==================== design 1
[config.mk]
export PLATFORM = sky130hd
export DESIGN_NAME = mux_arb_pipe_flat
export DESIGN_NICKNAME = d
export VERILOG_FILES = /design/src/rtl/mux_arb_pipe_pkg.sv /design/src/rtl/mux_arb_pipe_if.sv /design/src/rtl/mux_arb_pipe_rr_arbiter.sv /design/src/rtl/mux_arb_pipe.sv /design/src/flat_wrapper.sv
export SDC_FILE = /design/constraint.sdc
export NUM_CORES = 1
export LEC_CHECK = 0
export CELL_PAD_IN_SITES_DETAIL_PLACEMENT = 1
export CELL_PAD_IN_SITES_GLOBAL_PLACEMENT = 2
export CORE_ASPECT_RATIO = 1.75
export CORE_MARGIN = 2
export CORE_UTILIZATION = 17
export CTS_CLUSTER_SIZE = 16
export DETAILED_ROUTE_END_ITERATION = 8
export PLACE_DENSITY = 0.79
export SYNTH_ARGS = -nofsm -noshare
export SYNTH_HDL_FRONTEND = slang
export SYNTH_SLANG_ARGS = --single-unit
[constraint.sdc]
create_clock -name clk -period 1.7 [get_ports clk]
set_input_delay 0.17 -clock clk [delete_from_list [all_inputs] [get_ports clk]]
set_output_delay 0.17 -clock clk [all_outputs]
set_load 0.01 [all_outputs]
[src/rtl/mux_arb_pipe_pkg.sv]
// Shared types and helpers for the mux_arb_pipe block.
//   MAX_N      : largest supported channel count
//   chan_idx_t : channel index wide enough for MAX_N channels
//   next_idx   : increment a channel index with wrap at n-1 -> 0
package mux_arb_pipe_pkg;

    localparam int MAX_N    = 16;
    localparam int MAX_SELW = $clog2(MAX_N);

    typedef logic [MAX_SELW-1:0] chan_idx_t;

    function automatic chan_idx_t next_idx(input chan_idx_t idx, input int unsigned n);
        return (int'(idx) == int'(n) - 1) ? '0 : idx + 1'b1;
    endfunction

endpackage

[src/rtl/mux_arb_pipe_if.sv]
// Producer/consumer bundle for mux_arb_pipe.
//   in_data   : N channels of WIDTH bits, channel i at bits [i*WIDTH +: WIDTH]
//   in_valid  : per-channel offer
//   in_ready  : per-channel accept (at most one bit set)
//   sel       : external channel select (used when RR==0)
//   out_data  : registered selected data
//   out_sel   : channel that produced out_data
//   out_valid : output register holds an item
//   out_ready : consumer accepts the held item
// master = producers + consumer side, slave = the mux itself.
interface mux_arb_pipe_if #(
    parameter int WIDTH = 32,
    parameter int N     = 4
);
    localparam int SELW = $clog2(N);

    logic [N-1:0][WIDTH-1:0] in_data;
    logic [N-1:0]            in_valid;
    logic [N-1:0]            in_ready;
    logic [SELW-1:0]         sel;
    logic [WIDTH-1:0]        out_data;
    logic [SELW-1:0]         out_sel;
    logic                    out_valid;
    logic                    out_ready;

    modport master (
        output in_data, in_valid, sel, out_ready,
        input  in_ready, out_data, out_sel, out_valid
    );

    modport slave (
        input  in_data, in_valid, sel, out_ready,
        output in_ready, out_data, out_sel, out_valid
    );

endinterface

[src/rtl/mux_arb_pipe_rr_arbiter.sv]
// Round-robin arbiter: picks the first requester starting at ptr_i and
// searching upward with wrap.
//   req_i     : per-channel request
//   ptr_i     : highest-priority channel this cycle
//   en_i      : when low, no grant is produced
//   grant_o   : one-hot grant (or zero)
//   gnt_idx_o : index of the granted channel (0 when none)
//   any_o     : a grant was produced
module rr_arbiter #(
    parameter int N    = 4,
    parameter int SELW = $clog2(N)
) (
    input  logic [N-1:0]    req_i,
    input  logic [SELW-1:0] ptr_i,
    input  logic            en_i,
    output logic [N-1:0]    grant_o,
    output logic [SELW-1:0] gnt_idx_o,
    output logic            any_o
);

    logic        found;
    int unsigned j;

    always_comb begin
        grant_o   = '0;
        gnt_idx_o = '0;
        found     = 1'b0;
        j         = 0;
        for (int k = 0; k < N; k++) begin
            // ptr_i is always < N, so the modulo is a single wrap.
            j = (int'(ptr_i) + k) % N;
            if (en_i && !found && req_i[j]) begin
                found      = 1'b1;
                grant_o[j] = 1'b1;
                gnt_idx_o  = SELW'(j);
            end
        end
        any_o = found;
    end

endmodule

[src/rtl/mux_arb_pipe.sv]
// N:1 mux with per-channel valid/ready, a single registered output stage
// (latency 1, full throughput) and either external select (RR=0) or
// round-robin arbitration among valid channels (RR=1).
//   clk : clock, rising edge
//   rst : synchronous reset, active low
//   bus : mux_arb_pipe_if slave modport (inputs, select, output handshake)
module mux_arb_pipe
    import mux_arb_pipe_pkg::*;
#(
    parameter int WIDTH = 32,
    parameter int N     = 4,
    parameter int RR    = 0
) (
    input  logic          clk,
    input  logic          rst,
    mux_arb_pipe_if.slave bus
);

    localparam int SELW = $clog2(N);

    logic [N-1:0]     grant;
    logic [SELW-1:0]  gnt_idx;
    logic             any;
    logic             load;

    logic             out_valid_q, out_valid_d;
    logic [WIDTH-1:0] out_data_q,  out_data_d;
    logic [SELW-1:0]  out_sel_q,   out_sel_d;
    logic [SELW-1:0]  ptr_q,       ptr_d;
    logic [WIDTH-1:0] mux_data;

    // Output register can take a new item when empty or draining now.
    assign load = !out_valid_q || bus.out_ready;

    generate
        if (RR != 0) begin : g_rr
            rr_arbiter #(.N(N), .SELW(SELW)) u_arb (
                .req_i     (bus.in_valid),
                .ptr_i     (ptr_q),
                .en_i      (rst),
                .grant_o   (grant),
                .gnt_idx_o (gnt_idx),
                .any_o     (any)
            );
        end else begin : g_sel
            // Compare against every legal index so sel >= N decodes to no grant.
            always_comb begin
                grant = '0;
                for (int i = 0; i < N; i++) begin
                    if (rst && bus.sel == SELW'(i) && bus.in_valid[i]) grant[i] = 1'b1;
                end
                gnt_idx = bus.sel;
                any     = |grant;
            end
        end
    endgenerate

    // One-hot AND-OR data select; avoids a variable part-select.
    always_comb begin
        mux_data = '0;
        for (int i = 0; i < N; i++) begin
            if (grant[i]) mux_data = mux_data | bus.in_data[i];
        end
    end

    assign bus.in_ready = load ? grant : '0;

    always_comb begin
        out_valid_d = out_valid_q;
        out_data_d  = out_data_q;
        out_sel_d   = out_sel_q;
        ptr_d       = ptr_q;
        if (load) begin
            out_valid_d = any;
            if (any) begin
                out_data_d = mux_data;
                out_sel_d  = gnt_idx;
                ptr_d      = SELW'(next_idx(chan_idx_t'(gnt_idx), N));
            end
        end
    end

    always_ff @(posedge clk) begin
        if (!rst) begin
            out_valid_q <= 1'b0;
            out_data_q  <= '0;
            out_sel_q   <= '0;
            ptr_q       <= '0;
        end else begin
            out_valid_q <= out_valid_d;
            out_data_q  <= out_data_d;
            out_sel_q   <= out_sel_d;
            ptr_q       <= ptr_d;
        end
    end

    assign bus.out_valid = out_valid_q;
    assign bus.out_data  = out_data_q;
    assign bus.out_sel   = out_sel_q;

endmodule
[src/flat_wrapper.sv]
// flat-port wrapper written by rule: the top's interface ports become plain ports
module mux_arb_pipe_flat import mux_arb_pipe_pkg::*;
#(
    parameter int WIDTH = 32,
    parameter int N     = 4,
    parameter int RR    = 0
)
  (clk, rst, bus_in_data, bus_in_valid, bus_sel, bus_out_ready, bus_in_ready, bus_out_data, bus_out_sel, bus_out_valid);
  mux_arb_pipe_if #(.WIDTH(WIDTH), .N(N)) bus_i ();
  input  logic clk;
  input  logic rst;
  input wire logic [$bits(bus_i.in_data)-1:0] bus_in_data;
  input wire logic [$bits(bus_i.in_valid)-1:0] bus_in_valid;
  input wire logic [$bits(bus_i.sel)-1:0] bus_sel;
  input wire logic [$bits(bus_i.out_ready)-1:0] bus_out_ready;
  output wire logic [$bits(bus_i.in_ready)-1:0] bus_in_ready;
  output wire logic [$bits(bus_i.out_data)-1:0] bus_out_data;
  output wire logic [$bits(bus_i.out_sel)-1:0] bus_out_sel;
  output wire logic [$bits(bus_i.out_valid)-1:0] bus_out_valid;
  assign bus_i.in_data = bus_in_data;
  assign bus_i.in_valid = bus_in_valid;
  assign bus_i.sel = bus_sel;
  assign bus_i.out_ready = bus_out_ready;
  assign bus_in_ready = bus_i.in_ready;
  assign bus_out_data = bus_i.out_data;
  assign bus_out_sel = bus_i.out_sel;
  assign bus_out_valid = bus_i.out_valid;
  mux_arb_pipe #(.WIDTH(WIDTH), .N(N), .RR(RR)) u_core (.clk(clk), .rst(rst), .bus(bus_i));
endmodule
==================== design 2
==> config.mk <==
export PLATFORM = sky130hd
export DESIGN_NAME = bram_dump_reader
export DESIGN_NICKNAME = d
export VERILOG_FILES = /design/src/rtl/bram_dump_reader.sv
export SDC_FILE = /design/constraint.sdc
export NUM_CORES = 1
export LEC_CHECK = 0
export CAP_MARGIN = 20
export CORE_ASPECT_RATIO = 0.5
export CORE_MARGIN = 2
export CORE_UTILIZATION = 46
export CTS_BUF_LIST = sky130_fd_sc_hd__clkbuf_16
export CTS_CLUSTER_DIAMETER = 80
export DETAILED_ROUTE_END_ITERATION = 7
export GPL_TIMING_DRIVEN = 0
export PLACE_DENSITY = 0.81
export SLEW_MARGIN = 0
export SYNTH_ARGS = -nofsm -noshare
export SYNTH_HDL_FRONTEND = slang
export SYNTH_SLANG_ARGS = --single-unit
==> constraint.sdc <==
create_clock -name clk -period 2.1 [get_ports clk]
set_input_delay 0.42 -clock clk [delete_from_list [all_inputs] [get_ports clk]]
set_output_delay 0.42 -clock clk [all_outputs]
set_load 0.01 [all_outputs]
==> src/rtl/bram_dump_reader.sv <==
// Walks a word range of a bram32 debug read port and streams each word out
// on a valid/ready interface with its byte address and a last flag.
module bram_dump_reader #(
  parameter int unsigned ADDR_WIDTH   = 12,
  parameter int unsigned DATA_WIDTH   = 32,
  parameter int unsigned CNT_WIDTH    = 11,
  parameter int unsigned READ_LATENCY = 1
) (
  input  logic                  clk,
  input  logic                  rst,
  input  logic                  start,
  input  logic                  abort,
  input  logic [ADDR_WIDTH-1:0] base_addr,
  input  logic [CNT_WIDTH-1:0]  word_count,
  output logic [ADDR_WIDTH-1:0] debug_addr,
  input  logic [DATA_WIDTH-1:0] debug_data,
  output logic                  out_valid,
  input  logic                  out_ready,
  output logic [DATA_WIDTH-1:0] out_data,
  output logic [ADDR_WIDTH-1:0] out_addr,
  output logic                  out_last,
  output logic                  busy,
  output logic                  done
);

  localparam logic [2:0] IDLE    = 3'd0;
  localparam logic [2:0] ISSUE   = 3'd1;
  localparam logic [2:0] WAIT    = 3'd2;
  localparam logic [2:0] PRESENT = 3'd3;
  localparam logic [2:0] FINISH  = 3'd4;

  logic [2:0]            state, state_nxt;
  logic [CNT_WIDTH-1:0]  remaining, remaining_nxt;
  logic [1:0]            wait_cnt, wait_cnt_nxt;
  logic [ADDR_WIDTH-1:0] debug_addr_nxt, out_addr_nxt;
  logic [DATA_WIDTH-1:0] out_data_nxt;
  logic                  out_valid_nxt, out_last_nxt, busy_nxt, done_nxt;
  logic                  capture;

  // State and registered outputs
  always_ff @(posedge clk or negedge rst) begin
    if (!rst) begin
      state      <= IDLE;
      remaining  <= '0;
      wait_cnt   <= '0;
      debug_addr <= '0;
      out_valid  <= 1'b0;
      out_data   <= '0;
      out_addr   <= '0;
      out_last   <= 1'b0;
      busy       <= 1'b0;
      done       <= 1'b0;
    end else begin
      state      <= state_nxt;
      remaining  <= remaining_nxt;
      wait_cnt   <= wait_cnt_nxt;
      debug_addr <= debug_addr_nxt;
      out_valid  <= out_valid_nxt;
      out_data   <= out_data_nxt;
      out_addr   <= out_addr_nxt;
      out_last   <= out_last_nxt;
      busy       <= busy_nxt;
      done       <= done_nxt;
    end
  end

  // Next-state and next-output logic
  always_comb begin
    state_nxt      = state;
    remaining_nxt  = remaining;
    wait_cnt_nxt   = wait_cnt;
    debug_addr_nxt = debug_addr;
    out_valid_nxt  = out_valid;
    out_data_nxt   = out_data;
    out_addr_nxt   = out_addr;
    out_last_nxt   = out_last;
    capture        = 1'b0;

    case (state)
      IDLE: begin
        if (start) begin
          if (word_count != '0) begin
            state_nxt      = ISSUE;
            debug_addr_nxt = {base_addr[ADDR_WIDTH-1:2], 2'b00};
            remaining_nxt  = word_count;
          end else begin
            state_nxt = FINISH;
          end
        end
      end
      ISSUE: begin
        if (READ_LATENCY == 0) begin
          state_nxt = PRESENT;
          capture   = 1'b1;
        end else begin
          state_nxt    = WAIT;
          wait_cnt_nxt = 2'(READ_LATENCY - 1);
        end
      end
      WAIT: begin
        if (wait_cnt == 2'd0) begin
          state_nxt = PRESENT;
          capture   = 1'b1;
        end else begin
          wait_cnt_nxt = wait_cnt - 2'd1;
        end
      end
      PRESENT: begin
        if (out_valid && out_ready) begin
          out_valid_nxt = 1'b0;
          if (remaining == CNT_WIDTH'(1)) begin
            state_nxt = FINISH;
          end else begin
            remaining_nxt  = remaining - CNT_WIDTH'(1);
            debug_addr_nxt = debug_addr + ADDR_WIDTH'(4);
            state_nxt      = ISSUE;
          end
        end
      end
      FINISH:  state_nxt = IDLE;
      default: state_nxt = IDLE;
    endcase

    if (capture) begin
      out_valid_nxt = 1'b1;
      out_data_nxt  = debug_data;
      out_addr_nxt  = debug_addr;
      out_last_nxt  = (remaining == CNT_WIDTH'(1));
    end

    // Abort wins over any transition above; debug_addr and counters freeze
    if (abort && (state != IDLE)) begin
      state_nxt      = IDLE;
      out_valid_nxt  = 1'b0;
      debug_addr_nxt = debug_addr;
      remaining_nxt  = remaining;
    end

    busy_nxt = (state_nxt != IDLE);
    done_nxt = (state_nxt == FINISH);
  end

endmodule
==================== design 3
$ cat config.mk
export PLATFORM = sky130hd
export DESIGN_NAME = divider_datapath
export DESIGN_NICKNAME = d
export VERILOG_FILES = /design/src/rtl/divider_datapath.sv
export SDC_FILE = /design/constraint.sdc
export NUM_CORES = 1
export LEC_CHECK = 0
export ABC_AREA = 0
export ABC_CLOCK_PERIOD_IN_PS = 4300
export CAP_MARGIN = 25
export CORE_MARGIN = 1
export CORE_UTILIZATION = 53
export DETAILED_ROUTE_END_ITERATION = 7
export HOLD_SLACK_MARGIN = 0.08
export PLACE_DENSITY_LB_ADDON = 0.05
export SLEW_MARGIN = 15
export SYNTH_ARGS = -nofsm -noshare
export SYNTH_HDL_FRONTEND = slang
export SYNTH_SLANG_ARGS = --single-unit
$ cat constraint.sdc
create_clock -name clk -period 4.3 [get_ports clk]
set_clock_uncertainty 0.2 [all_clocks]
set_input_delay 0.86 -clock clk [delete_from_list [all_inputs] [get_ports clk]]
set_output_delay 0.86 -clock clk [all_outputs]
set_load 0.005 [all_outputs]
$ cat src/rtl/divider_datapath.sv
// Register/arithmetic datapath of the non-restoring divider: holds Q, R, M and the
// iteration counter, and reports sign_R/done back to the control FSM.
module divider_datapath #(
  parameter int unsigned WIDTH = 8
) (
  input  logic             clk,
  input  logic             reset,
  input  logic             load,
  input  logic             shift_en,
  input  logic             sub_en,
  input  logic             add_en,
  input  logic             count_en,
  input  logic             final_add,
  input  logic [WIDTH-1:0] dividend,
  input  logic [WIDTH-1:0] divisor,
  output logic             sign_R,
  output logic             done,
  output logic [WIDTH-1:0] quotient,
  output logic [WIDTH-1:0] remainder,
  output logic             div_by_zero
);

  localparam int unsigned CntW = (WIDTH > 1) ? $clog2(WIDTH) : 1;
  localparam logic [CntW-1:0] CntMax = CntW'(WIDTH - 1);

  logic [WIDTH+1:0] r_q, r_d;
  logic [WIDTH-1:0] q_q, q_d;
  logic [WIDTH-1:0] m_q, m_d;
  logic [CntW-1:0]  cnt_q, cnt_d;
  logic             dbz_q, dbz_d;

  logic [WIDTH+1:0] m_ext, r_sum, r_diff;

  assign m_ext  = {2'b00, m_q};
  assign r_sum  = r_q + m_ext;
  assign r_diff = r_q - m_ext;

  // Fixed priority keeps behaviour deterministic if strobes ever overlap.
  always_comb begin
    r_d   = r_q;
    q_d   = q_q;
    m_d   = m_q;
    dbz_d = dbz_q;
    if (load) begin
      q_d   = dividend;
      m_d   = divisor;
      r_d   = '0;
      dbz_d = (divisor == '0);
    end else if (shift_en) begin
      r_d = {r_q[WIDTH:0], q_q[WIDTH-1]};
      q_d = {q_q[WIDTH-2:0], 1'b0};
    end else if (sub_en) begin
      r_d    = r_diff;
      q_d[0] = ~r_diff[WIDTH+1];
    end else if (add_en) begin
      r_d    = r_sum;
      q_d[0] = ~r_sum[WIDTH+1];
    end else if (final_add) begin
      if (r_q[WIDTH+1]) r_d = r_sum;
    end
  end

  // Counter saturates at WIDTH-1 so done holds until the next load.
  always_comb begin
    cnt_d = cnt_q;
    if (load) begin
      cnt_d = '0;
    end else if (count_en && (cnt_q != CntMax)) begin
      cnt_d = cnt_q + 1'b1;
    end
  end

  always_ff @(posedge clk or negedge reset) begin
    if (!reset) begin
      r_q   <= '0;
      q_q   <= '0;
      m_q   <= '0;
      cnt_q <= '0;
      dbz_q <= 1'b0;
    end else begin
      r_q   <= r_d;
      q_q   <= q_d;
      m_q   <= m_d;
      cnt_q <= cnt_d;
      dbz_q <= dbz_d;
    end
  end

  assign sign_R      = r_q[WIDTH+1];
  assign done        = (cnt_q == CntMax);
  assign quotient    = q_q;
  assign remainder   = r_q[WIDTH-1:0];
  assign div_by_zero = dbz_q;

endmodule

==================== design 4
## config.mk

```make
export PLATFORM = sky130hd
export DESIGN_NAME = bin2bcd_seq
export DESIGN_NICKNAME = d
export VERILOG_FILES = /design/src/rtl/bin2bcd_seq.sv
export SDC_FILE = /design/constraint.sdc
export NUM_CORES = 1
export LEC_CHECK = 0
export CAP_MARGIN = 25
export CORE_MARGIN = 2
export CORE_UTILIZATION = 25
export CTS_CLUSTER_DIAMETER = 120
export DETAILED_ROUTE_END_ITERATION = 6
export SYNTH_ARGS = -nofsm -noshare
export SYNTH_HDL_FRONTEND = slang
export SYNTH_SLANG_ARGS = --single-unit
export TNS_END_PERCENT = 1
```

## constraint.sdc

```tcl
create_clock -name clk -period 2.1 [get_ports clk]
set_clock_uncertainty 0.2 [all_clocks]
set_input_delay 0.21 -clock clk [delete_from_list [all_inputs] [get_ports clk]]
set_output_delay 0.21 -clock clk [all_outputs]
set_load 0.01 [all_outputs]
```

## src/rtl/bin2bcd_seq.sv

```systemverilog
// ============================================================================
// bin2bcd_seq : 14-bit binary to 4-digit BCD, serial double-dabble (14 clocks)
// Optional: BCD_LEADING_BLANK_EN replaces leading zero digits with BLANK_CODE
// Revision: 1.0
// ============================================================================
`default_nettype none

module bin2bcd_seq #(
  parameter logic [3:0] BLANK_CODE = 4'hF
) (
  input  logic        clk,
  input  logic        clr,
  input  logic        start,
  input  logic [13:0] bin,
  output logic        busy,
  output logic        done,
  output logic        ovf,
  output logic [3:0]  ones,
  output logic [3:0]  tens,
  output logic [3:0]  hundreds,
  output logic [3:0]  thousands
);

  typedef enum logic [0:0] {
    IDLE  = 1'b0,
    SHIFT = 1'b1
  } state_t;

  localparam logic [13:0] MAX_VAL  = 14'd9999;
  localparam logic [3:0]  LAST_CNT = 4'd13;

  state_t      state_q, state_d;
  logic [3:0]  cnt_q, cnt_d;
  logic [13:0] bin_q, bin_d;
  logic [15:0] scr_q, scr_d;
  logic        ovf_next_q, ovf_next_d;
  logic        ovf_q, ovf_d;
  logic        done_q, done_d;
  logic [15:0] dig_q, dig_d;

  logic [15:0] scr_adj;
  logic [15:0] scr_shift;
  logic [13:0] bin_shift;
  logic [15:0] dig_fmt;

  always_comb begin
    scr_adj = scr_q;
    for (int i = 0; i < 4; i++) begin
      if (scr_q[i*4 +: 4] >= 4'd5) begin
        scr_adj[i*4 +: 4] = scr_q[i*4 +: 4] + 4'd3;
      end
    end
    {scr_shift, bin_shift} = {scr_adj[14:0], bin_q, 1'b0};
  end

`ifdef BCD_LEADING_BLANK_EN
  // Blank from the top down, stopping at the first nonzero digit; ones always shown
  always_comb begin
    dig_fmt = scr_shift;
    if (scr_shift[15:12] == 4'd0) begin
      dig_fmt[15:12] = BLANK_CODE;
      if (scr_shift[11:8] == 4'd0) begin
        dig_fmt[11:8] = BLANK_CODE;
        if (scr_shift[7:4] == 4'd0) begin
          dig_fmt[7:4] = BLANK_CODE;
        end
      end
    end
  end
`else
  always_comb begin
    dig_fmt = scr_shift;
  end
`endif

  always_comb begin
    state_d    = state_q;
    cnt_d      = cnt_q;
    bin_d      = bin_q;
    scr_d      = scr_q;
    ovf_next_d = ovf_next_q;
    ovf_d      = ovf_q;
    done_d     = 1'b0;
    dig_d      = dig_q;
    case (state_q)
      IDLE: begin
        if (start) begin
          bin_d      = (bin > MAX_VAL) ? MAX_VAL : bin;
          ovf_next_d = (bin > MAX_VAL);
          scr_d      = 16'd0;
          cnt_d      = 4'd0;
          state_d    = SHIFT;
        end
      end
      SHIFT: begin
        scr_d = scr_shift;
        bin_d = bin_shift;
        if (cnt_q == LAST_CNT) begin
          // Digits and ovf commit together so the display only sees whole results
          dig_d   = dig_fmt;
          ovf_d   = ovf_next_q;
          done_d  = 1'b1;
          state_d = IDLE;
        end else begin
          cnt_d = cnt_q + 4'd1;
        end
      end
      default: state_d = IDLE;
    endcase
  end

  always_ff @(posedge clk) begin
    if (clr) begin
      state_q    <= IDLE;
      cnt_q      <= 4'd0;
      bin_q      <= 14'd0;
      scr_q      <= 16'd0;
      ovf_next_q <= 1'b0;
      ovf_q      <= 1'b0;
      done_q     <= 1'b0;
      dig_q      <= 16'd0;
    end else begin
      state_q    <= state_d;
      cnt_q      <= cnt_d;
      bin_q      <= bin_d;
      scr_q      <= scr_d;
      ovf_next_q <= ovf_next_d;
      ovf_q      <= ovf_d;
      done_q     <= done_d;
      dig_q      <= dig_d;
    end
  end

  assign busy      = (state_q == SHIFT);
  assign done      = done_q;
  assign ovf       = ovf_q;
  assign thousands = dig_q[15:12];
  assign hundreds  = dig_q[11:8];
  assign tens      = dig_q[7:4];
  assign ones      = dig_q[3:0];

endmodule

`default_nettype wire

```

==================== design 5
===== src/rtl/prefetch_queue.sv =====
// Instruction prefetch queue: issues in-order fetches, pairs responses
// with their PCs and buffers them for decode; redirects flush in-flight work.
module prefetch_queue #(
  parameter int          DEPTH    = 4,
  parameter int          MAX_OUT  = 2,
  parameter logic [31:0] RESET_PC = 32'h0000_0000
) (
  input  logic        clk,
  input  logic        rst,
  output logic        imem_req,
  output logic [31:0] imem_addr,
  input  logic        imem_gnt,
  input  logic        imem_rvalid,
  input  logic [31:0] imem_rdata,
  input  logic        redirect,
  input  logic [31:0] redirect_pc,
  output logic        out_valid,
  output logic [31:0] out_inst,
  output logic [31:0] out_pc,
  input  logic        out_ready
);

  localparam int AW = $clog2(DEPTH);
  localparam int TW = (MAX_OUT > 1) ? $clog2(MAX_OUT) : 1;
  localparam int CW = $clog2(DEPTH + 1);

  typedef enum logic {FETCH, FLUSH} state_t;

  state_t          state, state_nx;
  logic [31:0]     fetch_pc;
  logic [31:0]     fifo_pc   [DEPTH];
  logic [31:0]     fifo_inst [DEPTH];
  logic [AW-1:0]   rd_ptr, wr_ptr;
  logic [CW-1:0]   count, outstanding, drop;
  logic [CW-1:0]   out_nx, drop_nx;
  logic [CW:0]     inflight;
  logic [31:0]     tag_q [MAX_OUT];
  logic [TW-1:0]   tag_rd, tag_wr;
  logic            req_acc, push, pop;

  function automatic logic [TW-1:0] tag_inc(input logic [TW-1:0] p);
    return (p == TW'(MAX_OUT - 1)) ? '0 : p + 1'b1;
  endfunction

  assign req_acc  = imem_req & imem_gnt;
  assign push     = imem_rvalid & ~redirect & (drop == '0);
  assign pop      = out_valid & out_ready & ~redirect;
  assign inflight = {1'b0, count} + {1'b0, outstanding};
  assign out_nx   = outstanding + CW'(req_acc) - CW'(imem_rvalid);

  // A redirect turns everything still in flight into responses to discard
  always_comb begin
    drop_nx = drop;
    if (redirect)
      drop_nx = out_nx;
    else if (imem_rvalid && drop != '0)
      drop_nx = drop - 1'b1;
  end

  always_ff @(posedge clk) begin
    if (!rst) state <= FETCH;
    else      state <= state_nx;
  end

  always_comb begin
    state_nx = state;
    if (redirect)
      state_nx = (drop_nx != '0) ? FLUSH : FETCH;
    else if (state == FLUSH && drop_nx == '0)
      state_nx = FETCH;
  end

  always_comb begin
    imem_req  = rst && state == FETCH
             && outstanding < CW'(MAX_OUT)
             && inflight < (CW + 1)'(DEPTH);
    imem_addr = fetch_pc;
    out_valid = rst && count != '0;
    out_pc    = fifo_pc[rd_ptr];
    out_inst  = fifo_inst[rd_ptr];
  end

  always_ff @(posedge clk) begin
    if (!rst) begin
      fetch_pc    <= RESET_PC;
      rd_ptr      <= '0;
      wr_ptr      <= '0;
      count       <= '0;
      outstanding <= '0;
      drop        <= '0;
      tag_rd      <= '0;
      tag_wr      <= '0;
    end else begin
      outstanding <= out_nx;
      drop        <= drop_nx;
      if (redirect) begin
        fetch_pc <= redirect_pc & 32'hFFFF_FFFC;
        rd_ptr   <= '0;
        wr_ptr   <= '0;
        count    <= '0;
        tag_rd   <= '0;
        tag_wr   <= '0;
      end else begin
        if (req_acc) begin
          fetch_pc <= fetch_pc + 32'd4;
          tag_wr   <= tag_inc(tag_wr);
        end
        if (push) begin
          wr_ptr <= wr_ptr + 1'b1;
          tag_rd <= tag_inc(tag_rd);
        end
        if (pop)
          rd_ptr <= rd_ptr + 1'b1;
        count <= count + CW'(push) - CW'(pop);
      end
    end
  end

  always_ff @(posedge clk) begin
    if (rst && !redirect && req_acc)
      tag_q[tag_wr] <= fetch_pc;
    if (rst && push) begin
      fifo_pc[wr_ptr]   <= tag_q[tag_rd];
      fifo_inst[wr_ptr] <= imem_rdata;
    end
  end

  a_no_orphan_rvalid: assert property (
    @(posedge clk) disable iff (!rst) imem_rvalid |-> outstanding != '0
  );

endmodule

===== config.mk =====
export PLATFORM = sky130hd
export DESIGN_NAME = prefetch_queue
export DESIGN_NICKNAME = d
export VERILOG_FILES = /design/src/rtl/prefetch_queue.sv
export SDC_FILE = /design/constraint.sdc
export NUM_CORES = 1
export LEC_CHECK = 0
export ABC_AREA = 0
export ABC_CLOCK_PERIOD_IN_PS = 4300
export CORE_MARGIN = 5
export CORE_UTILIZATION = 45
export DETAILED_ROUTE_END_ITERATION = 16
export PLACE_DENSITY_LB_ADDON = 0.3
export SYNTH_ARGS = -nofsm -noshare
export SYNTH_HDL_FRONTEND = slang
export SYNTH_SLANG_ARGS = --single-unit

===== constraint.sdc =====
create_clock -name clk -period 4.3 [get_ports clk]
set_clock_uncertainty 0.05 [all_clocks]
set_input_delay 1.29 -clock clk [delete_from_list [all_inputs] [get_ports clk]]
set_output_delay 1.29 -clock clk [all_outputs]
set_load 0.02 [all_outputs]

Figure 1. Local utilization (design 2).
13 x 7 tiles, from white (low) to dark blue (high), 0 to 100% covered.
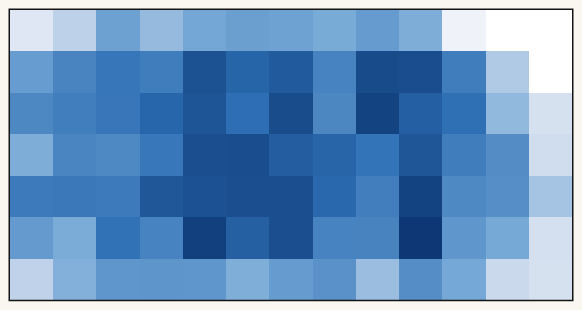
28% of the tiles are over 75% full. The emptiest ninth of the die: north-east. The fullest tile reaches 97%.

Figure 2. Layout detail (design 2).
Window x 86 to 106, y 39 to 59 um. Cells in grey, sequential cells in the stronger grey; small squares are vias.
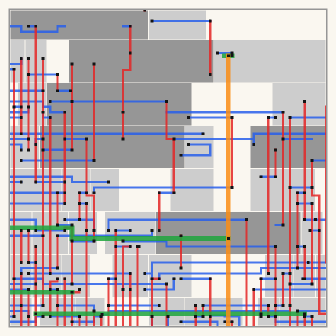
Blue stands for met1. Green stands for met3. Red stands for met2. Orange stands for met4.
Most frequent: dfrtp_1 (6), a21oi_1 (5). 36 logic cells have their middle in the window. Netlist names of flops here include remaining (2), state (2). Sequential cells in the window: 6.

==> run notes, design 2 <==
fresh numbers from the pnr run: Stages on worst setup path=6, Post-Route WL=9936 um, Comb power frac=44.0%, status=finished, final reports clean, area fraction in xor and xnor cells=0%, Logic inverters=6, # IOs=120, Setup TNS Final=0 ns, DPL Wire Length=6721 um, post-synthesis average cell area=11.22 um2, sequential share of the synthesized area=51.15%, Filler cells=548, Top Registers=out_data (32), remaining (11), CP peak stage delay=0.40 ns, FMAX=0.4942 GHz, Antenna diodes=0, DIE AREA=0.008416 mm2, Net Sw Power=2551 uW, dpl cells=527, RSZ-0062 raised after global routing=yes, tap cells=96, FF-to-FF Start=state[0], Largest area class, layout=registers, CP max FO=10, via count=3164, comb pwr=3290 uW, Comb gate area=0.001639 mm2
==> design 2: cell families (layout without fill, tap and decap cells) <==
logic type                 Yosys count  after routing
adders and majority gates            4              4
buffers and inverters               33            167
muxes                               44             44
AOI/OAI and AO/OA                   81             81
and+or+nand+nor                     79             79
other                                1              4
DFF                                 72             72
==> design 2: what timing repair did <==
item	in CTS	in global routing
resized	5	10
pin swaps	1	2
hold buffers	1	0
cloned	0	0
setup buffers	2	3
hold endpoints to repair	16	0
setup endpoints to repair	56	58
Figure 3. Register map, names as in the netlist (design 4).
The bar under the picture is 20 um long. Other sequential cells in the stronger grey, the rest of the logic in the fainter grey.
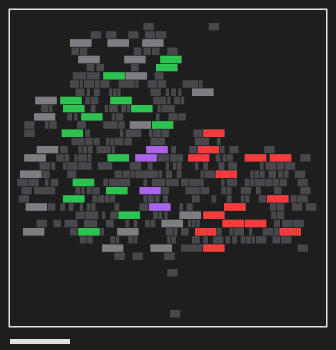
Red stands for bin_q, placed flops 14. Purple stands for cnt_q, placed flops 4, where centre. Green stands for scr_q, placed flops 16.
flop share of the area: 33.64%
Util after Layout: 32.72%
flip-flop and latch area: 0.001081 mm2
seq pwr: 1070 uW

Figure 4. Cells by drive strength (design 4).
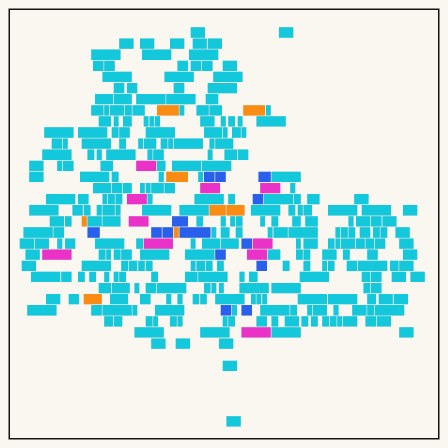
Orange stands for drive 2, cells 8. Blue stands for drive 3 to 4, cells 14. Magenta stands for drive 6 and up, cells 10. Cyan stands for drive 1 or less, cells 294.
Buffers, non-clock: 48
synthesis-to-finish area growth: 26.50%
Final WS setup: 0.2568 ns

==> run notes, design 4 <==
fresh numbers from the pnr run: initial detailed-routing violation count=86, ys cells=285, starting density of the core=25.87%, Via density=4.545, Clock Tree Buf Depth=2, most used logic cell in the final layout=dfxtp_1, PortBufs=35, FF-to-FF Start=cnt_q[0], WL met1=2904 um, Reg power frac=56.1%, FMAX=0.5425 GHz, R2R setup slack=0.29 ns, routed wl met3=272 um, WP data arrival=1.43 ns, CTS tree=yes, number of global-route vias before repair=1954, CP startpoint kind=flop, worst hold endpoint=ovf_next_q, drt pass-1 iters=4, area leader, netlist=dfxtp_1, status=finished, final reports clean, Net Sw Power=457.0 uW, Stages on worst setup path=1, Buffers & Inverters on Critical Path=1, GP Congestion=0.7909, FFs w/ async S/R, synth=0%, Synth mux share=4.778%, Area contributors post-synth=dfxtp_1 43%, a21oi_1 4.9%, ha_1 4.9%, nor2_1 4.7%, mux2i_1 4.3%, WS Path Type=flop to output port, most instantiated logic cells after routing=54 x dfxtp_1, 35 x clkdlybuf4s50_1, 32 x nor2_1, 25 x a21oi_1, 20 x nand2_1, YS warnings=0, Syn Inst Count=285, Crit. End Element=output port, Setup TNS Final=0 ns, Max Slew Vio Count=0, Post-Route WL=5685 um, first-pass GRT wire length=9584 um, Critical Path RT=1.69 ns
design 4: through the flow:
stage                     hold WS, ns  utilization [%]  power (uW)  instances  cell area (um2)
after floorplan                0.1765                -        1200        285             2540
after global placement         0.2486            31.65        1284        451             3108
after detailed placement       0.2411            31.65        1286        451             3108
after CTS                      0.2605            32.72        1932        459             3213
after global routing           0.3097            32.72        1989        459             3213
final                          0.2600            32.72        1904        459             3213
design 4: area by class of cell:
class,instances,area (um2)
clock buffer,7,96.34
clock inverter,1,8.758
fill,1062,6606
inverter,12,45.04
multi-input combinational,204,1330
sequential,54,1081
tap,133,166.4
timing repair buffer,48,485.5
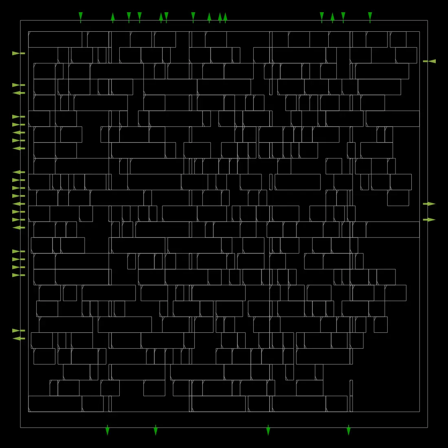
Figure 5: design 3, placed standard cells.
Filler cells: 369
tap cells: 52
Core Area: 0.004384 mm2
row count: 24

==> run notes, design 3 <==
fresh numbers from the pnr run: status=finished, final reports clean, CP startpoint kind=flop, NonClk Buf Share=15.54%, Reg power frac=37.1%, Top logic family=AND-OR/OR-AND gates, reg2reg end=quotient[0], Placed Area=0.002806 mm2, Setup-failing EPs final=0, Top-area cell share=30.71%, Stages on worst setup path=13, Power Total=913.8 uW, Final WS setup=0.9198 ns, CP max-delay cell=ha_1, Finished Cell Area=0.002898 mm2, Post-Route WL=5761 um, Setup Buffers After CTS=0, first-pass GRT wire length=9756 um, WL per Instance=16.09 um, final antenna-violating net count=0, Antenna diodes=0, Buffers & Inverters on Critical Path=0, largest reg by FF count=r_q, Final nets=350, Post-Layout Cell Count=358, post-cts resize count=0, Yosys chip area=0.002445 mm2, HP Class=flop to flop, Final Hold Vio Count=0, # IOs=43, worst hold endpoint=cnt_q[2], fraction of layout cells with a size suffix above 1=9.150%, WP data arrival=3.34 ns, min-delay src=cnt_q[2], Post-Synth AOI/OAI Area=26.51%, Syn Inst Count=276, pwr dens=315.3 mW/mm2, GP Congestion=0.9236, initial antenna violation count=0, Adders+Majority by Area=11.36%, Util after Layout=66.10%, post-synthesis average cell area=8.858 um2, Final period util=78.61%, Largest area class, layout=multi-input combinational cells
[design 3: layer usage]
layer  global-route usage (%)  wire length [um]
met5                        0                 0
met2                    38.25              2567
met4                    8.667               104
met3                    4.040               285
met1                    36.94              2803
[design 3: cell families (layout without fill, tap and decap cells)]
| family | after synthesis | count (layout) |
|---|---|---|
| muxes | 13 | 13 |
| AOI/OAI and AO/OA | 87 | 87 |
| buffers and inverters | 45 | 75 |
| DFF | 30 | 30 |
| and+or+nand+nor | 76 | 76 |
| adders and majority gates | 21 | 21 |
| xor gates and xnor gates | 4 | 4 |
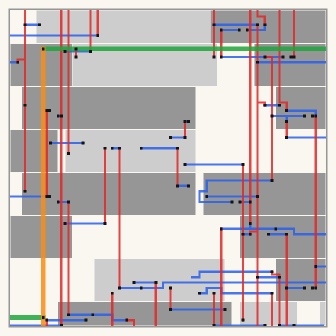
Figure 6: design 5, layout detail.
Window x 129 to 149, y 129 to 149 um. Cells in grey, sequential cells in the stronger grey; small squares are vias.
Blue stands for met1. Green stands for met3. Red stands for met2. Orange stands for met4.
Most frequent: edfxtp_1 (5), mux4_2 (2). Netlist names of flops here include fifo_pc (3), fifo_inst (2). Sequential cells in the window: 5. 10 logic cells have their middle in the window.

==> run notes, design 5 <==
fresh numbers from the pnr run: status=finished, final reports clean, ClkCell Share=7.235%, most used cell, CP=clkdlybuf4s50_1, CP max FO=4, H-tree depth=2, OpenROAD warning count=32, met2 WL=14250 um, FFs w/ async S/R, synth=0%, main flop type=edfxtp_1, Clock net power=3260 uW, Stages on worst setup path=4, Top logic family=multiplexers, die y size=185.3 um, number of global-route vias before repair=7594, PortBufs=161, largest reg by FF count=fifo_inst, # IOs=168, Setup Buffers After CTS=0, Net Sw Power=1644 uW, area leader, netlist=edfxtp_1, Util after Layout=57.06%, delay-heaviest family, CP=buffers and inverters, clock root buffer master=clkbuf_16, Post-Synth AOI/OAI Area=2.933%, RSZ-0062 raised after global routing=no, Post-synth regs=357, via count=7310, Worst Setup EP=imem_req, CTS Buf Count=37, Reg power frac=50.5%, Buffers & Inverters on Critical Path=2, EDFF count, synth=308, seq pwr=3960 uW, HP Class=flop to flop, final worst path period need=4.232 ns, total track usage=16.58%, Critical Path RT=2.96 ns, Unique masters post-synth=51, NonClk Buf Share=11.13%, CP startpoint kind=input port
design 5: placed cells by master, fill, tap and decap left out, drive strengths merged, types with 3 or more instances in the layout:
cell type / n
clkbuf: 54
buf: 26
inv: 16
nor3: 3
mux2i: 3
clkinv: 6
a31oi: 5
nand4: 22
nand3: 16
nand2: 19
conb: 4
edfxtp: 308
and2: 7
nor2: 30
nor4: 6
and4: 4
or4: 4
mux2: 31
o21ai: 26
and3: 9
xor2: 16
mux4: 62
bufinv: 5
a21oi: 20
dfxtp: 49
ha: 14
clkdlybuf4s50: 161
nand2b: 3
xnor2: 11
a22oi: 4
Figure 7. Placed standard cells (design 1).
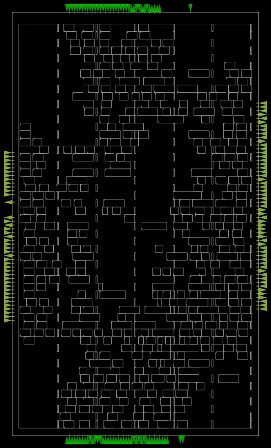
row count: 53
tap cells: 165
Post-Layout Cell Count: 565
Util after Layout: 36.59%
Filler cells: 1371

==> run notes, design 1 <==
fresh numbers from the pnr run: Placed Area=0.004133 mm2, Post-Syn Area=0.002101 mm2, Overflow after GRT=0, Synth mux share=0%, Post-synth regs=35, Comb gate area=0.001244 mm2, met2 WL=5892 um, Setup TNS Final=0 ns, H-tree depth=2, initial detailed-routing violation count=37, most used cell, CP=clkdlybuf4s50_1, hold_buf cts=0, Top logic family=AND-OR/OR-AND gates, min-delay src=bus_sel[0], Simple Share, Synth=5.241%, WL met1=3331 um, status=finished, final reports clean, Least-Margin Pin Slew=0.3911 ns, die y size=151.1 um, Yosys chip area=0.002101 mm2, first-pass GRT wire length=15060 um, synthesis-to-finish area growth=110.2%, Critical Path Start=bus_out_ready, CTS Buf Count=5, worst reg-to-reg path cell count=6, Setup Buffers After CTS=10, CP max-delay cell=clkdlybuf4s50_1, FMAX=0.6012 GHz, Post-Synth AOI/OAI Area=53.07%, maximum vdd drop=0.0002788 V, Mapped Nets=349, post-cts resize count=17, HP Class=input port to flop, worst hold path depth=3, Antenna diodes=0, leakage=0.001585 uW, FFs w/ async S/R, synth=0%, EDFF count, synth=0
[design 1: report_power, final]
group          internal (uW)  leakage, uW  switching, uW
Clock                    541    0.0000679            333
Combinational            485      0.00123            275
Sequential               861     0.000284           22.1
[design 1: area by class of cell]
cell class	instances	area share (%)
flip-flops and latches	35	15.87
well taps	165	4.676
clock buffers	7	3.004
clock inverters	1	0.1133
multi-input cells	145	28.17
repair buffers	210	48.00
inverters	2	0.1700
[design 1: critical path, delay by kind of cell]
family | cells | cell delay [ns]
buf+inv | 2 | 1.05
simple gates | 2 | 0.28

==> gallery <==
Pin map.
panel A
The bar under the picture is 50 um long. Pins as bars across the die edge, other pins in grey.
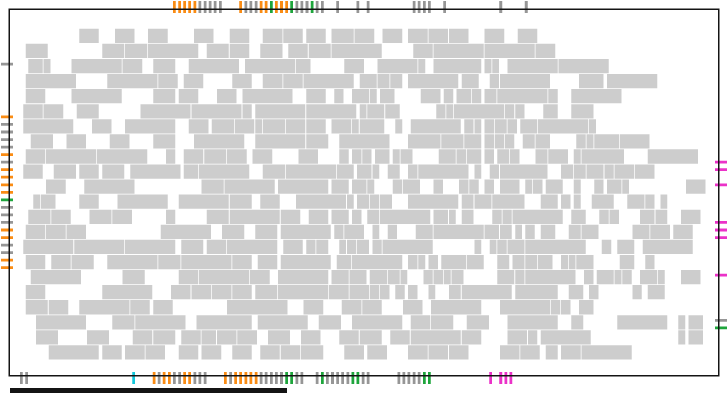
panel B
The bar under the picture is 20 um long. Pins as bars across the die edge, other pins in grey.
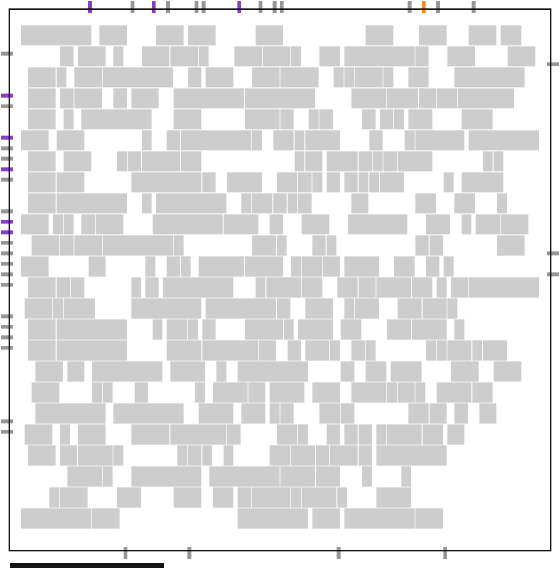
panel C
The bar under the picture is 20 um long. Pins as bars across the die edge, other pins in grey.
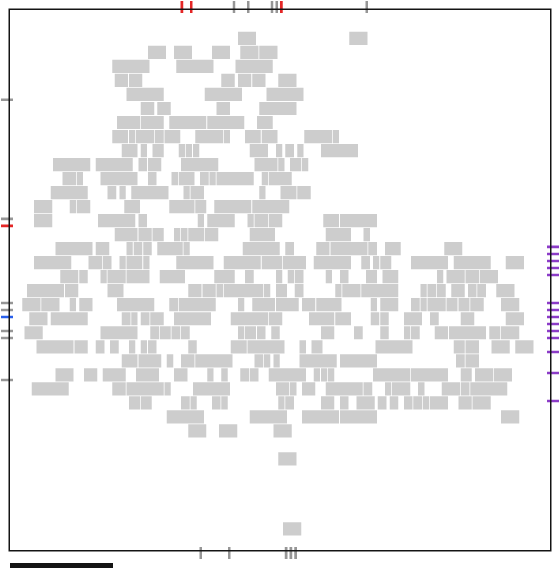
panel D
The bar under the picture is 50 um long. Pins as bars across the die edge, other pins in grey.
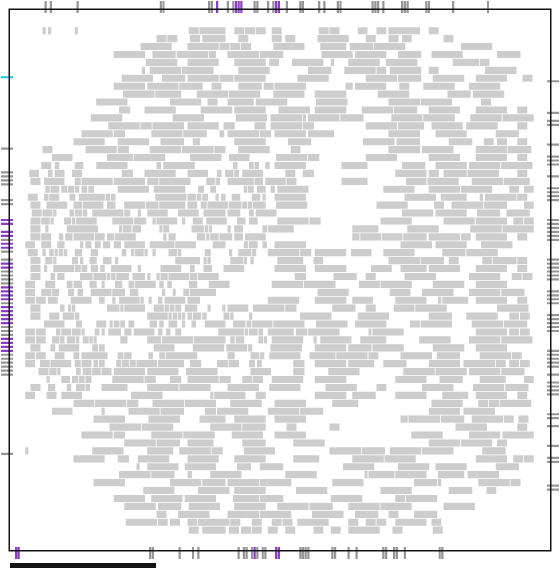
panel E
The bar under the picture is 20 um long. Pins as bars across the die edge, other pins in grey.
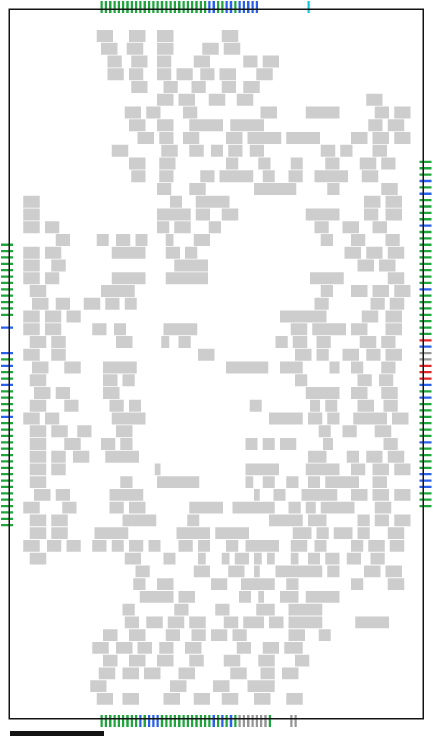
Panel D is design 5.
Panel E is design 1.
Panel B is design 3.
Panel C is design 4.
Panel A is design 2.
Of these, largest die: panel D
Of these, smallest die: panel B

Key to panel E:
Cyan stands for clk, pins 1, direction input, edge north. Blue stands for bus_out_data, pins 32, direction output, edge 11 east, 9 north, 7 south, 5 west. Green stands for bus_in_data, pins 128, direction input, edge 38 east, 36 west, 28 north, 26 south. Red stands for bus_in_ready, pins 4, direction output, edge east.
All pins by edge: 55 east, 42 south, 41 west, 38 north.


==================== design 6
`src/rtl/c_another_rr_arbiter.sv`:
```
// Round-robin arbiter: NUM_REQ cSt producers share one registered output channel.
// The winner is chosen combinationally starting at the rotation pointer; the
// output register reloads on the same cycle it drains, so sustained throughput
// is one transfer per cycle.
// Optional build macro: C_ARB_GRANT_CNT_EN adds per-requester saturating grant counters.
//
// state | meaning
// EMPTY | output register holds nothing, out_vld=0
// FULL  | output register holds a payload, out_vld=1
module c_another_rr_arbiter #(
  parameter int NUM_REQ = 4,
  parameter int DATA_W  = 10,
  parameter int SRC_W   = $clog2(NUM_REQ)
) (
  input  logic                      clk,
  input  logic                      rst,
  input  logic [NUM_REQ-1:0]        req_vld,
  input  logic [NUM_REQ*DATA_W-1:0] req_data,
  output logic [NUM_REQ-1:0]        req_rdy,
  output logic                      out_vld,
  output logic [DATA_W-1:0]         out_data,
  output logic [SRC_W-1:0]          out_src,
  input  logic                      out_rdy
`ifdef C_ARB_GRANT_CNT_EN
  ,
  output logic [NUM_REQ*16-1:0]     grant_cnt
`endif
);

  typedef enum logic {EMPTY = 1'b0, FULL = 1'b1} stateT;

  stateT            state, stateNext;
  logic [SRC_W-1:0] ptr;
  logic [SRC_W-1:0] winner;
  logic [SRC_W:0]   scanIdx;
  logic             anyVld;
  logic             canLoad;
  logic             load;

  assign out_vld = (state == FULL);
  assign canLoad = (state == EMPTY) | (out_vld & out_rdy);
  assign load    = canLoad & anyVld & ~rst;

  // Winner search: first valid requester scanning ptr upward with wrap.
  always_comb begin
    anyVld  = 1'b0;
    winner  = '0;
    scanIdx = '0;
    for (int k = 0; k < NUM_REQ; k++) begin
      scanIdx = {1'b0, ptr} + (SRC_W+1)'(k);
      if (scanIdx >= (SRC_W+1)'(NUM_REQ)) scanIdx = scanIdx - (SRC_W+1)'(NUM_REQ);
      if (!anyVld && req_vld[scanIdx[SRC_W-1:0]]) begin
        anyVld = 1'b1;
        winner = scanIdx[SRC_W-1:0];
      end
    end
  end

  // Accept only the winner, and only when the output register can take it.
  always_comb begin
    req_rdy = '0;
    if (load) req_rdy[winner] = 1'b1;
  end

  // Output register occupancy: a load wins over a drain in the same cycle.
  always_comb begin
    stateNext = state;
    if (load) stateNext = FULL;
    else if ((state == FULL) && out_rdy) stateNext = EMPTY;
  end

  // State register.
  always_ff @(posedge clk) begin
    if (rst) state <= EMPTY;
    else     state <= stateNext;
  end

  // Payload capture and pointer rotation; both move only on acceptance.
  always_ff @(posedge clk) begin
    if (rst) begin
      out_data <= '0;
      out_src  <= '0;
      ptr      <= '0;
    end else if (load) begin
      out_data <= req_data[int'(winner)*DATA_W +: DATA_W];
      out_src  <= winner;
      ptr      <= (winner == SRC_W'(NUM_REQ-1)) ? '0 : winner + SRC_W'(1);
    end
  end

`ifdef C_ARB_GRANT_CNT_EN
  // Per-requester saturating grant counters; observation only.
  for (genvar gi = 0; gi < NUM_REQ; gi++) begin : g_cnt
    logic [15:0] cnt;
    always_ff @(posedge clk) begin
      if (rst) cnt <= '0;
      else if (req_vld[gi] && req_rdy[gi] && (cnt != 16'hFFFF)) cnt <= cnt + 16'd1;
    end
    assign grant_cnt[gi*16 +: 16] = cnt;
  end
`endif

  // Protocol invariants.
  a_rdy_onehot: assert property (@(posedge clk) disable iff (rst) $onehot0(req_rdy));
  a_data_hold:  assert property (@(posedge clk) disable iff (rst)
                  (out_vld && !out_rdy) |=> $stable(out_data));

endmodule

```
`config.mk`:
```
export PLATFORM = sky130hd
export DESIGN_NAME = c_another_rr_arbiter
export DESIGN_NICKNAME = d
export VERILOG_FILES = /design/src/rtl/c_another_rr_arbiter.sv
export SDC_FILE = /design/constraint.sdc
export NUM_CORES = 1
export LEC_CHECK = 0
export CAP_MARGIN = 40
export CORE_MARGIN = 3
export CORE_UTILIZATION = 34
export CTS_CLUSTER_DIAMETER = 80
export DETAILED_ROUTE_END_ITERATION = 16
export GPL_TIMING_DRIVEN = 0
export PLACE_DENSITY = 0.83
export RECOVER_POWER = 25
export SYNTH_ARGS = -nofsm -noshare
export SYNTH_HDL_FRONTEND = slang
export SYNTH_SLANG_ARGS = --single-unit
```
`constraint.sdc`:
```
create_clock -name clk -period 1.4 [get_ports clk]
set_input_delay 0.21 -clock clk [delete_from_list [all_inputs] [get_ports clk]]
set_output_delay 0.21 -clock clk [all_outputs]
set_load 0.005 [all_outputs]
```
==================== design 7
==> src/rtl/id_scoreboard.sv <==
// id_scoreboard
//   Register-hazard scoreboard for the ID stage against the 32-entry integer
//   register file. Each architectural register has a pending-write counter.
//   An accepted issue that writes rd increments the counter, and a writeback
//   decrements it. issue_ready drops while a source register has a write in
//   flight, while rd's counter is saturated, or while the global outstanding
//   limit is reached.
//
//   Optional feature macro: SCOREBOARD_BYPASS_EN
//     When defined, a same-cycle writeback to a source register with exactly
//     one pending write hides the RAW hazard on that source, because EX
//     forwards the writeback data.
//
// Ports
//   clk          clock, all state on rising edge
//   rst_n        asynchronous active-low reset
//   issue_valid  ID presents a decoded instruction
//   issue_ready  no hazard; instruction may issue this cycle
//   rs1_r_ena/rs1_r_addr, rs2_r_ena/rs2_r_addr   source operand reads
//   rd_w_ena/rd_w_addr                           destination write
//   wb_valid/wb_addr                             writeback retiring one write
//   flush        synchronous clear of all pending state (wb_err kept)
//   stall        issue_valid & ~issue_ready
//   busy         bit i set while register i has a pending write (bit 0 = 0)
//   out_cnt      total outstanding writes, 0..MAX_OUT
//   wb_err       sticky flag: writeback with nothing outstanding
module id_scoreboard #(
  parameter int CNT_W   = 2,
  parameter int MAX_OUT = 4
) (
  input  logic        clk,
  input  logic        rst_n,
  input  logic        issue_valid,
  output logic        issue_ready,
  input  logic        rs1_r_ena,
  input  logic [4:0]  rs1_r_addr,
  input  logic        rs2_r_ena,
  input  logic [4:0]  rs2_r_addr,
  input  logic        rd_w_ena,
  input  logic [4:0]  rd_w_addr,
  input  logic        wb_valid,
  input  logic [4:0]  wb_addr,
  input  logic        flush,
  output logic        stall,
  output logic [31:0] busy,
  output logic [2:0]  out_cnt,
  output logic        wb_err
);

  localparam logic [CNT_W-1:0] CNT_MAX = {CNT_W{1'b1}};
  localparam logic [2:0]       OUT_MAX = 3'(MAX_OUT);

  logic [CNT_W-1:0] cnt_q [32];
  logic [CNT_W-1:0] cnt_d [32];
  logic [2:0]       out_cnt_q, out_cnt_d;
  logic             wb_err_q, wb_err_d;

  logic raw1, raw2, waw_full, out_full;
  logic byp1, byp2;
  logic inc_en, dec_en, wb_bad;

  // Hazard detection, purely from current state (issue_valid is not used,
  // so there is no path from issue_valid back to issue_ready).
  always_comb begin
    byp1 = 1'b0;
    byp2 = 1'b0;
`ifdef SCOREBOARD_BYPASS_EN
    // Only a count of exactly one is hidden: with more writes in flight the
    // retiring one is not the youngest value.
    byp1 = wb_valid && (wb_addr == rs1_r_addr) && (cnt_q[rs1_r_addr] == CNT_W'(1));
    byp2 = wb_valid && (wb_addr == rs2_r_addr) && (cnt_q[rs2_r_addr] == CNT_W'(1));
`endif
    raw1     = rs1_r_ena && (rs1_r_addr != 5'd0) && (cnt_q[rs1_r_addr] != '0) && !byp1;
    raw2     = rs2_r_ena && (rs2_r_addr != 5'd0) && (cnt_q[rs2_r_addr] != '0) && !byp2;
    // Limits use pre-writeback state even with bypass compiled in.
    waw_full = rd_w_ena && (rd_w_addr != 5'd0) && (cnt_q[rd_w_addr] == CNT_MAX);
    out_full = rd_w_ena && (rd_w_addr != 5'd0) && (out_cnt_q == OUT_MAX);
  end

  assign issue_ready = !(raw1 || raw2 || waw_full || out_full);
  assign stall       = issue_valid && !issue_ready;

  assign inc_en = issue_valid && issue_ready && rd_w_ena && (rd_w_addr != 5'd0);
  assign dec_en = wb_valid && (wb_addr != 5'd0) && (cnt_q[wb_addr] != '0);
  assign wb_bad = wb_valid && ((wb_addr == 5'd0) ? (out_cnt_q == 3'd0)
                                                 : (cnt_q[wb_addr] == '0));

  always_comb begin
    for (int i = 0; i < 32; i++) begin
      cnt_d[i] = cnt_q[i];
    end
    out_cnt_d = out_cnt_q;
    wb_err_d  = wb_err_q || wb_bad;

    // x0 is never tracked; its counter stays zero.
    for (int i = 1; i < 32; i++) begin
      if (inc_en && (rd_w_addr == 5'(i))) cnt_d[i] = cnt_d[i] + CNT_W'(1);
      if (dec_en && (wb_addr == 5'(i)))   cnt_d[i] = cnt_d[i] - CNT_W'(1);
    end
    // Same-register inc/dec cancel above; out_cnt only moves on a net change.
    if (inc_en && !dec_en) out_cnt_d = out_cnt_q + 3'd1;
    if (!inc_en && dec_en) out_cnt_d = out_cnt_q - 3'd1;

    if (flush) begin
      for (int i = 0; i < 32; i++) begin
        cnt_d[i] = '0;
      end
      out_cnt_d = 3'd0;
    end
  end

  always_ff @(posedge clk or negedge rst_n) begin
    if (!rst_n) begin
      for (int i = 0; i < 32; i++) begin
        cnt_q[i] <= '0;
      end
      out_cnt_q <= 3'd0;
      wb_err_q  <= 1'b0;
    end else begin
      for (int i = 0; i < 32; i++) begin
        cnt_q[i] <= cnt_d[i];
      end
      out_cnt_q <= out_cnt_d;
      wb_err_q  <= wb_err_d;
    end
  end

  always_comb begin
    busy = '0;
    for (int i = 1; i < 32; i++) begin
      busy[i] = (cnt_q[i] != '0);
    end
  end

  assign out_cnt = out_cnt_q;
  assign wb_err  = wb_err_q;

endmodule

==> config.mk <==
export PLATFORM = sky130hd
export DESIGN_NAME = id_scoreboard
export DESIGN_NICKNAME = d
export VERILOG_FILES = /design/src/rtl/id_scoreboard.sv
export SDC_FILE = /design/constraint.sdc
export NUM_CORES = 1
export LEC_CHECK = 0
export CORE_MARGIN = 5
export CORE_UTILIZATION = 54
export DETAILED_ROUTE_END_ITERATION = 6
export PLACE_DENSITY = 0.84
export SLEW_MARGIN = 20
export SYNTH_ARGS = -nofsm -noshare
export SYNTH_HDL_FRONTEND = slang
export SYNTH_SLANG_ARGS = --single-unit
==> constraint.sdc <==
create_clock -name clk -period 3.3 [get_ports clk]
set_input_delay 0.495 -clock clk [delete_from_list [all_inputs] [get_ports clk]]
set_output_delay 0.495 -clock clk [all_outputs]
set_load 0.02 [all_outputs]
==================== design 8
===== src/rtl/hermes_vc_switch.sv =====
// Hermes router switch control with virtual channels: round-robin header arbitration,
// XY/YX/forced routing, same-VC output allocation and end-of-packet release.
module hermes_vc_switch #(
    parameter int unsigned                COORD_W    = 8,
    parameter logic [2*COORD_W-1:0]       ADDRESS    = 16'h0000,
    parameter int unsigned                FLIT_SIZE  = 32,
    parameter int unsigned                NVC        = 2,
    parameter int unsigned                YX_ROUTING = 0,
    parameter int unsigned                NCH        = 5 * NVC,
    parameter int unsigned                CH_W       = $clog2(NCH)
) (
    input  logic                              clk_i,
    input  logic                              rst_ni,
    input  logic [NCH-1:0]                    req_i,
    input  logic [NCH-1:0]                    sending_i,
    input  logic [NCH-1:0][FLIT_SIZE-1:0]     data_i,
    output logic [NCH-1:0]                    ack_o,
    output logic [NCH-1:0]                    free_o,
    output logic [NCH-1:0][2:0]               outport_o,
    output logic [NCH-1:0][CH_W-1:0]          inport_o
);

    localparam logic [2:0] PORT_EAST  = 3'd0;
    localparam logic [2:0] PORT_WEST  = 3'd1;
    localparam logic [2:0] PORT_NORTH = 3'd2;
    localparam logic [2:0] PORT_SOUTH = 3'd3;
    localparam logic [2:0] PORT_LOCAL = 3'd4;

    localparam logic [COORD_W-1:0] MY_X = ADDRESS[2*COORD_W-1:COORD_W];
    localparam logic [COORD_W-1:0] MY_Y = ADDRESS[COORD_W-1:0];

    typedef enum logic [2:0] {
        S_IDLE  = 3'd0,
        S_ARBIT = 3'd1,
        S_ROUTE = 3'd2,
        S_GRANT = 3'd3,
        S_ACK   = 3'd4
    } state_t;

    state_t                   state_r;
    state_t                   state_next_s;
    logic [CH_W-1:0]          sel_r;
    logic [CH_W-1:0]          next_sel_s;
    logic [NCH-1:0]           free_r;
    logic [NCH-1:0]           sending_r;
    logic [NCH-1:0][2:0]      outport_r;
    logic [NCH-1:0][CH_W-1:0] inport_r;
    logic [NCH-1:0]           ack_s;
    logic [NCH-1:0]           rel_mask_s;
    logic [NCH-1:0]           grant_mask_s;
    logic [COORD_W-1:0]       tx_s;
    logic [COORD_W-1:0]       ty_s;
    logic                     force_s;
    logic [2:0]               fport_s;
    logic [2:0]               route_s;
    logic [CH_W-1:0]          och_s;
    logic                     unused_flit_s;

    // Output channel index for a given port, keeping the virtual channel number.
    function automatic logic [CH_W-1:0] out_chan(input logic [2:0] port, input int vc);
        return CH_W'(int'(port) * int'(NVC) + vc);
    endfunction

    assign tx_s          = data_i[sel_r][2*COORD_W-1:COORD_W];
    assign ty_s          = data_i[sel_r][COORD_W-1:0];
    assign force_s       = data_i[sel_r][FLIT_SIZE-1];
    assign fport_s       = data_i[sel_r][FLIT_SIZE-2:FLIT_SIZE-4];
    assign unused_flit_s = ^data_i;

    // Route decode of the selected header; comparisons are unsigned.
    always_comb begin
        route_s = PORT_LOCAL;
        if (force_s) begin
            route_s = (fport_s > PORT_LOCAL) ? PORT_LOCAL : fport_s;
        end else if (YX_ROUTING == 0) begin
            if (tx_s != MY_X) begin
                route_s = (tx_s > MY_X) ? PORT_EAST : PORT_WEST;
            end else if (ty_s != MY_Y) begin
                route_s = (ty_s > MY_Y) ? PORT_NORTH : PORT_SOUTH;
            end else begin
                route_s = PORT_LOCAL;
            end
        end else begin
            if (ty_s != MY_Y) begin
                route_s = (ty_s > MY_Y) ? PORT_NORTH : PORT_SOUTH;
            end else if (tx_s != MY_X) begin
                route_s = (tx_s > MY_X) ? PORT_EAST : PORT_WEST;
            end else begin
                route_s = PORT_LOCAL;
            end
        end
    end

    assign och_s = out_chan(route_s, int'(sel_r) % int'(NVC));

    // Round-robin: scanning from farthest to nearest leaves the first requester after sel.
    always_comb begin : rr_next
        int idx;
        next_sel_s = sel_r;
        idx        = 0;
        for (int i = int'(NCH); i >= 1; i--) begin
            idx        = (int'(sel_r) + i >= int'(NCH)) ? int'(sel_r) + i - int'(NCH) : int'(sel_r) + i;
            next_sel_s = req_i[idx] ? CH_W'(idx) : next_sel_s;
        end
    end

    // State register.
    always_ff @(posedge clk_i or negedge rst_ni) begin
        if (!rst_ni) begin
            state_r <= S_IDLE;
        end else begin
            state_r <= state_next_s;
        end
    end

    // Next-state logic.
    always_comb begin
        state_next_s = S_IDLE;
        case (state_r)
            S_IDLE:  state_next_s = (|req_i) ? S_ARBIT : S_IDLE;
            S_ARBIT: state_next_s = S_ROUTE;
            S_ROUTE: begin
                if (!req_i[sel_r]) begin
                    state_next_s = S_IDLE;
                end else if (free_r[och_s]) begin
                    state_next_s = S_GRANT;
                end else begin
                    state_next_s = S_ARBIT;
                end
            end
            S_GRANT: state_next_s = S_ACK;
            S_ACK:   state_next_s = S_IDLE;
            default: state_next_s = S_IDLE;
        endcase
    end

    // Output logic: single-cycle grant pulse to the selected channel.
    always_comb begin
        ack_s = '0;
        if (state_r == S_ACK) begin
            ack_s[sel_r] = 1'b1;
        end else begin
            ack_s = '0;
        end
    end

    // Release and allocation masks; a grant clear overrides a release of the same channel.
    always_comb begin
        rel_mask_s   = '0;
        grant_mask_s = '0;
        for (int c = 0; c < int'(NCH); c++) begin
            rel_mask_s[out_chan(outport_r[c], c % int'(NVC))] =
                rel_mask_s[out_chan(outport_r[c], c % int'(NVC))] | (sending_r[c] & ~sending_i[c]);
        end
        grant_mask_s[och_s] = (state_r == S_GRANT);
    end

    // Arbiter pointer.
    always_ff @(posedge clk_i or negedge rst_ni) begin
        if (!rst_ni) begin
            sel_r <= '0;
        end else if (state_r == S_ARBIT) begin
            sel_r <= next_sel_s;
        end else begin
            sel_r <= sel_r;
        end
    end

    // Allocation tables and end-of-packet detection.
    always_ff @(posedge clk_i or negedge rst_ni) begin
        if (!rst_ni) begin
            free_r    <= '1;
            sending_r <= '0;
            outport_r <= '0;
            inport_r  <= '0;
        end else begin
            sending_r <= sending_i;
            free_r    <= (free_r | rel_mask_s) & ~grant_mask_s;
            if (state_r == S_GRANT) begin
                outport_r[sel_r] <= route_s;
                inport_r[och_s]  <= sel_r;
            end else begin
                outport_r <= outport_r;
                inport_r  <= inport_r;
            end
        end
    end

    assign ack_o     = ack_s;
    assign free_o    = free_r;
    assign outport_o = outport_r;
    assign inport_o  = inport_r;

endmodule


===== config.mk =====
export PLATFORM = sky130hd
export DESIGN_NAME = hermes_vc_switch
export DESIGN_NICKNAME = d
export VERILOG_FILES = /design/src/rtl/hermes_vc_switch.sv
export SDC_FILE = /design/constraint.sdc
export NUM_CORES = 1
export LEC_CHECK = 0
export CORE_AREA = 2 2 169 171
export CTS_BUF_LIST = sky130_fd_sc_hd__clkbuf_8 sky130_fd_sc_hd__clkbuf_16
export DETAILED_ROUTE_END_ITERATION = 10
export DIE_AREA = 0 0 171 173
export PLACE_DENSITY = 0.68
export SLEW_MARGIN = 20
export SYNTH_ARGS = -nofsm -noshare
export SYNTH_HDL_FRONTEND = slang
export SYNTH_SLANG_ARGS = --single-unit
export TNS_END_PERCENT = 50

===== constraint.sdc =====
create_clock -name clk_i -period 3.9 [get_ports clk_i]
set_input_delay 0.78 -clock clk_i [delete_from_list [all_inputs] [get_ports clk_i]]
set_output_delay 0.78 -clock clk_i [all_outputs]
set_load 0.03 [all_outputs]

==================== design 9
## src/rtl/uart_tx_arbiter.sv

```systemverilog
// rtl/uart_tx_arbiter.sv - round-robin arbiter sharing one UART transmitter between N_REQ byte producers
module uart_tx_arbiter #(
  parameter int N_REQ   = 3,
  parameter int BUSY_TO = 16
) (
  input  logic               sys_clk,
  input  logic               sys_rst_n,
  input  logic [N_REQ-1:0]   req,
  input  logic [N_REQ-1:0]   lock,
  input  logic [8*N_REQ-1:0] tx_data,
  input  logic               uart_busy,
  output logic [N_REQ-1:0]   grant,
  output logic [N_REQ-1:0]   byte_done,
  output logic               start_uart_tx,
  output logic [7:0]         uart_data,
  output logic               arb_busy,
  output logic               err_timeout
);

  localparam int IW = (N_REQ > 1) ? $clog2(N_REQ) : 1;
  localparam logic [7:0] TO_LAST = 8'(BUSY_TO - 1);
  localparam logic [IW-1:0] LAST_REQ = IW'(N_REQ - 1);

  typedef enum logic [2:0] {
    ST_IDLE,
    ST_LAUNCH,
    ST_WAIT_BUSY,
    ST_WAIT_DONE,
    ST_DONE
  } state_t;

  state_t            state, state_nxt;
  logic [IW-1:0]     owner, owner_nxt;
  logic [IW-1:0]     last_winner, last_winner_nxt;
  logic [7:0]        timer, timer_nxt;
  logic [N_REQ-1:0]  grant_nxt, byte_done_nxt;
  logic              start_nxt, err_nxt, arb_busy_nxt;
  logic [7:0]        data_nxt;

  logic              win_found;
  logic [IW-1:0]     win_idx;
  logic [7:0]        win_byte, own_byte;
  int                cand;

  // round-robin search starting just after the previous winner
  always_comb begin
    win_found = 1'b0;
    win_idx   = '0;
    cand      = 0;
    for (int k = 1; k <= N_REQ; k++) begin
      cand = (int'(last_winner) + k) % N_REQ;
      if (!win_found && req[cand]) begin
        win_found = 1'b1;
        win_idx   = IW'(cand);
      end
    end
  end

  assign win_byte = tx_data[{win_idx, 3'b000} +: 8];
  assign own_byte = tx_data[{owner, 3'b000} +: 8];

  // next-state and next-output decode; every output is registered from these
  always_comb begin
    state_nxt       = state;
    owner_nxt       = owner;
    last_winner_nxt = last_winner;
    timer_nxt       = timer;
    grant_nxt       = grant;
    data_nxt        = uart_data;
    byte_done_nxt   = '0;
    start_nxt       = 1'b0;
    err_nxt         = 1'b0;
    case (state)
      ST_IDLE: begin
        if (win_found && !uart_busy) begin
          owner_nxt          = win_idx;
          grant_nxt          = '0;
          grant_nxt[win_idx] = 1'b1;
          data_nxt           = win_byte;
          start_nxt          = 1'b1;
          state_nxt          = ST_LAUNCH;
        end
      end
      ST_LAUNCH: begin
        timer_nxt = '0;
        state_nxt = ST_WAIT_BUSY;
      end
      ST_WAIT_BUSY: begin
        if (uart_busy) begin
          state_nxt = ST_WAIT_DONE;
        end else if (timer == TO_LAST) begin
          byte_done_nxt = grant;
          state_nxt     = ST_DONE;
        end else begin
          timer_nxt = timer + 8'd1;
          // flag lands in the final waiting cycle so byte_done follows directly
          err_nxt   = ((timer + 8'd1) == TO_LAST);
        end
      end
      ST_WAIT_DONE: begin
        if (!uart_busy) begin
          byte_done_nxt = grant;
          state_nxt     = ST_DONE;
        end
      end
      ST_DONE: begin
        if (lock[owner] && req[owner]) begin
          data_nxt  = own_byte;
          start_nxt = 1'b1;
          state_nxt = ST_LAUNCH;
        end else begin
          grant_nxt       = '0;
          last_winner_nxt = owner;
          state_nxt       = ST_IDLE;
        end
      end
      default: begin
        grant_nxt = '0;
        state_nxt = ST_IDLE;
      end
    endcase
    arb_busy_nxt = (state_nxt != ST_IDLE);
  end

  // state and output registers, cleared asynchronously
  always_ff @(posedge sys_clk or negedge sys_rst_n) begin
    if (!sys_rst_n) begin
      state         <= ST_IDLE;
      owner         <= '0;
      last_winner   <= LAST_REQ;
      timer         <= '0;
      grant         <= '0;
      byte_done     <= '0;
      start_uart_tx <= 1'b0;
      uart_data     <= 8'h00;
      arb_busy      <= 1'b0;
      err_timeout   <= 1'b0;
    end else begin
      state         <= state_nxt;
      owner         <= owner_nxt;
      last_winner   <= last_winner_nxt;
      timer         <= timer_nxt;
      grant         <= grant_nxt;
      byte_done     <= byte_done_nxt;
      start_uart_tx <= start_nxt;
      uart_data     <= data_nxt;
      arb_busy      <= arb_busy_nxt;
      err_timeout   <= err_nxt;
    end
  end

endmodule
```

## config.mk

```make
export PLATFORM = sky130hd
export DESIGN_NAME = uart_tx_arbiter
export DESIGN_NICKNAME = d
export VERILOG_FILES = /design/src/rtl/uart_tx_arbiter.sv
export SDC_FILE = /design/constraint.sdc
export NUM_CORES = 1
export LEC_CHECK = 0
export ABC_AREA = 1
export CAP_MARGIN = 10
export CORE_MARGIN = 1.5
export CORE_UTILIZATION = 53
export DETAILED_ROUTE_END_ITERATION = 8
export MAX_ROUTING_LAYER = met4
export PLACE_DENSITY = 0.81
export SETUP_SLACK_MARGIN = 0.3
export SLEW_MARGIN = 5
export SYNTH_ARGS = -nofsm -noshare
export SYNTH_HDL_FRONTEND = slang
export SYNTH_SLANG_ARGS = --single-unit
```

## constraint.sdc

```tcl
create_clock -name sys_clk -period 2.8 [get_ports sys_clk]
set_input_delay 0.28 -clock sys_clk [delete_from_list [all_inputs] [get_ports sys_clk]]
set_output_delay 0.28 -clock sys_clk [all_outputs]
set_load 0.005 [all_outputs]
```

==================== design 10
[src/rtl/aes_gf_pkg.sv]
// Shared constants, enums and affine helpers for the GF(2^8) S-box engine.
package aes_gf_pkg;

    localparam logic [7:0] GF_POLY   = 8'h1B;  // x^8 + x^4 + x^3 + x + 1, low byte
    localparam logic [7:0] AFF_C     = 8'h63;  // forward affine constant
    localparam logic [7:0] INV_AFF_D = 8'h05;  // inverse affine constant
    localparam logic [2:0] ITER_LAST = 3'd6;   // iteration on which the final square happens

    typedef enum logic [1:0] {
        MODE_RAW_INV  = 2'b00,
        MODE_FWD_SBOX = 2'b01,
        MODE_INV_SBOX = 2'b10,
        MODE_RSVD     = 2'b11   // behaves like MODE_RAW_INV
    } mode_t;

    typedef enum logic [1:0] {
        ST_IDLE = 2'b00,
        ST_SQR  = 2'b01,
        ST_MUL  = 2'b10,
        ST_DONE = 2'b11
    } state_t;

    // Forward AES affine map: b_i = a_i ^ a_(i+4) ^ a_(i+5) ^ a_(i+6) ^ a_(i+7) ^ c_i
    function automatic logic [7:0] affine(input logic [7:0] a);
        logic [7:0] b;
        b = '0;
        for (int i = 0; i < 8; i++) begin
            b[i] = a[i] ^ a[(i + 4) % 8] ^ a[(i + 5) % 8] ^ a[(i + 6) % 8]
                 ^ a[(i + 7) % 8] ^ AFF_C[i];
        end
        return b;
    endfunction

    // Inverse AES affine map: b_i = a_(i+2) ^ a_(i+5) ^ a_(i+7) ^ d_i
    function automatic logic [7:0] inv_affine(input logic [7:0] a);
        logic [7:0] b;
        b = '0;
        for (int i = 0; i < 8; i++) begin
            b[i] = a[(i + 2) % 8] ^ a[(i + 5) % 8] ^ a[(i + 7) % 8] ^ INV_AFF_D[i];
        end
        return b;
    endfunction

endpackage

[src/rtl/gf_mul8.sv]
// Combinational 8x8 multiply in GF(2^8) modulo x^8+x^4+x^3+x+1.
module gf_mul8
    import aes_gf_pkg::*;
(
    input  logic [7:0] a,
    input  logic [7:0] b,
    output logic [7:0] p
);

    logic [7:0] shifted;

    // Shift-and-add: accumulate a*x^i for every set bit of b, reducing as we go.
    always_comb begin
        p       = '0;
        shifted = a;
        for (int i = 0; i < 8; i++) begin
            if (b[i]) begin
                p = p ^ shifted;
            end
            shifted = {shifted[6:0], 1'b0} ^ (shifted[7] ? GF_POLY : 8'h00);
        end
    end

endmodule

[src/rtl/sbox_engine.sv]
// Iterative GF(2^8) inverter / AES S-box engine: computes a^254 with a shared
// multiplier using 7 square and 6 multiply cycles.
//
// Handshake: a transfer on either side happens on a rising clk edge where
// valid && ready are both high. in_ready is high only in IDLE, out_valid only
// in DONE; out_byte/out_valid stay stable in DONE until out_ready is seen.
module sbox_engine
    import aes_gf_pkg::*;
(
    input  logic       clk,
    input  logic       rst_n,
    input  logic       in_valid,
    output logic       in_ready,
    input  logic [7:0] in_byte,
    input  logic [1:0] in_mode,
    output logic       out_valid,
    input  logic       out_ready,
    output logic [7:0] out_byte,
    output logic       busy
);

    state_t     state;
    state_t     state_nxt;
    mode_t      mode;
    logic [7:0] a_reg;
    logic [7:0] acc;
    logic [7:0] out_reg;
    logic [2:0] iter;
    logic [7:0] mul_b;
    logic [7:0] prod;
    logic [7:0] operand;
    logic       accept;

    assign in_ready  = (state == ST_IDLE);
    assign out_valid = (state == ST_DONE);
    assign busy      = (state != ST_IDLE);
    assign out_byte  = out_reg;
    assign accept    = in_valid && in_ready;

    // Inverse S-box undoes the affine map before inverting.
    assign operand = (in_mode == MODE_INV_SBOX) ? inv_affine(in_byte) : in_byte;

    // One multiplier: SQR computes acc*acc, MUL computes acc*a.
    assign mul_b = (state == ST_MUL) ? a_reg : acc;

    gf_mul8 u_mul (
        .a (acc),
        .b (mul_b),
        .p (prod)
    );

    // State register.
    always_ff @(posedge clk) begin
        if (!rst_n) begin
            state <= ST_IDLE;
        end else begin
            state <= state_nxt;
        end
    end

    // Next-state logic.
    always_comb begin
        state_nxt = state;
        case (state)
            ST_IDLE: if (accept)    state_nxt = ST_SQR;
            ST_SQR:  state_nxt = (iter == ITER_LAST) ? ST_DONE : ST_MUL;
            ST_MUL:  state_nxt = ST_SQR;
            ST_DONE: if (out_ready) state_nxt = ST_IDLE;
            default: state_nxt = ST_IDLE;
        endcase
    end

    // Datapath registers: operand capture, accumulator, iteration count, result.
    always_ff @(posedge clk) begin
        if (!rst_n) begin
            mode    <= MODE_RAW_INV;
            a_reg   <= '0;
            acc     <= '0;
            iter    <= '0;
            out_reg <= '0;
        end else begin
            case (state)
                ST_IDLE: begin
                    if (accept) begin
                        mode  <= mode_t'(in_mode);
                        a_reg <= operand;
                        acc   <= operand;
                        iter  <= '0;
                    end
                end
                ST_SQR: begin
                    acc <= prod;
                    if (iter == ITER_LAST) begin
                        out_reg <= (mode == MODE_FWD_SBOX) ? affine(prod) : prod;
                    end
                end
                ST_MUL: begin
                    acc  <= prod;
                    iter <= iter + 3'd1;
                end
                default: ;
            endcase
        end
    end

endmodule

[config.mk]
export PLATFORM = sky130hd
export DESIGN_NAME = sbox_engine
export DESIGN_NICKNAME = d
export VERILOG_FILES = /design/src/rtl/aes_gf_pkg.sv /design/src/rtl/gf_mul8.sv /design/src/rtl/sbox_engine.sv
export SDC_FILE = /design/constraint.sdc
export NUM_CORES = 1
export LEC_CHECK = 0
export ABC_AREA = 1
export CAP_MARGIN = 0
export CORE_ASPECT_RATIO = 1.4
export CORE_MARGIN = 1.5
export CORE_UTILIZATION = 45
export CTS_CLUSTER_SIZE = 16
export DETAILED_ROUTE_END_ITERATION = 8
export PLACE_DENSITY_LB_ADDON = 0.05
export SYNTH_ARGS = -nofsm -noshare
export SYNTH_HDL_FRONTEND = slang
export SYNTH_SLANG_ARGS = --single-unit
[constraint.sdc]
create_clock -name clk -period 2.8 [get_ports clk]
set_input_delay 0.42 -clock clk [delete_from_list [all_inputs] [get_ports clk]]
set_output_delay 0.42 -clock clk [all_outputs]
set_load 0.02 [all_outputs]
Figure 8. Placed standard cells (design 8).
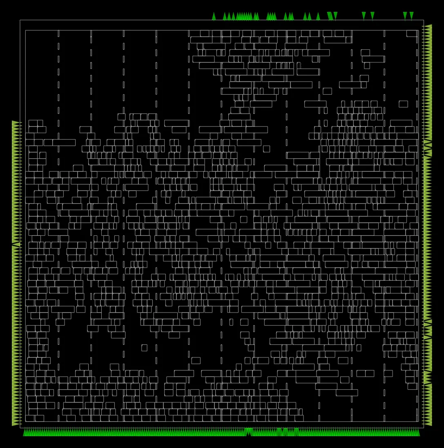
tap cells: 378
row count: 61
Filler cells: 2720
Flops: 97

==> run notes, design 8 <==
fresh numbers from the pnr run: status=finished, final reports clean, met1 Usage GRT=30.74%, DPL Wire Length=27790 um, total track usage=22.68%, YS warnings=0, max layer used=met4, Post-Syn Area=0.008741 mm2, WL met1=14820 um, Post-Layout Cell Count=1677, Area contributors post-synth=dfrtp_1 25%, mux2_2 4.6%, nand2_1 4.0%, mux4_2 3.6%, mux2i_1 3.3%, Core Area=0.02763 mm2, clock root buffer master=clkbuf_16, CTS Buf Count=9, Final period util=94.22%, Max Cap Viol=0, post-cts resize count=0, hold_buf cts=0
-- design 8: final cells by class --
type | count | area [um2] | share of cell area, %
multi-input cells | 797 | 5909 | 46.44
repair buffers | 358 | 3475 | 27.30
flip-flops and latches | 97 | 2442 | 19.19
well taps | 378 | 473.0 | 3.716
clock buffers | 9 | 225.2 | 1.770
inverters | 28 | 107.6 | 0.8455
clock inverters | 7 | 86.33 | 0.6784
diodes | 3 | 7.507 | 0.05899
-- design 8: report_power, final --
part,internal [uW],total [uW],switching [uW]
Clock,511,936,425
Sequential,1350,1810,466
Combinational,3940,9530,5590
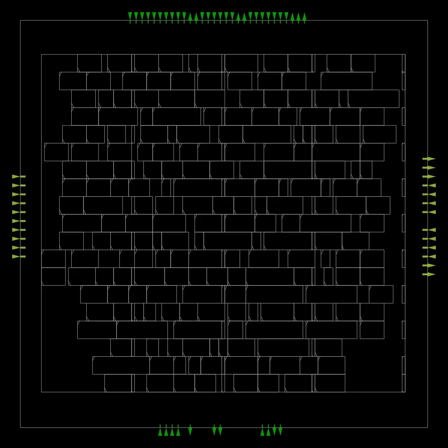
Figure 9: design 6, placed standard cells.
Core Area: 0.002877 mm2
Post-Layout Cell Count: 254
tap cells: 42
flop share of the area: 14.26%
row count: 19

==> run notes, design 6 <==
fresh numbers from the pnr run: status=finished with violations, failing checks=negative setup slack, NonClk Buf Share=41.62%, Flops=15, EDFF count, synth=0, largest net degree at the start of global routing=11, R2R setup slack=-0.55 ns, Commonest cells post-synth=15 x dfxtp_1, 12 x mux2i_1, 12 x nand2_1, number of global-route vias before repair=1432, clock sinks=15, logic share of the area=40.39%, maximum vdd drop=0.0004215 V, met2 WL=2605 um, Setup-failing EPs final=18, Crit. End Element=output port, main flop type=dfxtp_1, Logic inverters=1, layout clock buffer count=3, # IOs=64, via count=1331, Final period util=148.4%, OpenROAD warning count=29, Clock Tree Buf Depth=2, clock root buffer master=clkbuf_4, Max Cap Viol=0, H-tree depth=1, Top-area cell share=27.84%, Mapped Nets=168, Setup Buffers After CTS=20, Final WS setup=-0.6781 ns, hold_buf cts=0, Synth mux share=11.14%, Fin Hold WS=0.2282 ns
-- design 6: critical path, stage by stage (launching register included) --
cell	delay (ns)
dfxtp_4	0.38
buf_6	0.13
mux2i_2	0.31
o22a_1	0.23
nand2_2	0.10
buf_8	0.14
and2_4	0.15
buf_6	0.11
-- design 6: state kept, by name, summed over array words and instances, names as in the netlist --
signal    count
out_src       2
ptr           2
out_data     10
out_vld       1
-- design 6: where the power goes --
part	switching [uW]	internal [uW]	total (uW)	leakage [uW]
registers	41.2	498	539	0.000128
clock network	172	107	279	0.0000177
logic	432	616	1050	0.000874
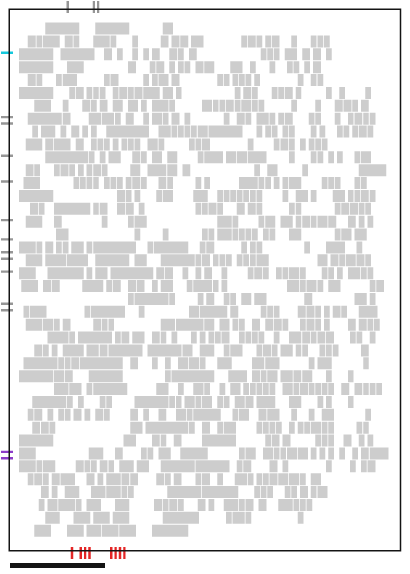
Figure 10: design 10, pin map.
The bar under the picture is 20 um long. Pins as bars across the die edge, other pins in grey.
Purple stands for in_mode, pins 2, direction input, edge west. Cyan stands for clk, pins 1, direction input, edge west. Red stands for in_byte, pins 8, direction input, edge south.

==> run notes, design 10 <==
fresh numbers from the pnr run: area leader, netlist=nand2_1, most instantiated logic cells after routing=294 x nand2_1, 86 x nand3_1, 66 x inv_1, 43 x nor2_1, Comb power frac=82.7%, remaining design rule violation count=0, Buffers, non-clock=56, NonClk Buf Share=10.87%, Final Hold Vio Count=0, sequential share of the synthesized area=15.65%, main flop type=dfxtp_1, initial antenna violation count=0, Reg power frac=9.4%, status=finished, final reports clean, Net Sw Power=4032 uW, flop share of the area=13.25%, Via density=5.210, Util after Layout=55.28%, Setup-failing EPs final=0, area fraction in xor and xnor cells=3.502%
==> design 10: layer usage <==
metal  part of all wire, %  global-route usage, %  vias up
li1                      -                      -     2425
met1                    41                  30.51     2037
met2                    50                  47.32      137
met3                   3.3                  2.311       33
met4                   4.9                  15.14        0
met5                     0                      0        -
==> design 10: power by group through the flow <==
stage	Sequential (uW)	Combinational (uW)	Clock (uW)
global route	650	6220	552
floorplan	580	4040	0
CTS	628	5230	538
finish	638	5600	529
global placement	633	5150	0
detailed placement	636	5180	0
Figure 11. Local utilization (design 9).
6 x 6 tiles, from white (low) to dark blue (high), 0 to 100% covered.
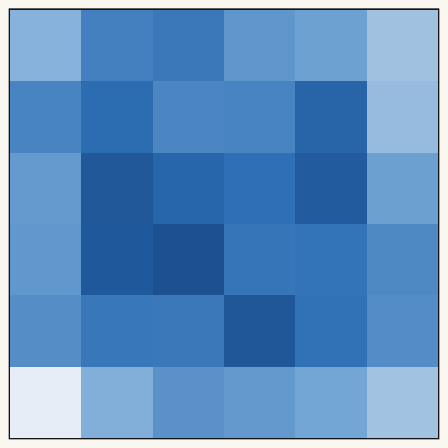
The fullest tile reaches 87%. The densest ninth of the die: centre. 22% of the tiles are over 75% full.
starting density of the core: 54.48%
Util after Layout: 73.31%
Core Area: 0.003633 mm2

==> run notes, design 9 <==
fresh numbers from the pnr run: remaining design rule violation count=0, NonClk Buf Share=18.69%, layout clock buffer count=7, Adders+Majority by Area=3.793%, post-cts resize count=0, Least-Margin Pin Slew=0.4763 ns, FFs w/ async S/R, synth=100.0%, FF-to-FF Start=last_winner[1], R2R setup slack=0.66 ns, Commonest cells post-synth=68 x nand2_1, 52 x nand3_1, 43 x inv_1, CTS tree=yes, Largest area class, layout=multi-input combinational cells, area leader, netlist=dfrtp_1, Final nets=370, Area contributors post-synth=dfrtp_1 39%, nand3_1 13%, nand2_1 13%, inv_1 8.2%, ha_1 3.8%, clk_skew=0.007624 ns, synthesis-to-finish area growth=34.58%, number of logic gates=190, CTS Buf Count=5, drt pass-1 iters=5, Finished Cell Area=0.002664 mm2, Post-Route WL=4661 um, PortBufs=49, status=finished, final reports clean
design 9: worst max-delay path, stage by stage, from the launching register on:
cell and delay (ns):
dfstp_2 0.54, ha_1 0.31, inv_2 0.12, nand2_1 0.05
nand3_1 0.09, nand2_2 0.09, nand2_1 0.09, nor2_1 0.05
nor2_2 0.15, nand3_1 0.12, nand2_2 0.18, nand3_1 0.11
nand2_1 0.08, nand2_1 0.05, nand2_1 0.05
design 9: per-layer routing:
metal	share of wire [%]	vias to the layer above	track usage, %
met5	0	-	-
met4	1.6	0	8.511
met3	6.6	9	5.634
met2	48	87	41.67
met1	44	896	32.80
li1	-	996	-
Figure 12. Pin map (design 7).
The bar under the picture is 20 um long. Pins as bars across the die edge, other pins in grey.
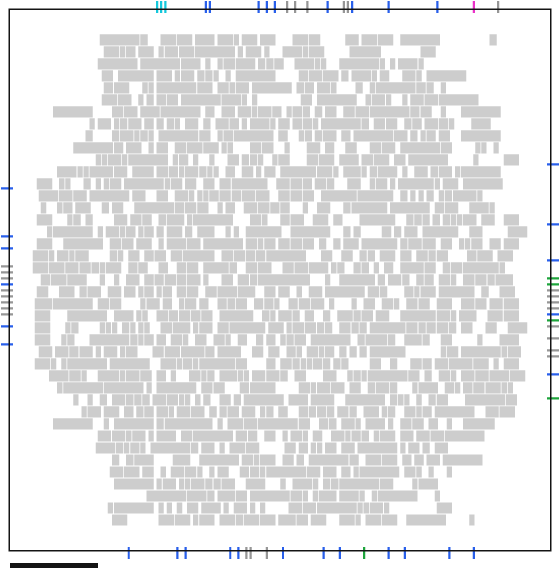
Magenta stands for clk, pins 1, direction input, edge north. Cyan stands for out_cnt, pins 3, direction output, edge north. Green stands for rs1_r_addr, pins 5, direction input, edge 4 east, 1 south. Blue stands for busy, pins 32, direction output, edge 12 south, 9 north, 6 west, 5 east.
All pins by edge: 19 north, 17 east, 16 south, 14 west.
die width: 122.4 um
die y size: 122.4 um
PortBufs: 64

Figure 13. Local utilization (design 7).
12 x 12 tiles, from white (low) to dark blue (high), 0 to 100% covered.
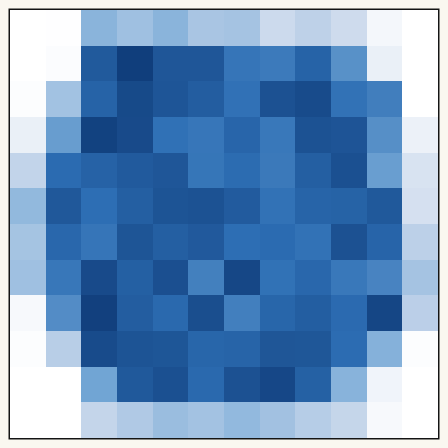
11% of the tiles are nearly empty. The mean over all tiles is 58%. 46% of the tiles are over 75% full. The densest ninth of the die: centre. The fullest tile reaches 94%.

==> run notes, design 7 <==
fresh numbers from the pnr run: status=finished, final reports clean, Finished Cell Area=0.008851 mm2, Clock Power Share=42.4%, WP data arrival=3.47 ns, Setup TNS Final=0 ns, Adders+Majority by Area=5.982%, total track usage=32.83%, Overflow after GRT=0, # IOs=66, final worst path period need=3.263 ns, most used logic cell in the final layout=buf_4, H-tree depth=3, Fin Hold WS=0.2384 ns, flop share of the area=18.66%, FFs w/ async S/R, synth=100.0%, Clk Latency, worst-skew pair=0.36 ns, Simple Share, Synth=26.13%, FMAX=0.3064 GHz, ClkCell Share=3.449%, layout clock buffer count=13, Util after Layout=70.71%, Mapped Nets=918, EDFF count, synth=0, NonClk Buf Share=19.01%, remaining design rule violation count=0, max reg flops=62, Filler cells=1011, via count=7615, Yosys chip area=0.006819 mm2, Post-Route WL=24300 um, row count=41, Largest area class, layout=multi-input combinational cells, Net Sw Power=733.1 uW, Final nets=1070, initial detailed-routing violation count=1195, clk_skew=0.009654 ns, Synth mux share=8.826%, Via density=6.421, internal cell power=1706 uW, initial antenna violation count=0, Antenna diodes=0, dpl cells=1165, Final WS setup=0.03663 ns, WL per Instance=20.49 um
## design 7: worst max-delay path: stages
cell and delay (ns):
clkdlybuf4s50_1 0.55, buf_4 0.23, mux4_2 0.52, a2bb2oi_1 0.16
o211a_1 0.27, nor2_1 0.19, nand2_1 0.15, nor2_2 0.21
fa_2 0.47, mux2i_1 0.17, nor2_1 0.06
## design 7: per-layer routing
metal  routed length [um]  share of wire (%)  global-route usage, %
met1                 9659                 40                  44.46
met2                10670                 44                  49.40
met5                    0                  0                      0
met3                 2591                 11                  6.498
met4                 1380                5.7                  17.77

==================== design 11
Figure 14. Cells by drive strength (design 11).
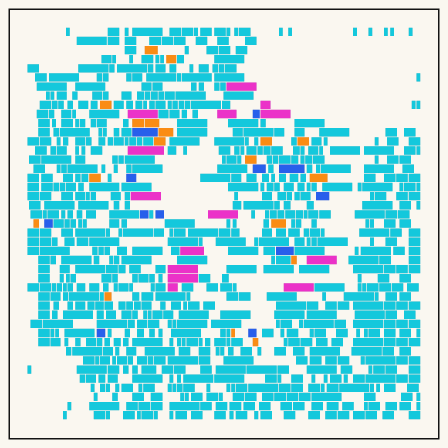

<file path="src/rtl/fetch_stage.sv">
// rtl/fetch_stage.sv - MIPS instruction-fetch stage: PC, IF/ID register, stall watchdog
//
// Optional feature macro: FETCH_PERF_CNT_EN (stall/flush performance counters).
//
// Ports:
//   Clk, Reset          rising-edge clock, asynchronous active-high reset
//   PCSrc               taken branch/jump, redirects PC to Branch_Target
//   Branch_Target[31:0] redirect address, low two bits forced to 00
//   PC_Write            1 = hold PC, 0 = advance
//   IF_ID_Signal[1:0]   0 load, 1 hold, 2/3 flush
//   IMem_Instruction    instruction-memory read data at IMem_Address
//   IMem_Address        current PC
//   IF_Instruction      IMem_Instruction passed through for the hazard unit
//   ID_Instruction      IF/ID instruction
//   ID_PCPlus4          IF/ID PC+4
//   ID_Valid            IF/ID holds a real instruction
//   Stall_Timeout       consecutive-stall watchdog flag
//   Stall_Count         hold-edge counter (0 when feature disabled)
//   Flush_Count         flush-edge counter (0 when feature disabled)

module fetch_stage #(
  parameter logic [31:0] RESET_PC  = 32'h0000_0000,
  parameter int          MAX_STALL = 15
) (
  input  logic        Clk,
  input  logic        Reset,
  input  logic        PCSrc,
  input  logic [31:0] Branch_Target,
  input  logic        PC_Write,
  input  logic [1:0]  IF_ID_Signal,
  input  logic [31:0] IMem_Instruction,
  output logic [31:0] IMem_Address,
  output logic [31:0] IF_Instruction,
  output logic [31:0] ID_Instruction,
  output logic [31:0] ID_PCPlus4,
  output logic        ID_Valid,
  output logic        Stall_Timeout,
  output logic [15:0] Stall_Count,
  output logic [15:0] Flush_Count
);

  typedef enum logic [1:0] {
    RUN   = 2'd0,
    STALL = 2'd1,
    FLUSH = 2'd2
  } state_t;

  localparam logic [15:0] MAX_STALL_C = MAX_STALL[15:0];

  logic [31:0] pc;
  logic [31:0] pc_plus4;
  logic        do_flush;
  logic        do_hold;
  state_t      state;
  state_t      state_nxt;
  logic [15:0] stall_cnt;
  logic [15:0] stall_cnt_nxt;
  logic        timeout_nxt;
  logic        unused_target_bits;

  // Word-aligned fetch: the low target bits carry no information.
  assign unused_target_bits = &Branch_Target[1:0];

  assign pc_plus4       = pc + 32'd4;
  assign IMem_Address   = pc;
  assign IF_Instruction = IMem_Instruction;

  // A redirect always kills the wrong-path instruction, even over a hold.
  assign do_flush = PCSrc | IF_ID_Signal[1];
  assign do_hold  = ~do_flush & IF_ID_Signal[0];

  always_ff @(posedge Clk or posedge Reset) begin
    if (Reset) begin
      pc <= RESET_PC;
    end else if (PCSrc) begin
      pc <= {Branch_Target[31:2], 2'b00};
    end else if (!PC_Write) begin
      pc <= pc_plus4;
    end
  end

  always_ff @(posedge Clk or posedge Reset) begin
    if (Reset) begin
      ID_Instruction <= 32'h0;
      ID_PCPlus4     <= 32'h0;
      ID_Valid       <= 1'b0;
    end else if (do_flush) begin
      ID_Instruction <= 32'h0;
      ID_PCPlus4     <= 32'h0;
      ID_Valid       <= 1'b0;
    end else if (!do_hold) begin
      ID_Instruction <= IMem_Instruction;
      ID_PCPlus4     <= pc_plus4;
      ID_Valid       <= 1'b1;
    end
  end

  always_ff @(posedge Clk or posedge Reset) begin
    if (Reset) begin
      state         <= RUN;
      stall_cnt     <= 16'd0;
      Stall_Timeout <= 1'b0;
    end else begin
      state         <= state_nxt;
      stall_cnt     <= stall_cnt_nxt;
      Stall_Timeout <= timeout_nxt;
    end
  end

  // The counter tracks hold edges; a fresh stall starts at 1 so the flag
  // rises right after the MAX_STALL-th consecutive hold edge.
  always_comb begin
    state_nxt     = RUN;
    stall_cnt_nxt = 16'd0;
    timeout_nxt   = 1'b0;
    if (do_flush) begin
      state_nxt = FLUSH;
    end else if (do_hold) begin
      state_nxt = STALL;
      if (state != STALL) begin
        stall_cnt_nxt = 16'd1;
      end else if (stall_cnt == MAX_STALL_C) begin
        stall_cnt_nxt = stall_cnt;
      end else begin
        stall_cnt_nxt = stall_cnt + 16'd1;
      end
      timeout_nxt = (stall_cnt_nxt == MAX_STALL_C);
    end
  end

`ifdef FETCH_PERF_CNT_EN
  logic [15:0] stall_count_q;
  logic [15:0] flush_count_q;

  always_ff @(posedge Clk or posedge Reset) begin
    if (Reset) begin
      stall_count_q <= 16'd0;
      flush_count_q <= 16'd0;
    end else begin
      if (do_hold && stall_count_q != 16'hFFFF) begin
        stall_count_q <= stall_count_q + 16'd1;
      end
      if (do_flush && flush_count_q != 16'hFFFF) begin
        flush_count_q <= flush_count_q + 16'd1;
      end
    end
  end

  assign Stall_Count = stall_count_q;
  assign Flush_Count = flush_count_q;
`else
  assign Stall_Count = 16'd0;
  assign Flush_Count = 16'd0;
`endif

endmodule

</file>
<file path="config.mk">
export PLATFORM = sky130hd
export DESIGN_NAME = fetch_stage
export DESIGN_NICKNAME = d
export VERILOG_FILES = /design/src/rtl/fetch_stage.sv
export SDC_FILE = /design/constraint.sdc
export NUM_CORES = 1
export LEC_CHECK = 0
export CORE_MARGIN = 5
export CORE_UTILIZATION = 45
export DETAILED_ROUTE_END_ITERATION = 12
export PLACE_DENSITY = 0.78
export SYNTH_ARGS = -nofsm -noshare
export SYNTH_HDL_FRONTEND = slang
export SYNTH_SLANG_ARGS = --single-unit
</file>
<file path="constraint.sdc">
create_clock -name Clk -period 4.32 [get_ports Clk]
set_input_delay 0.648 -clock Clk [delete_from_list [all_inputs] [get_ports Clk]]
set_output_delay 0.648 -clock Clk [all_outputs]
set_load 0.01 [all_outputs]
</file>
==================== design 12
--- src/rtl/ps2_host_tx.sv ---
// Host-to-device PS/2 command transmitter: inhibit, request-to-send, device-clocked frame, ACK check.
// Optional PS2_TX_RETRY_EN: retry a failed transfer up to RETRY_MAX extra times before reporting tx_err.
module ps2_host_tx #(
  parameter int INHIBIT_CYC = 6000,
  parameter int RTS_CYC     = 100,
  parameter int TIMEOUT_CYC = 750000,
  parameter int FILTER_LEN  = 8,
  parameter int RETRY_MAX   = 2
) (
  input  logic       clk,
  input  logic       rst,
  input  logic [7:0] tx_data,
  input  logic       tx_valid,
  output logic       tx_ready,
  input  logic       ps2_clk_in,
  input  logic       ps2_dat_in,
  output logic       ps2_clk_oe,
  output logic       ps2_dat_oe,
  output logic       busy,
  output logic       tx_done,
  output logic       tx_err
);

  localparam int PH_MAX = (INHIBIT_CYC > RTS_CYC) ? INHIBIT_CYC : RTS_CYC;
  localparam int PH_W   = $clog2(PH_MAX + 1);
  localparam int TMO_W  = $clog2(TIMEOUT_CYC + 1);
  localparam int FLT_W  = $clog2(FILTER_LEN + 1);
  localparam int BIT_W  = $clog2(10 + 1);

  localparam logic [PH_W-1:0]  INH_LAST = PH_W'(INHIBIT_CYC - 1);
  localparam logic [PH_W-1:0]  RTS_LAST = PH_W'(RTS_CYC - 1);
  localparam logic [TMO_W-1:0] TMO_LAST = TMO_W'(TIMEOUT_CYC - 1);
  localparam logic [FLT_W-1:0] FLT_LAST = FLT_W'(FILTER_LEN - 1);
  localparam logic [BIT_W-1:0] STOP_IDX = BIT_W'(9);

  typedef enum logic [2:0] {
    IDLE,
    INHIBIT,
    RTS,
    SHIFT,
    ACK,
    WAIT_IDLE,
    FAIL
  } state_t;

  state_t             state;
  logic               clk_s1, clk_s2, dat_s1, dat_s2;
  logic               clk_f, clk_f_q;
  logic [FLT_W-1:0]   flt_cnt;
  logic [PH_W-1:0]    ph_cnt;
  logic [TMO_W-1:0]   tmo_cnt;
  logic [BIT_W-1:0]   bit_idx;
  logic [9:0]         shreg;
  logic               fall;
  logic               tmo_hit;

`ifdef PS2_TX_RETRY_EN
  localparam int RC_W = $clog2(RETRY_MAX + 1);
  logic [RC_W-1:0]    retry_cnt;
  logic [9:0]         frame;
`endif

  // The filtered clock only moves after FILTER_LEN consecutive disagreeing samples.
  always_ff @(posedge clk) begin
    if (rst) begin
      clk_s1  <= 1'b1;
      clk_s2  <= 1'b1;
      dat_s1  <= 1'b1;
      dat_s2  <= 1'b1;
      clk_f   <= 1'b1;
      clk_f_q <= 1'b1;
      flt_cnt <= '0;
    end else begin
      clk_s1  <= ps2_clk_in;
      clk_s2  <= clk_s1;
      dat_s1  <= ps2_dat_in;
      dat_s2  <= dat_s1;
      clk_f_q <= clk_f;
      if (clk_s2 == clk_f) begin
        flt_cnt <= '0;
      end else if (flt_cnt == FLT_LAST) begin
        clk_f   <= clk_s2;
        flt_cnt <= '0;
      end else begin
        flt_cnt <= flt_cnt + 1'b1;
      end
    end
  end

  assign fall    = clk_f_q & ~clk_f;
  assign tmo_hit = (tmo_cnt >= TMO_LAST);

  always_ff @(posedge clk) begin
    if (rst) begin
      state      <= IDLE;
      tx_ready   <= 1'b1;
      busy       <= 1'b0;
      ps2_clk_oe <= 1'b0;
      ps2_dat_oe <= 1'b0;
      tx_done    <= 1'b0;
      tx_err     <= 1'b0;
      ph_cnt     <= '0;
      tmo_cnt    <= '0;
      bit_idx    <= '0;
      shreg      <= '0;
`ifdef PS2_TX_RETRY_EN
      retry_cnt  <= '0;
      frame      <= '0;
`endif
    end else begin
      tx_done <= 1'b0;
      tx_err  <= 1'b0;
      case (state)
        IDLE: begin
          if (tx_valid) begin
            shreg      <= {1'b1, ~^tx_data, tx_data};
`ifdef PS2_TX_RETRY_EN
            frame      <= {1'b1, ~^tx_data, tx_data};
            retry_cnt  <= '0;
`endif
            bit_idx    <= '0;
            ph_cnt     <= '0;
            ps2_clk_oe <= 1'b1;
            ps2_dat_oe <= 1'b0;
            tx_ready   <= 1'b0;
            busy       <= 1'b1;
            state      <= INHIBIT;
          end
        end

        INHIBIT: begin
          ps2_clk_oe <= 1'b1;
          if (ph_cnt == INH_LAST) begin
            ph_cnt     <= '0;
            ps2_dat_oe <= 1'b1;
            state      <= RTS;
          end else begin
            ph_cnt <= ph_cnt + 1'b1;
          end
        end

        RTS: begin
          if (ph_cnt == RTS_LAST) begin
            ph_cnt     <= '0;
            tmo_cnt    <= '0;
            ps2_clk_oe <= 1'b0;
            state      <= SHIFT;
          end else begin
            ph_cnt <= ph_cnt + 1'b1;
          end
        end

        // Data changes while the device holds the clock low; the stop bit releases the line.
        SHIFT: begin
          if (tmo_hit) begin
            ps2_clk_oe <= 1'b0;
            ps2_dat_oe <= 1'b0;
            state      <= FAIL;
          end else begin
            tmo_cnt <= tmo_cnt + 1'b1;
            if (fall) begin
              ps2_dat_oe <= ~shreg[0];
              shreg      <= {1'b1, shreg[9:1]};
              bit_idx    <= bit_idx + 1'b1;
              if (bit_idx == STOP_IDX) state <= ACK;
            end
          end
        end

        ACK: begin
          ps2_dat_oe <= 1'b0;
          if (tmo_hit) begin
            ps2_clk_oe <= 1'b0;
            state      <= FAIL;
          end else begin
            tmo_cnt <= tmo_cnt + 1'b1;
            if (fall) state <= dat_s2 ? FAIL : WAIT_IDLE;
          end
        end

        WAIT_IDLE: begin
          if (tmo_hit) begin
            ps2_clk_oe <= 1'b0;
            ps2_dat_oe <= 1'b0;
            state      <= FAIL;
          end else if (clk_f && dat_s2) begin
            tx_done  <= 1'b1;
            tx_ready <= 1'b1;
            busy     <= 1'b0;
            state    <= IDLE;
          end else begin
            tmo_cnt <= tmo_cnt + 1'b1;
          end
        end

        FAIL: begin
          ps2_clk_oe <= 1'b0;
          ps2_dat_oe <= 1'b0;
`ifdef PS2_TX_RETRY_EN
          if (retry_cnt < RC_W'(RETRY_MAX)) begin
            retry_cnt <= retry_cnt + 1'b1;
            shreg     <= frame;
            bit_idx   <= '0;
            ph_cnt    <= '0;
            state     <= INHIBIT;
          end else begin
            tx_err   <= 1'b1;
            tx_ready <= 1'b1;
            busy     <= 1'b0;
            state    <= IDLE;
          end
`else
          tx_err   <= 1'b1;
          tx_ready <= 1'b1;
          busy     <= 1'b0;
          state    <= IDLE;
`endif
        end

        default: state <= IDLE;
      endcase
    end
  end

endmodule

--- config.mk ---
export PLATFORM = sky130hd
export DESIGN_NAME = ps2_host_tx
export DESIGN_NICKNAME = d
export VERILOG_FILES = /design/src/rtl/ps2_host_tx.sv
export SDC_FILE = /design/constraint.sdc
export NUM_CORES = 1
export LEC_CHECK = 0
export CORE_MARGIN = 5
export CORE_UTILIZATION = 25
export CTS_BUF_LIST = sky130_fd_sc_hd__clkbuf_8
export DETAILED_ROUTE_END_ITERATION = 6
export HOLD_SLACK_MARGIN = 0.12
export PLACE_DENSITY = 0.51
export SLEW_MARGIN = 20
export SYNTH_ARGS = -nofsm -noshare
export SYNTH_HDL_FRONTEND = slang
export SYNTH_SLANG_ARGS = --single-unit
--- constraint.sdc ---
create_clock -name clk -period 4.66 [get_ports clk]
set_input_delay 0.466 -clock clk [delete_from_list [all_inputs] [get_ports clk]]
set_output_delay 0.466 -clock clk [all_outputs]
set_load 0.03 [all_outputs]
==================== design 13
$ cat config.mk
export PLATFORM = sky130hd
export DESIGN_NAME = exu_fpu_issue_q
export DESIGN_NICKNAME = d
export VERILOG_FILES = /design/src/rtl/exu_fpu_issue_q.sv
export SDC_FILE = /design/constraint.sdc
export NUM_CORES = 1
export LEC_CHECK = 0
export ABC_AREA = 0
export CELL_PAD_IN_SITES_DETAIL_PLACEMENT = 1
export CELL_PAD_IN_SITES_GLOBAL_PLACEMENT = 1
export CORE_MARGIN = 3
export CORE_UTILIZATION = 49
export CTS_BUF_LIST = sky130_fd_sc_hd__clkbuf_16
export CTS_CLUSTER_SIZE = 28
export DETAILED_ROUTE_END_ITERATION = 7
export DONT_BUFFER_PORTS = 1
export PLACE_DENSITY = 0.78
export SYNTH_ARGS = -nofsm -noshare
export SYNTH_HDL_FRONTEND = slang
export SYNTH_SLANG_ARGS = --single-unit
$ cat constraint.sdc
create_clock -name clk -period 3.4 [get_ports clk]
set_input_delay 0.34 -clock clk [delete_from_list [all_inputs] [get_ports clk]]
set_output_delay 0.34 -clock clk [all_outputs]
set_load 0.005 [all_outputs]
$ cat src/rtl/exu_fpu_issue_q.sv
// exu_fpu_issue_q: in-order issue queue between decode and a pipelined FPU.
// Latency: an enqueued op can issue the cycle after enqueue; results appear one cycle after fpu_out_valid.
// Backpressure: enq_ready drops when queued + in-flight ops reach DEPTH; the head is held until fpu_in_ready.
//
// Ports:
//   clk, rst                    clock, asynchronous active-high reset
//   flush / fpu_flush           kill all queued and in-flight ops (forwarded to the FPU the same cycle)
//   enq_*                       decode-side enqueue (op, op_mod, rm, three operands)
//   fcsr_frm                    dynamic rounding mode, used when the op's rm field is 3'b111
//   fpu_in_* / fpu_op* / fpu_rnd_mode / fpu_operands / fpu_tag_o
//                               head-of-queue issue interface; operands are {c, b, a} with a in the LSBs
//   fpu_out_valid / fpu_result / fpu_status / fpu_tag_i
//                               FPU completion
//   res_valid / res_data / res_tag
//                               registered writeback of each completion
//   fflags_o / fflags_clr       accumulated exception flags (only when RV_FPU_FFLAGS_EN is defined)
//   busy / occupancy            queued + in-flight op count
//
// Build option: RV_FPU_FFLAGS_EN enables fflags accumulation; otherwise fflags_o is tied to zero.

module exu_fpu_issue_q #(
  parameter int DEPTH = 4,
  parameter int WIDTH = 32,
  parameter int TAGW  = $clog2(DEPTH)
) (
  input  logic               clk,
  input  logic               rst,
  input  logic               flush,
  input  logic               enq_valid,
  output logic               enq_ready,
  input  logic [3:0]         enq_op,
  input  logic               enq_op_mod,
  input  logic [2:0]         enq_rm,
  input  logic [WIDTH-1:0]   enq_a,
  input  logic [WIDTH-1:0]   enq_b,
  input  logic [WIDTH-1:0]   enq_c,
  input  logic [2:0]         fcsr_frm,
  output logic               fpu_in_valid,
  input  logic               fpu_in_ready,
  output logic [3:0]         fpu_op,
  output logic               fpu_op_mod,
  output logic [2:0]         fpu_rnd_mode,
  output logic [3*WIDTH-1:0] fpu_operands,
  output logic [TAGW-1:0]    fpu_tag_o,
  output logic               fpu_flush,
  input  logic               fpu_out_valid,
  input  logic [WIDTH-1:0]   fpu_result,
  input  logic [4:0]         fpu_status,
  input  logic [TAGW-1:0]    fpu_tag_i,
  output logic               res_valid,
  output logic [WIDTH-1:0]   res_data,
  output logic [TAGW-1:0]    res_tag,
  output logic [4:0]         fflags_o,
  input  logic               fflags_clr,
  output logic               busy,
  output logic [TAGW:0]      occupancy
);

  localparam logic [TAGW-1:0] PTR_LAST = TAGW'(DEPTH - 1);
  localparam logic [TAGW-1:0] PTR_ONE  = TAGW'(1);
  localparam logic [TAGW:0]   CNT_ONE  = (TAGW+1)'(1);
  localparam logic [TAGW:0]   CNT_FULL = (TAGW+1)'(DEPTH);
  localparam logic [2:0]      RM_DYN   = 3'b111;

  typedef struct packed {
    logic [3:0]       op;
    logic             op_mod;
    logic [2:0]       rm;
    logic [WIDTH-1:0] a;
    logic [WIDTH-1:0] b;
    logic [WIDTH-1:0] c;
  } entry_t;

  entry_t          mem [DEPTH];
  entry_t          enq_ent;
  entry_t          head;
  logic [TAGW-1:0] wr_ptr;
  logic [TAGW-1:0] rd_ptr;
  logic [TAGW-1:0] tag_cnt;
  logic [TAGW:0]   q_cnt;     // entries waiting in the FIFO
  logic [TAGW:0]   out_cnt;   // issued to the FPU, not yet completed
  logic            enq_fire;
  logic            issue_fire;
  logic            cmpl_vld;

  // Wraps explicitly at DEPTH-1 so a TAGW override wider than log2(DEPTH) still indexes correctly.
  function automatic logic [TAGW-1:0] ptr_inc(input logic [TAGW-1:0] p);
    return (p == PTR_LAST) ? '0 : p + PTR_ONE;
  endfunction

  assign occupancy = q_cnt + out_cnt;
  assign busy      = (occupancy != '0);

  // Full check uses the registered occupancy only: a pop or completion this cycle frees a slot next cycle.
  assign enq_ready    = ~rst & ~flush & (occupancy < CNT_FULL);
  assign fpu_in_valid = ~rst & ~flush & (q_cnt != '0);
  assign fpu_flush    = ~rst & flush;

  assign enq_fire   = enq_valid & enq_ready;
  assign issue_fire = fpu_in_valid & fpu_in_ready;
  // Completions with nothing outstanding are spurious; completions during flush belong to killed ops.
  assign cmpl_vld   = fpu_out_valid & (out_cnt != '0) & ~flush;

  assign enq_ent = {enq_op, enq_op_mod, enq_rm, enq_a, enq_b, enq_c};

  // Storage needs no reset: occupancy gates every read.
  always_ff @(posedge clk) begin
    if (enq_fire) begin
      mem[wr_ptr] <= enq_ent;
    end
  end

  // The head is read from registered storage, so it stays stable while the FPU stalls,
  // and an entry written this cycle is not visible until the next.
  assign head         = mem[rd_ptr];
  assign fpu_op       = head.op;
  assign fpu_op_mod   = head.op_mod;
  assign fpu_rnd_mode = (head.rm == RM_DYN) ? fcsr_frm : head.rm;
  assign fpu_operands = {head.c, head.b, head.a};
  assign fpu_tag_o    = tag_cnt;

  always_ff @(posedge clk or posedge rst) begin
    if (rst) begin
      wr_ptr  <= '0;
      rd_ptr  <= '0;
      q_cnt   <= '0;
      out_cnt <= '0;
    end else if (flush) begin
      wr_ptr  <= '0;
      rd_ptr  <= '0;
      q_cnt   <= '0;
      out_cnt <= '0;
    end else begin
      if (enq_fire) begin
        wr_ptr <= ptr_inc(wr_ptr);
      end
      if (issue_fire) begin
        rd_ptr <= ptr_inc(rd_ptr);
      end
      // Issue moves an op from queued to outstanding; total occupancy only changes on enq/complete.
      q_cnt   <= q_cnt + (enq_fire ? CNT_ONE : '0) - (issue_fire ? CNT_ONE : '0);
      out_cnt <= out_cnt + (issue_fire ? CNT_ONE : '0) - (cmpl_vld ? CNT_ONE : '0);
    end
  end

  // Tag counter survives flush so tags of killed ops are never reused right away.
  always_ff @(posedge clk or posedge rst) begin
    if (rst) begin
      tag_cnt <= '0;
    end else if (issue_fire) begin
      tag_cnt <= ptr_inc(tag_cnt);
    end
  end

  always_ff @(posedge clk or posedge rst) begin
    if (rst) begin
      res_valid <= 1'b0;
      res_data  <= '0;
      res_tag   <= '0;
    end else begin
      res_valid <= cmpl_vld;
      if (cmpl_vld) begin
        res_data <= fpu_result;
        res_tag  <= fpu_tag_i;
      end
    end
  end

`ifdef RV_FPU_FFLAGS_EN
  logic [4:0] fflags_base;

  // Clear takes effect before the same-cycle completion is OR-ed in.
  assign fflags_base = fflags_clr ? 5'b0 : fflags_o;

  always_ff @(posedge clk or posedge rst) begin
    if (rst) begin
      fflags_o <= '0;
    end else begin
      fflags_o <= cmpl_vld ? (fflags_base | fpu_status) : fflags_base;
    end
  end
`else
  logic unused_fflags;

  assign fflags_o      = 5'b0;
  assign unused_fflags = fflags_clr ^ (^fpu_status);
`endif

endmodule

Figure 15. Layout detail (design 12).
Window x 88 to 108, y 88 to 108 um. Cells in grey, sequential cells in the stronger grey; small squares are vias.
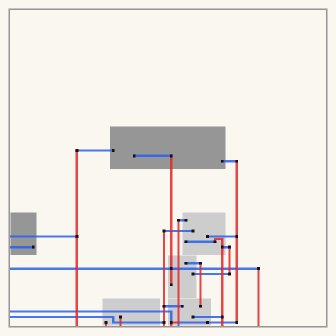
Blue stands for met1. Red stands for met2.
5 logic cells have their middle in the window. Netlist names of flops here include tmo_cnt (1). Sequential cells in the window: 1.

==> run notes, design 12 <==
fresh numbers from the pnr run: maximum vdd drop=0.0002002 V, internal cell power=1146 uW, max layer used=met4, logic share of the area=51.07%, tap cells=184, Core Area=0.01442 mm2, Final WS setup=1.848 ns, Overflow after GRT=0, area leader, netlist=dfxtp_1, largest reg by FF count=tmo_cnt, Mapped Nets=439, Clock Power Share=36.7%, status=finished, final reports clean, most instantiated logic cells after routing=66 x dfxtp_1, 36 x nand2_1, 30 x nor2_1, 29 x nand3_1, 22 x a21oi_1, main flop type=dfxtp_1, post-cts resize count=0, Top logic family=simple AND/OR/NAND/NOR gates, Syn Inst Count=421, Antenna diodes=0, die width=130.8 um, Clock net power=605 uW
## design 12: worst max-delay path by stage
stage,start,to,slack (ns),depth (start not counted)
final,state[2],tmo_cnt[13],1.85,5
after global routing,state[2],tmo_cnt[5],1.57,5
after CTS,state[2],tmo_cnt[18],1.82,5
after detailed placement,rst,ph_cnt[4],1.81,4
after global placement,rst,ph_cnt[12],1.85,4
after floorplan,ph_cnt[0],tmo_cnt[12],2.54,8
## design 12: worst max-delay path: stages (launching register included)
cell and delay (ns):
dfxtp_1 0.85, and3b_1 0.44, a21o_1 0.27, nor2_2 0.83, or4_1 0.22, a21oi_1 0.06
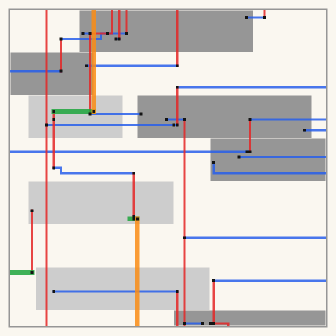
Figure 16: design 13, layout detail.
Window x 135 to 155, y 135 to 155 um. Cells in grey, sequential cells in the stronger grey; small squares are vias.
Orange stands for met4. Red stands for met2. Green stands for met3. Blue stands for met1.
Sequential cells in the window: 3. 6 logic cells have their middle in the window. Most frequent: edfxtp_1 (3). Netlist names of flops here include mem (3).

==> run notes, design 13 <==
fresh numbers from the pnr run: status=finished, final reports clean, number of logic gates=204, Final WS setup=0.1963 ns, starting density of the core=50.46%, max layer used=met5, maximum vdd drop=0.0005409 V, Finished Cell Area=0.02065 mm2, met2 GRT Util=38.54%, first-pass GRT wire length=61130 um, delay-heaviest family, CP=adder cells, most used cell, CP=ha_1, WL per Instance=29.91 um, Final period util=94.23%, GR Layer Usage met3=5.984%, pwr dens=649.9 mW/mm2, Post-Synth AOI/OAI Area=0.3934%, via count=7883, Reg power frac=51.9%, WS Path Type=flop to flop, tap cells=448, CP max FO=5, Fin Hold WS=0.04442 ns, FFs w/ async S/R, synth=10.15%, seq pwr=6970 uW, Adders+Majority by Area=1.078%, area fraction in xor and xnor cells=0.2987%, Max Cap Viol=0, Simple Share, Synth=0.8962%
design 13: final timing paths:
kind | from | end | slack (ns) | cells past startpoint
worst min-delay path | rst | wr_ptr[0] | 0.04 | 2
worst max register to register | out_cnt[0] | q_cnt[2] | 0.20 | 13
worst max-delay path | out_cnt[0] | q_cnt[2] | 0.20 | 13
max in group asynchronous | rst | res_data[13] | 2.33 | 3
min in group asynchronous | rst | out_cnt[2] | 0.29 | 2
worst min register to register | res_data[17] | res_data[17] | 0.56 | 1
Figure 17. Pin map (design 11).
The bar under the picture is 50 um long. Pins as bars across the die edge, other pins in grey.
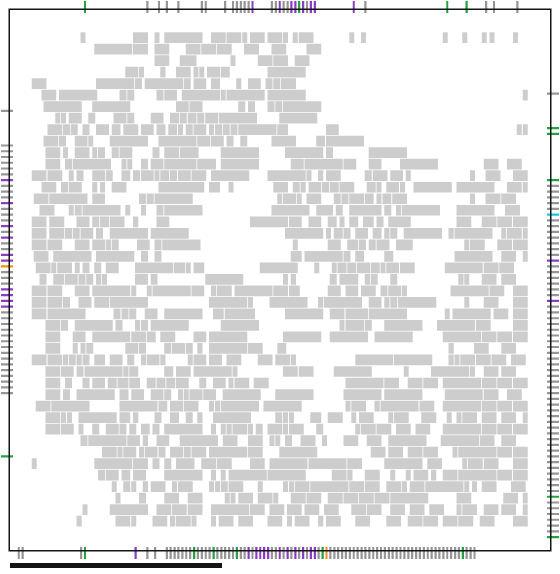
Cyan stands for Stall_Timeout, pins 1, direction output, edge east. Purple stands for ID_PCPlus4, pins 32, direction output, edge 12 south, 10 west, 8 north, 2 east. Green stands for Flush_Count, pins 16, direction output, edge 6 south, 5 east, 4 north, 1 west. Orange stands for IF_ID_Signal, pins 2, direction input, edge 1 south, 1 west.

About Figure 14:
Blue stands for drive 3 to 4, cells 12. Cyan stands for drive 1 or less, cells 750. Magenta stands for drive 6 and up, cells 14. Orange stands for drive 2, cells 18.

==> run notes, design 11 <==
fresh numbers from the pnr run: Critical Path Start=IMem_Address[4], delay-heaviest family, CP=simple AND/OR/NAND/NOR gates, worst hold endpoint=ID_PCPlus4[10], largest net degree at the start of global routing=75, RSZ-0062 raised after global routing=no, Worst Setup EP=IMem_Address[27], Stages on worst setup path=5, FF-to-FF Start=IMem_Address[4], initial antenna violation count=0, maximum vdd drop=0.0001666 V, Syn Inst Count=653, Crit. End Element=flop, seq pwr=1160 uW, Max Cap Viol=0, fraction of layout cells with a size suffix above 1=5.542%, YS warnings=0, Final nets=861, Fin Hold WS=0.5184 ns, Least-Margin Pin Slew=0.9102 ns, Buffers & Inverters on Critical Path=0, FMAX=0.3905 GHz, WL per Instance=15.86 um, Yosys chip area=0.006217 mm2, Post-Layout Cell Count=974, die width=127.5 um, Util after Layout=59.58%, Finished Cell Area=0.008174 mm2, Area contributors post-synth=dfrtp_1 45%, buf_4 8.2%, xnor2_1 7.6%, mux2i_1 6.8%, nor2_1 5.1%, status=finished, final reports clean, Reg power frac=47.2%, GP Congestion=0.8393, DIE AREA=0.01627 mm2, first-pass GRT wire length=24940 um, R2R setup slack=1.76 ns, starting density of the core=45.32%
## design 11: layout make-up
| type | instances | area [um2] |
|---|---|---|
| clock inverter | 6 | 77.57 |
| clock buffer | 10 | 229.0 |
| multi-input combinational | 459 | 2828 |
| fill | 1188 | 5545 |
| tap | 180 | 225.2 |
| timing repair buffer | 199 | 1979 |
| sequential | 112 | 2803 |
| inverter | 8 | 32.53 |
## design 11: per-layer routing
layer | GRT usage, % | up-vias
met5 | 0 | -
met4 | 5.047 | 0
met3 | 4.181 | 23
li1 | - | 2383
met1 | 24.02 | 2381
met2 | 31.90 | 187


==> screenshots <==
Local utilization.
(a)
7 x 7 tiles, from white (low) to dark blue (high), 0 to 100% covered.
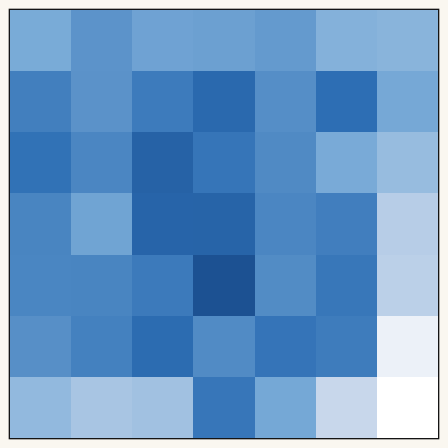
(b)
13 x 13 tiles, from white (low) to dark blue (high), 0 to 100% covered.
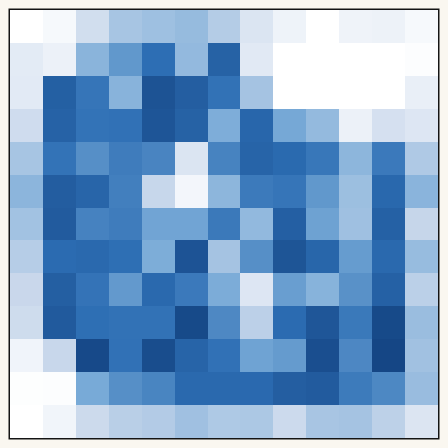
(c)
9 x 15 tiles, from white (low) to dark blue (high), 0 to 100% covered.
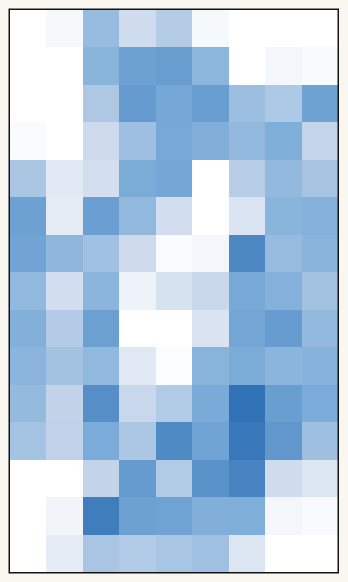
(d)
8 x 11 tiles, from white (low) to dark blue (high), 0 to 100% covered.
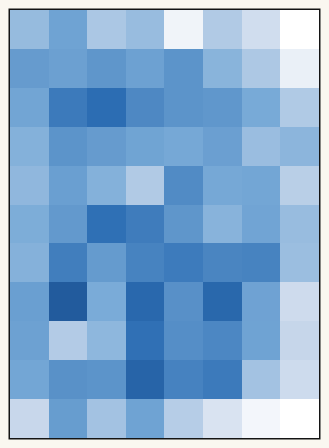
(e)
19 x 19 tiles, from white (low) to dark blue (high), 0 to 100% covered.
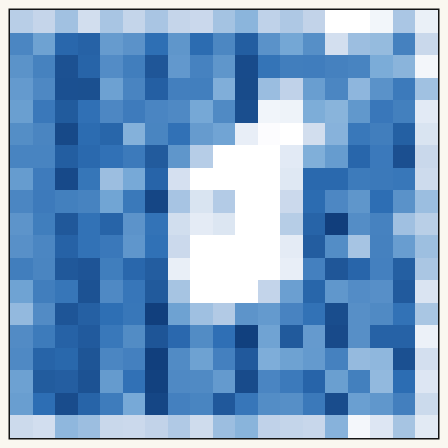
(f)
10 x 10 tiles, from white (low) to dark blue (high), 0 to 100% covered.
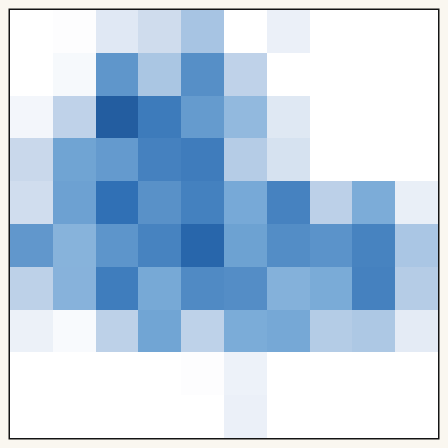
(c): design 1
(b): design 11
(a): design 3
(f): design 4
(d): design 10
(e): design 13


## Gallery

Layout detail.
picture 1
Window x 82 to 102, y 82 to 102 um. Cells in grey, sequential cells in the stronger grey; small squares are vias.
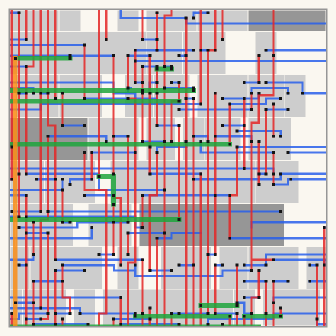
picture 2
Window x 86 to 106, y 86 to 106 um. Cells in grey, sequential cells in the stronger grey; small squares are vias.
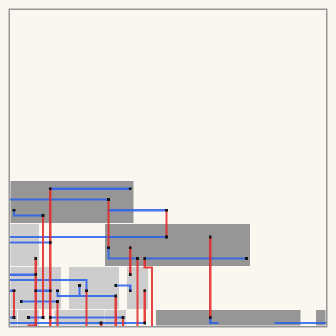
picture 3
Window x 37 to 57, y 37 to 57 um. Cells in grey, sequential cells in the stronger grey; small squares are vias.
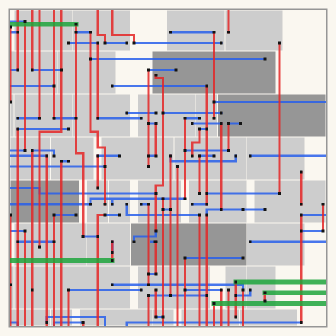
picture 4
Window x 52 to 72, y 76 to 96 um. Cells in grey, sequential cells in the stronger grey; small squares are vias.
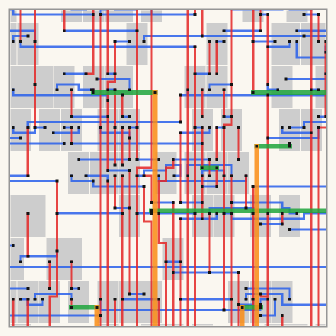
picture 5
Window x 118 to 138, y 120 to 140 um. Cells in grey, sequential cells in the stronger grey; small squares are vias.
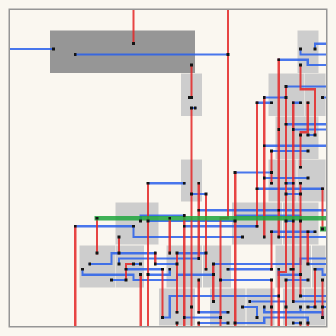
picture 6
Window x 56 to 76, y 103 to 123 um. Cells in grey, sequential cells in the stronger grey; small squares are vias.
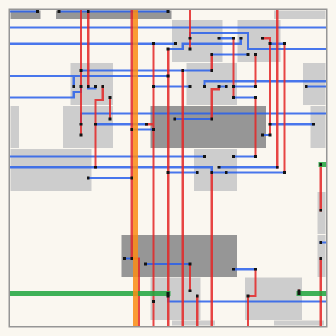
| picture | from |
|---|---|
| picture 5 | design 8 |
| picture 2 | design 11 |
| picture 6 | design 1 |
| picture 1 | design 7 |
| picture 3 | design 6 |
| picture 4 | design 10 |

Power and IR drop assume default switching activity.
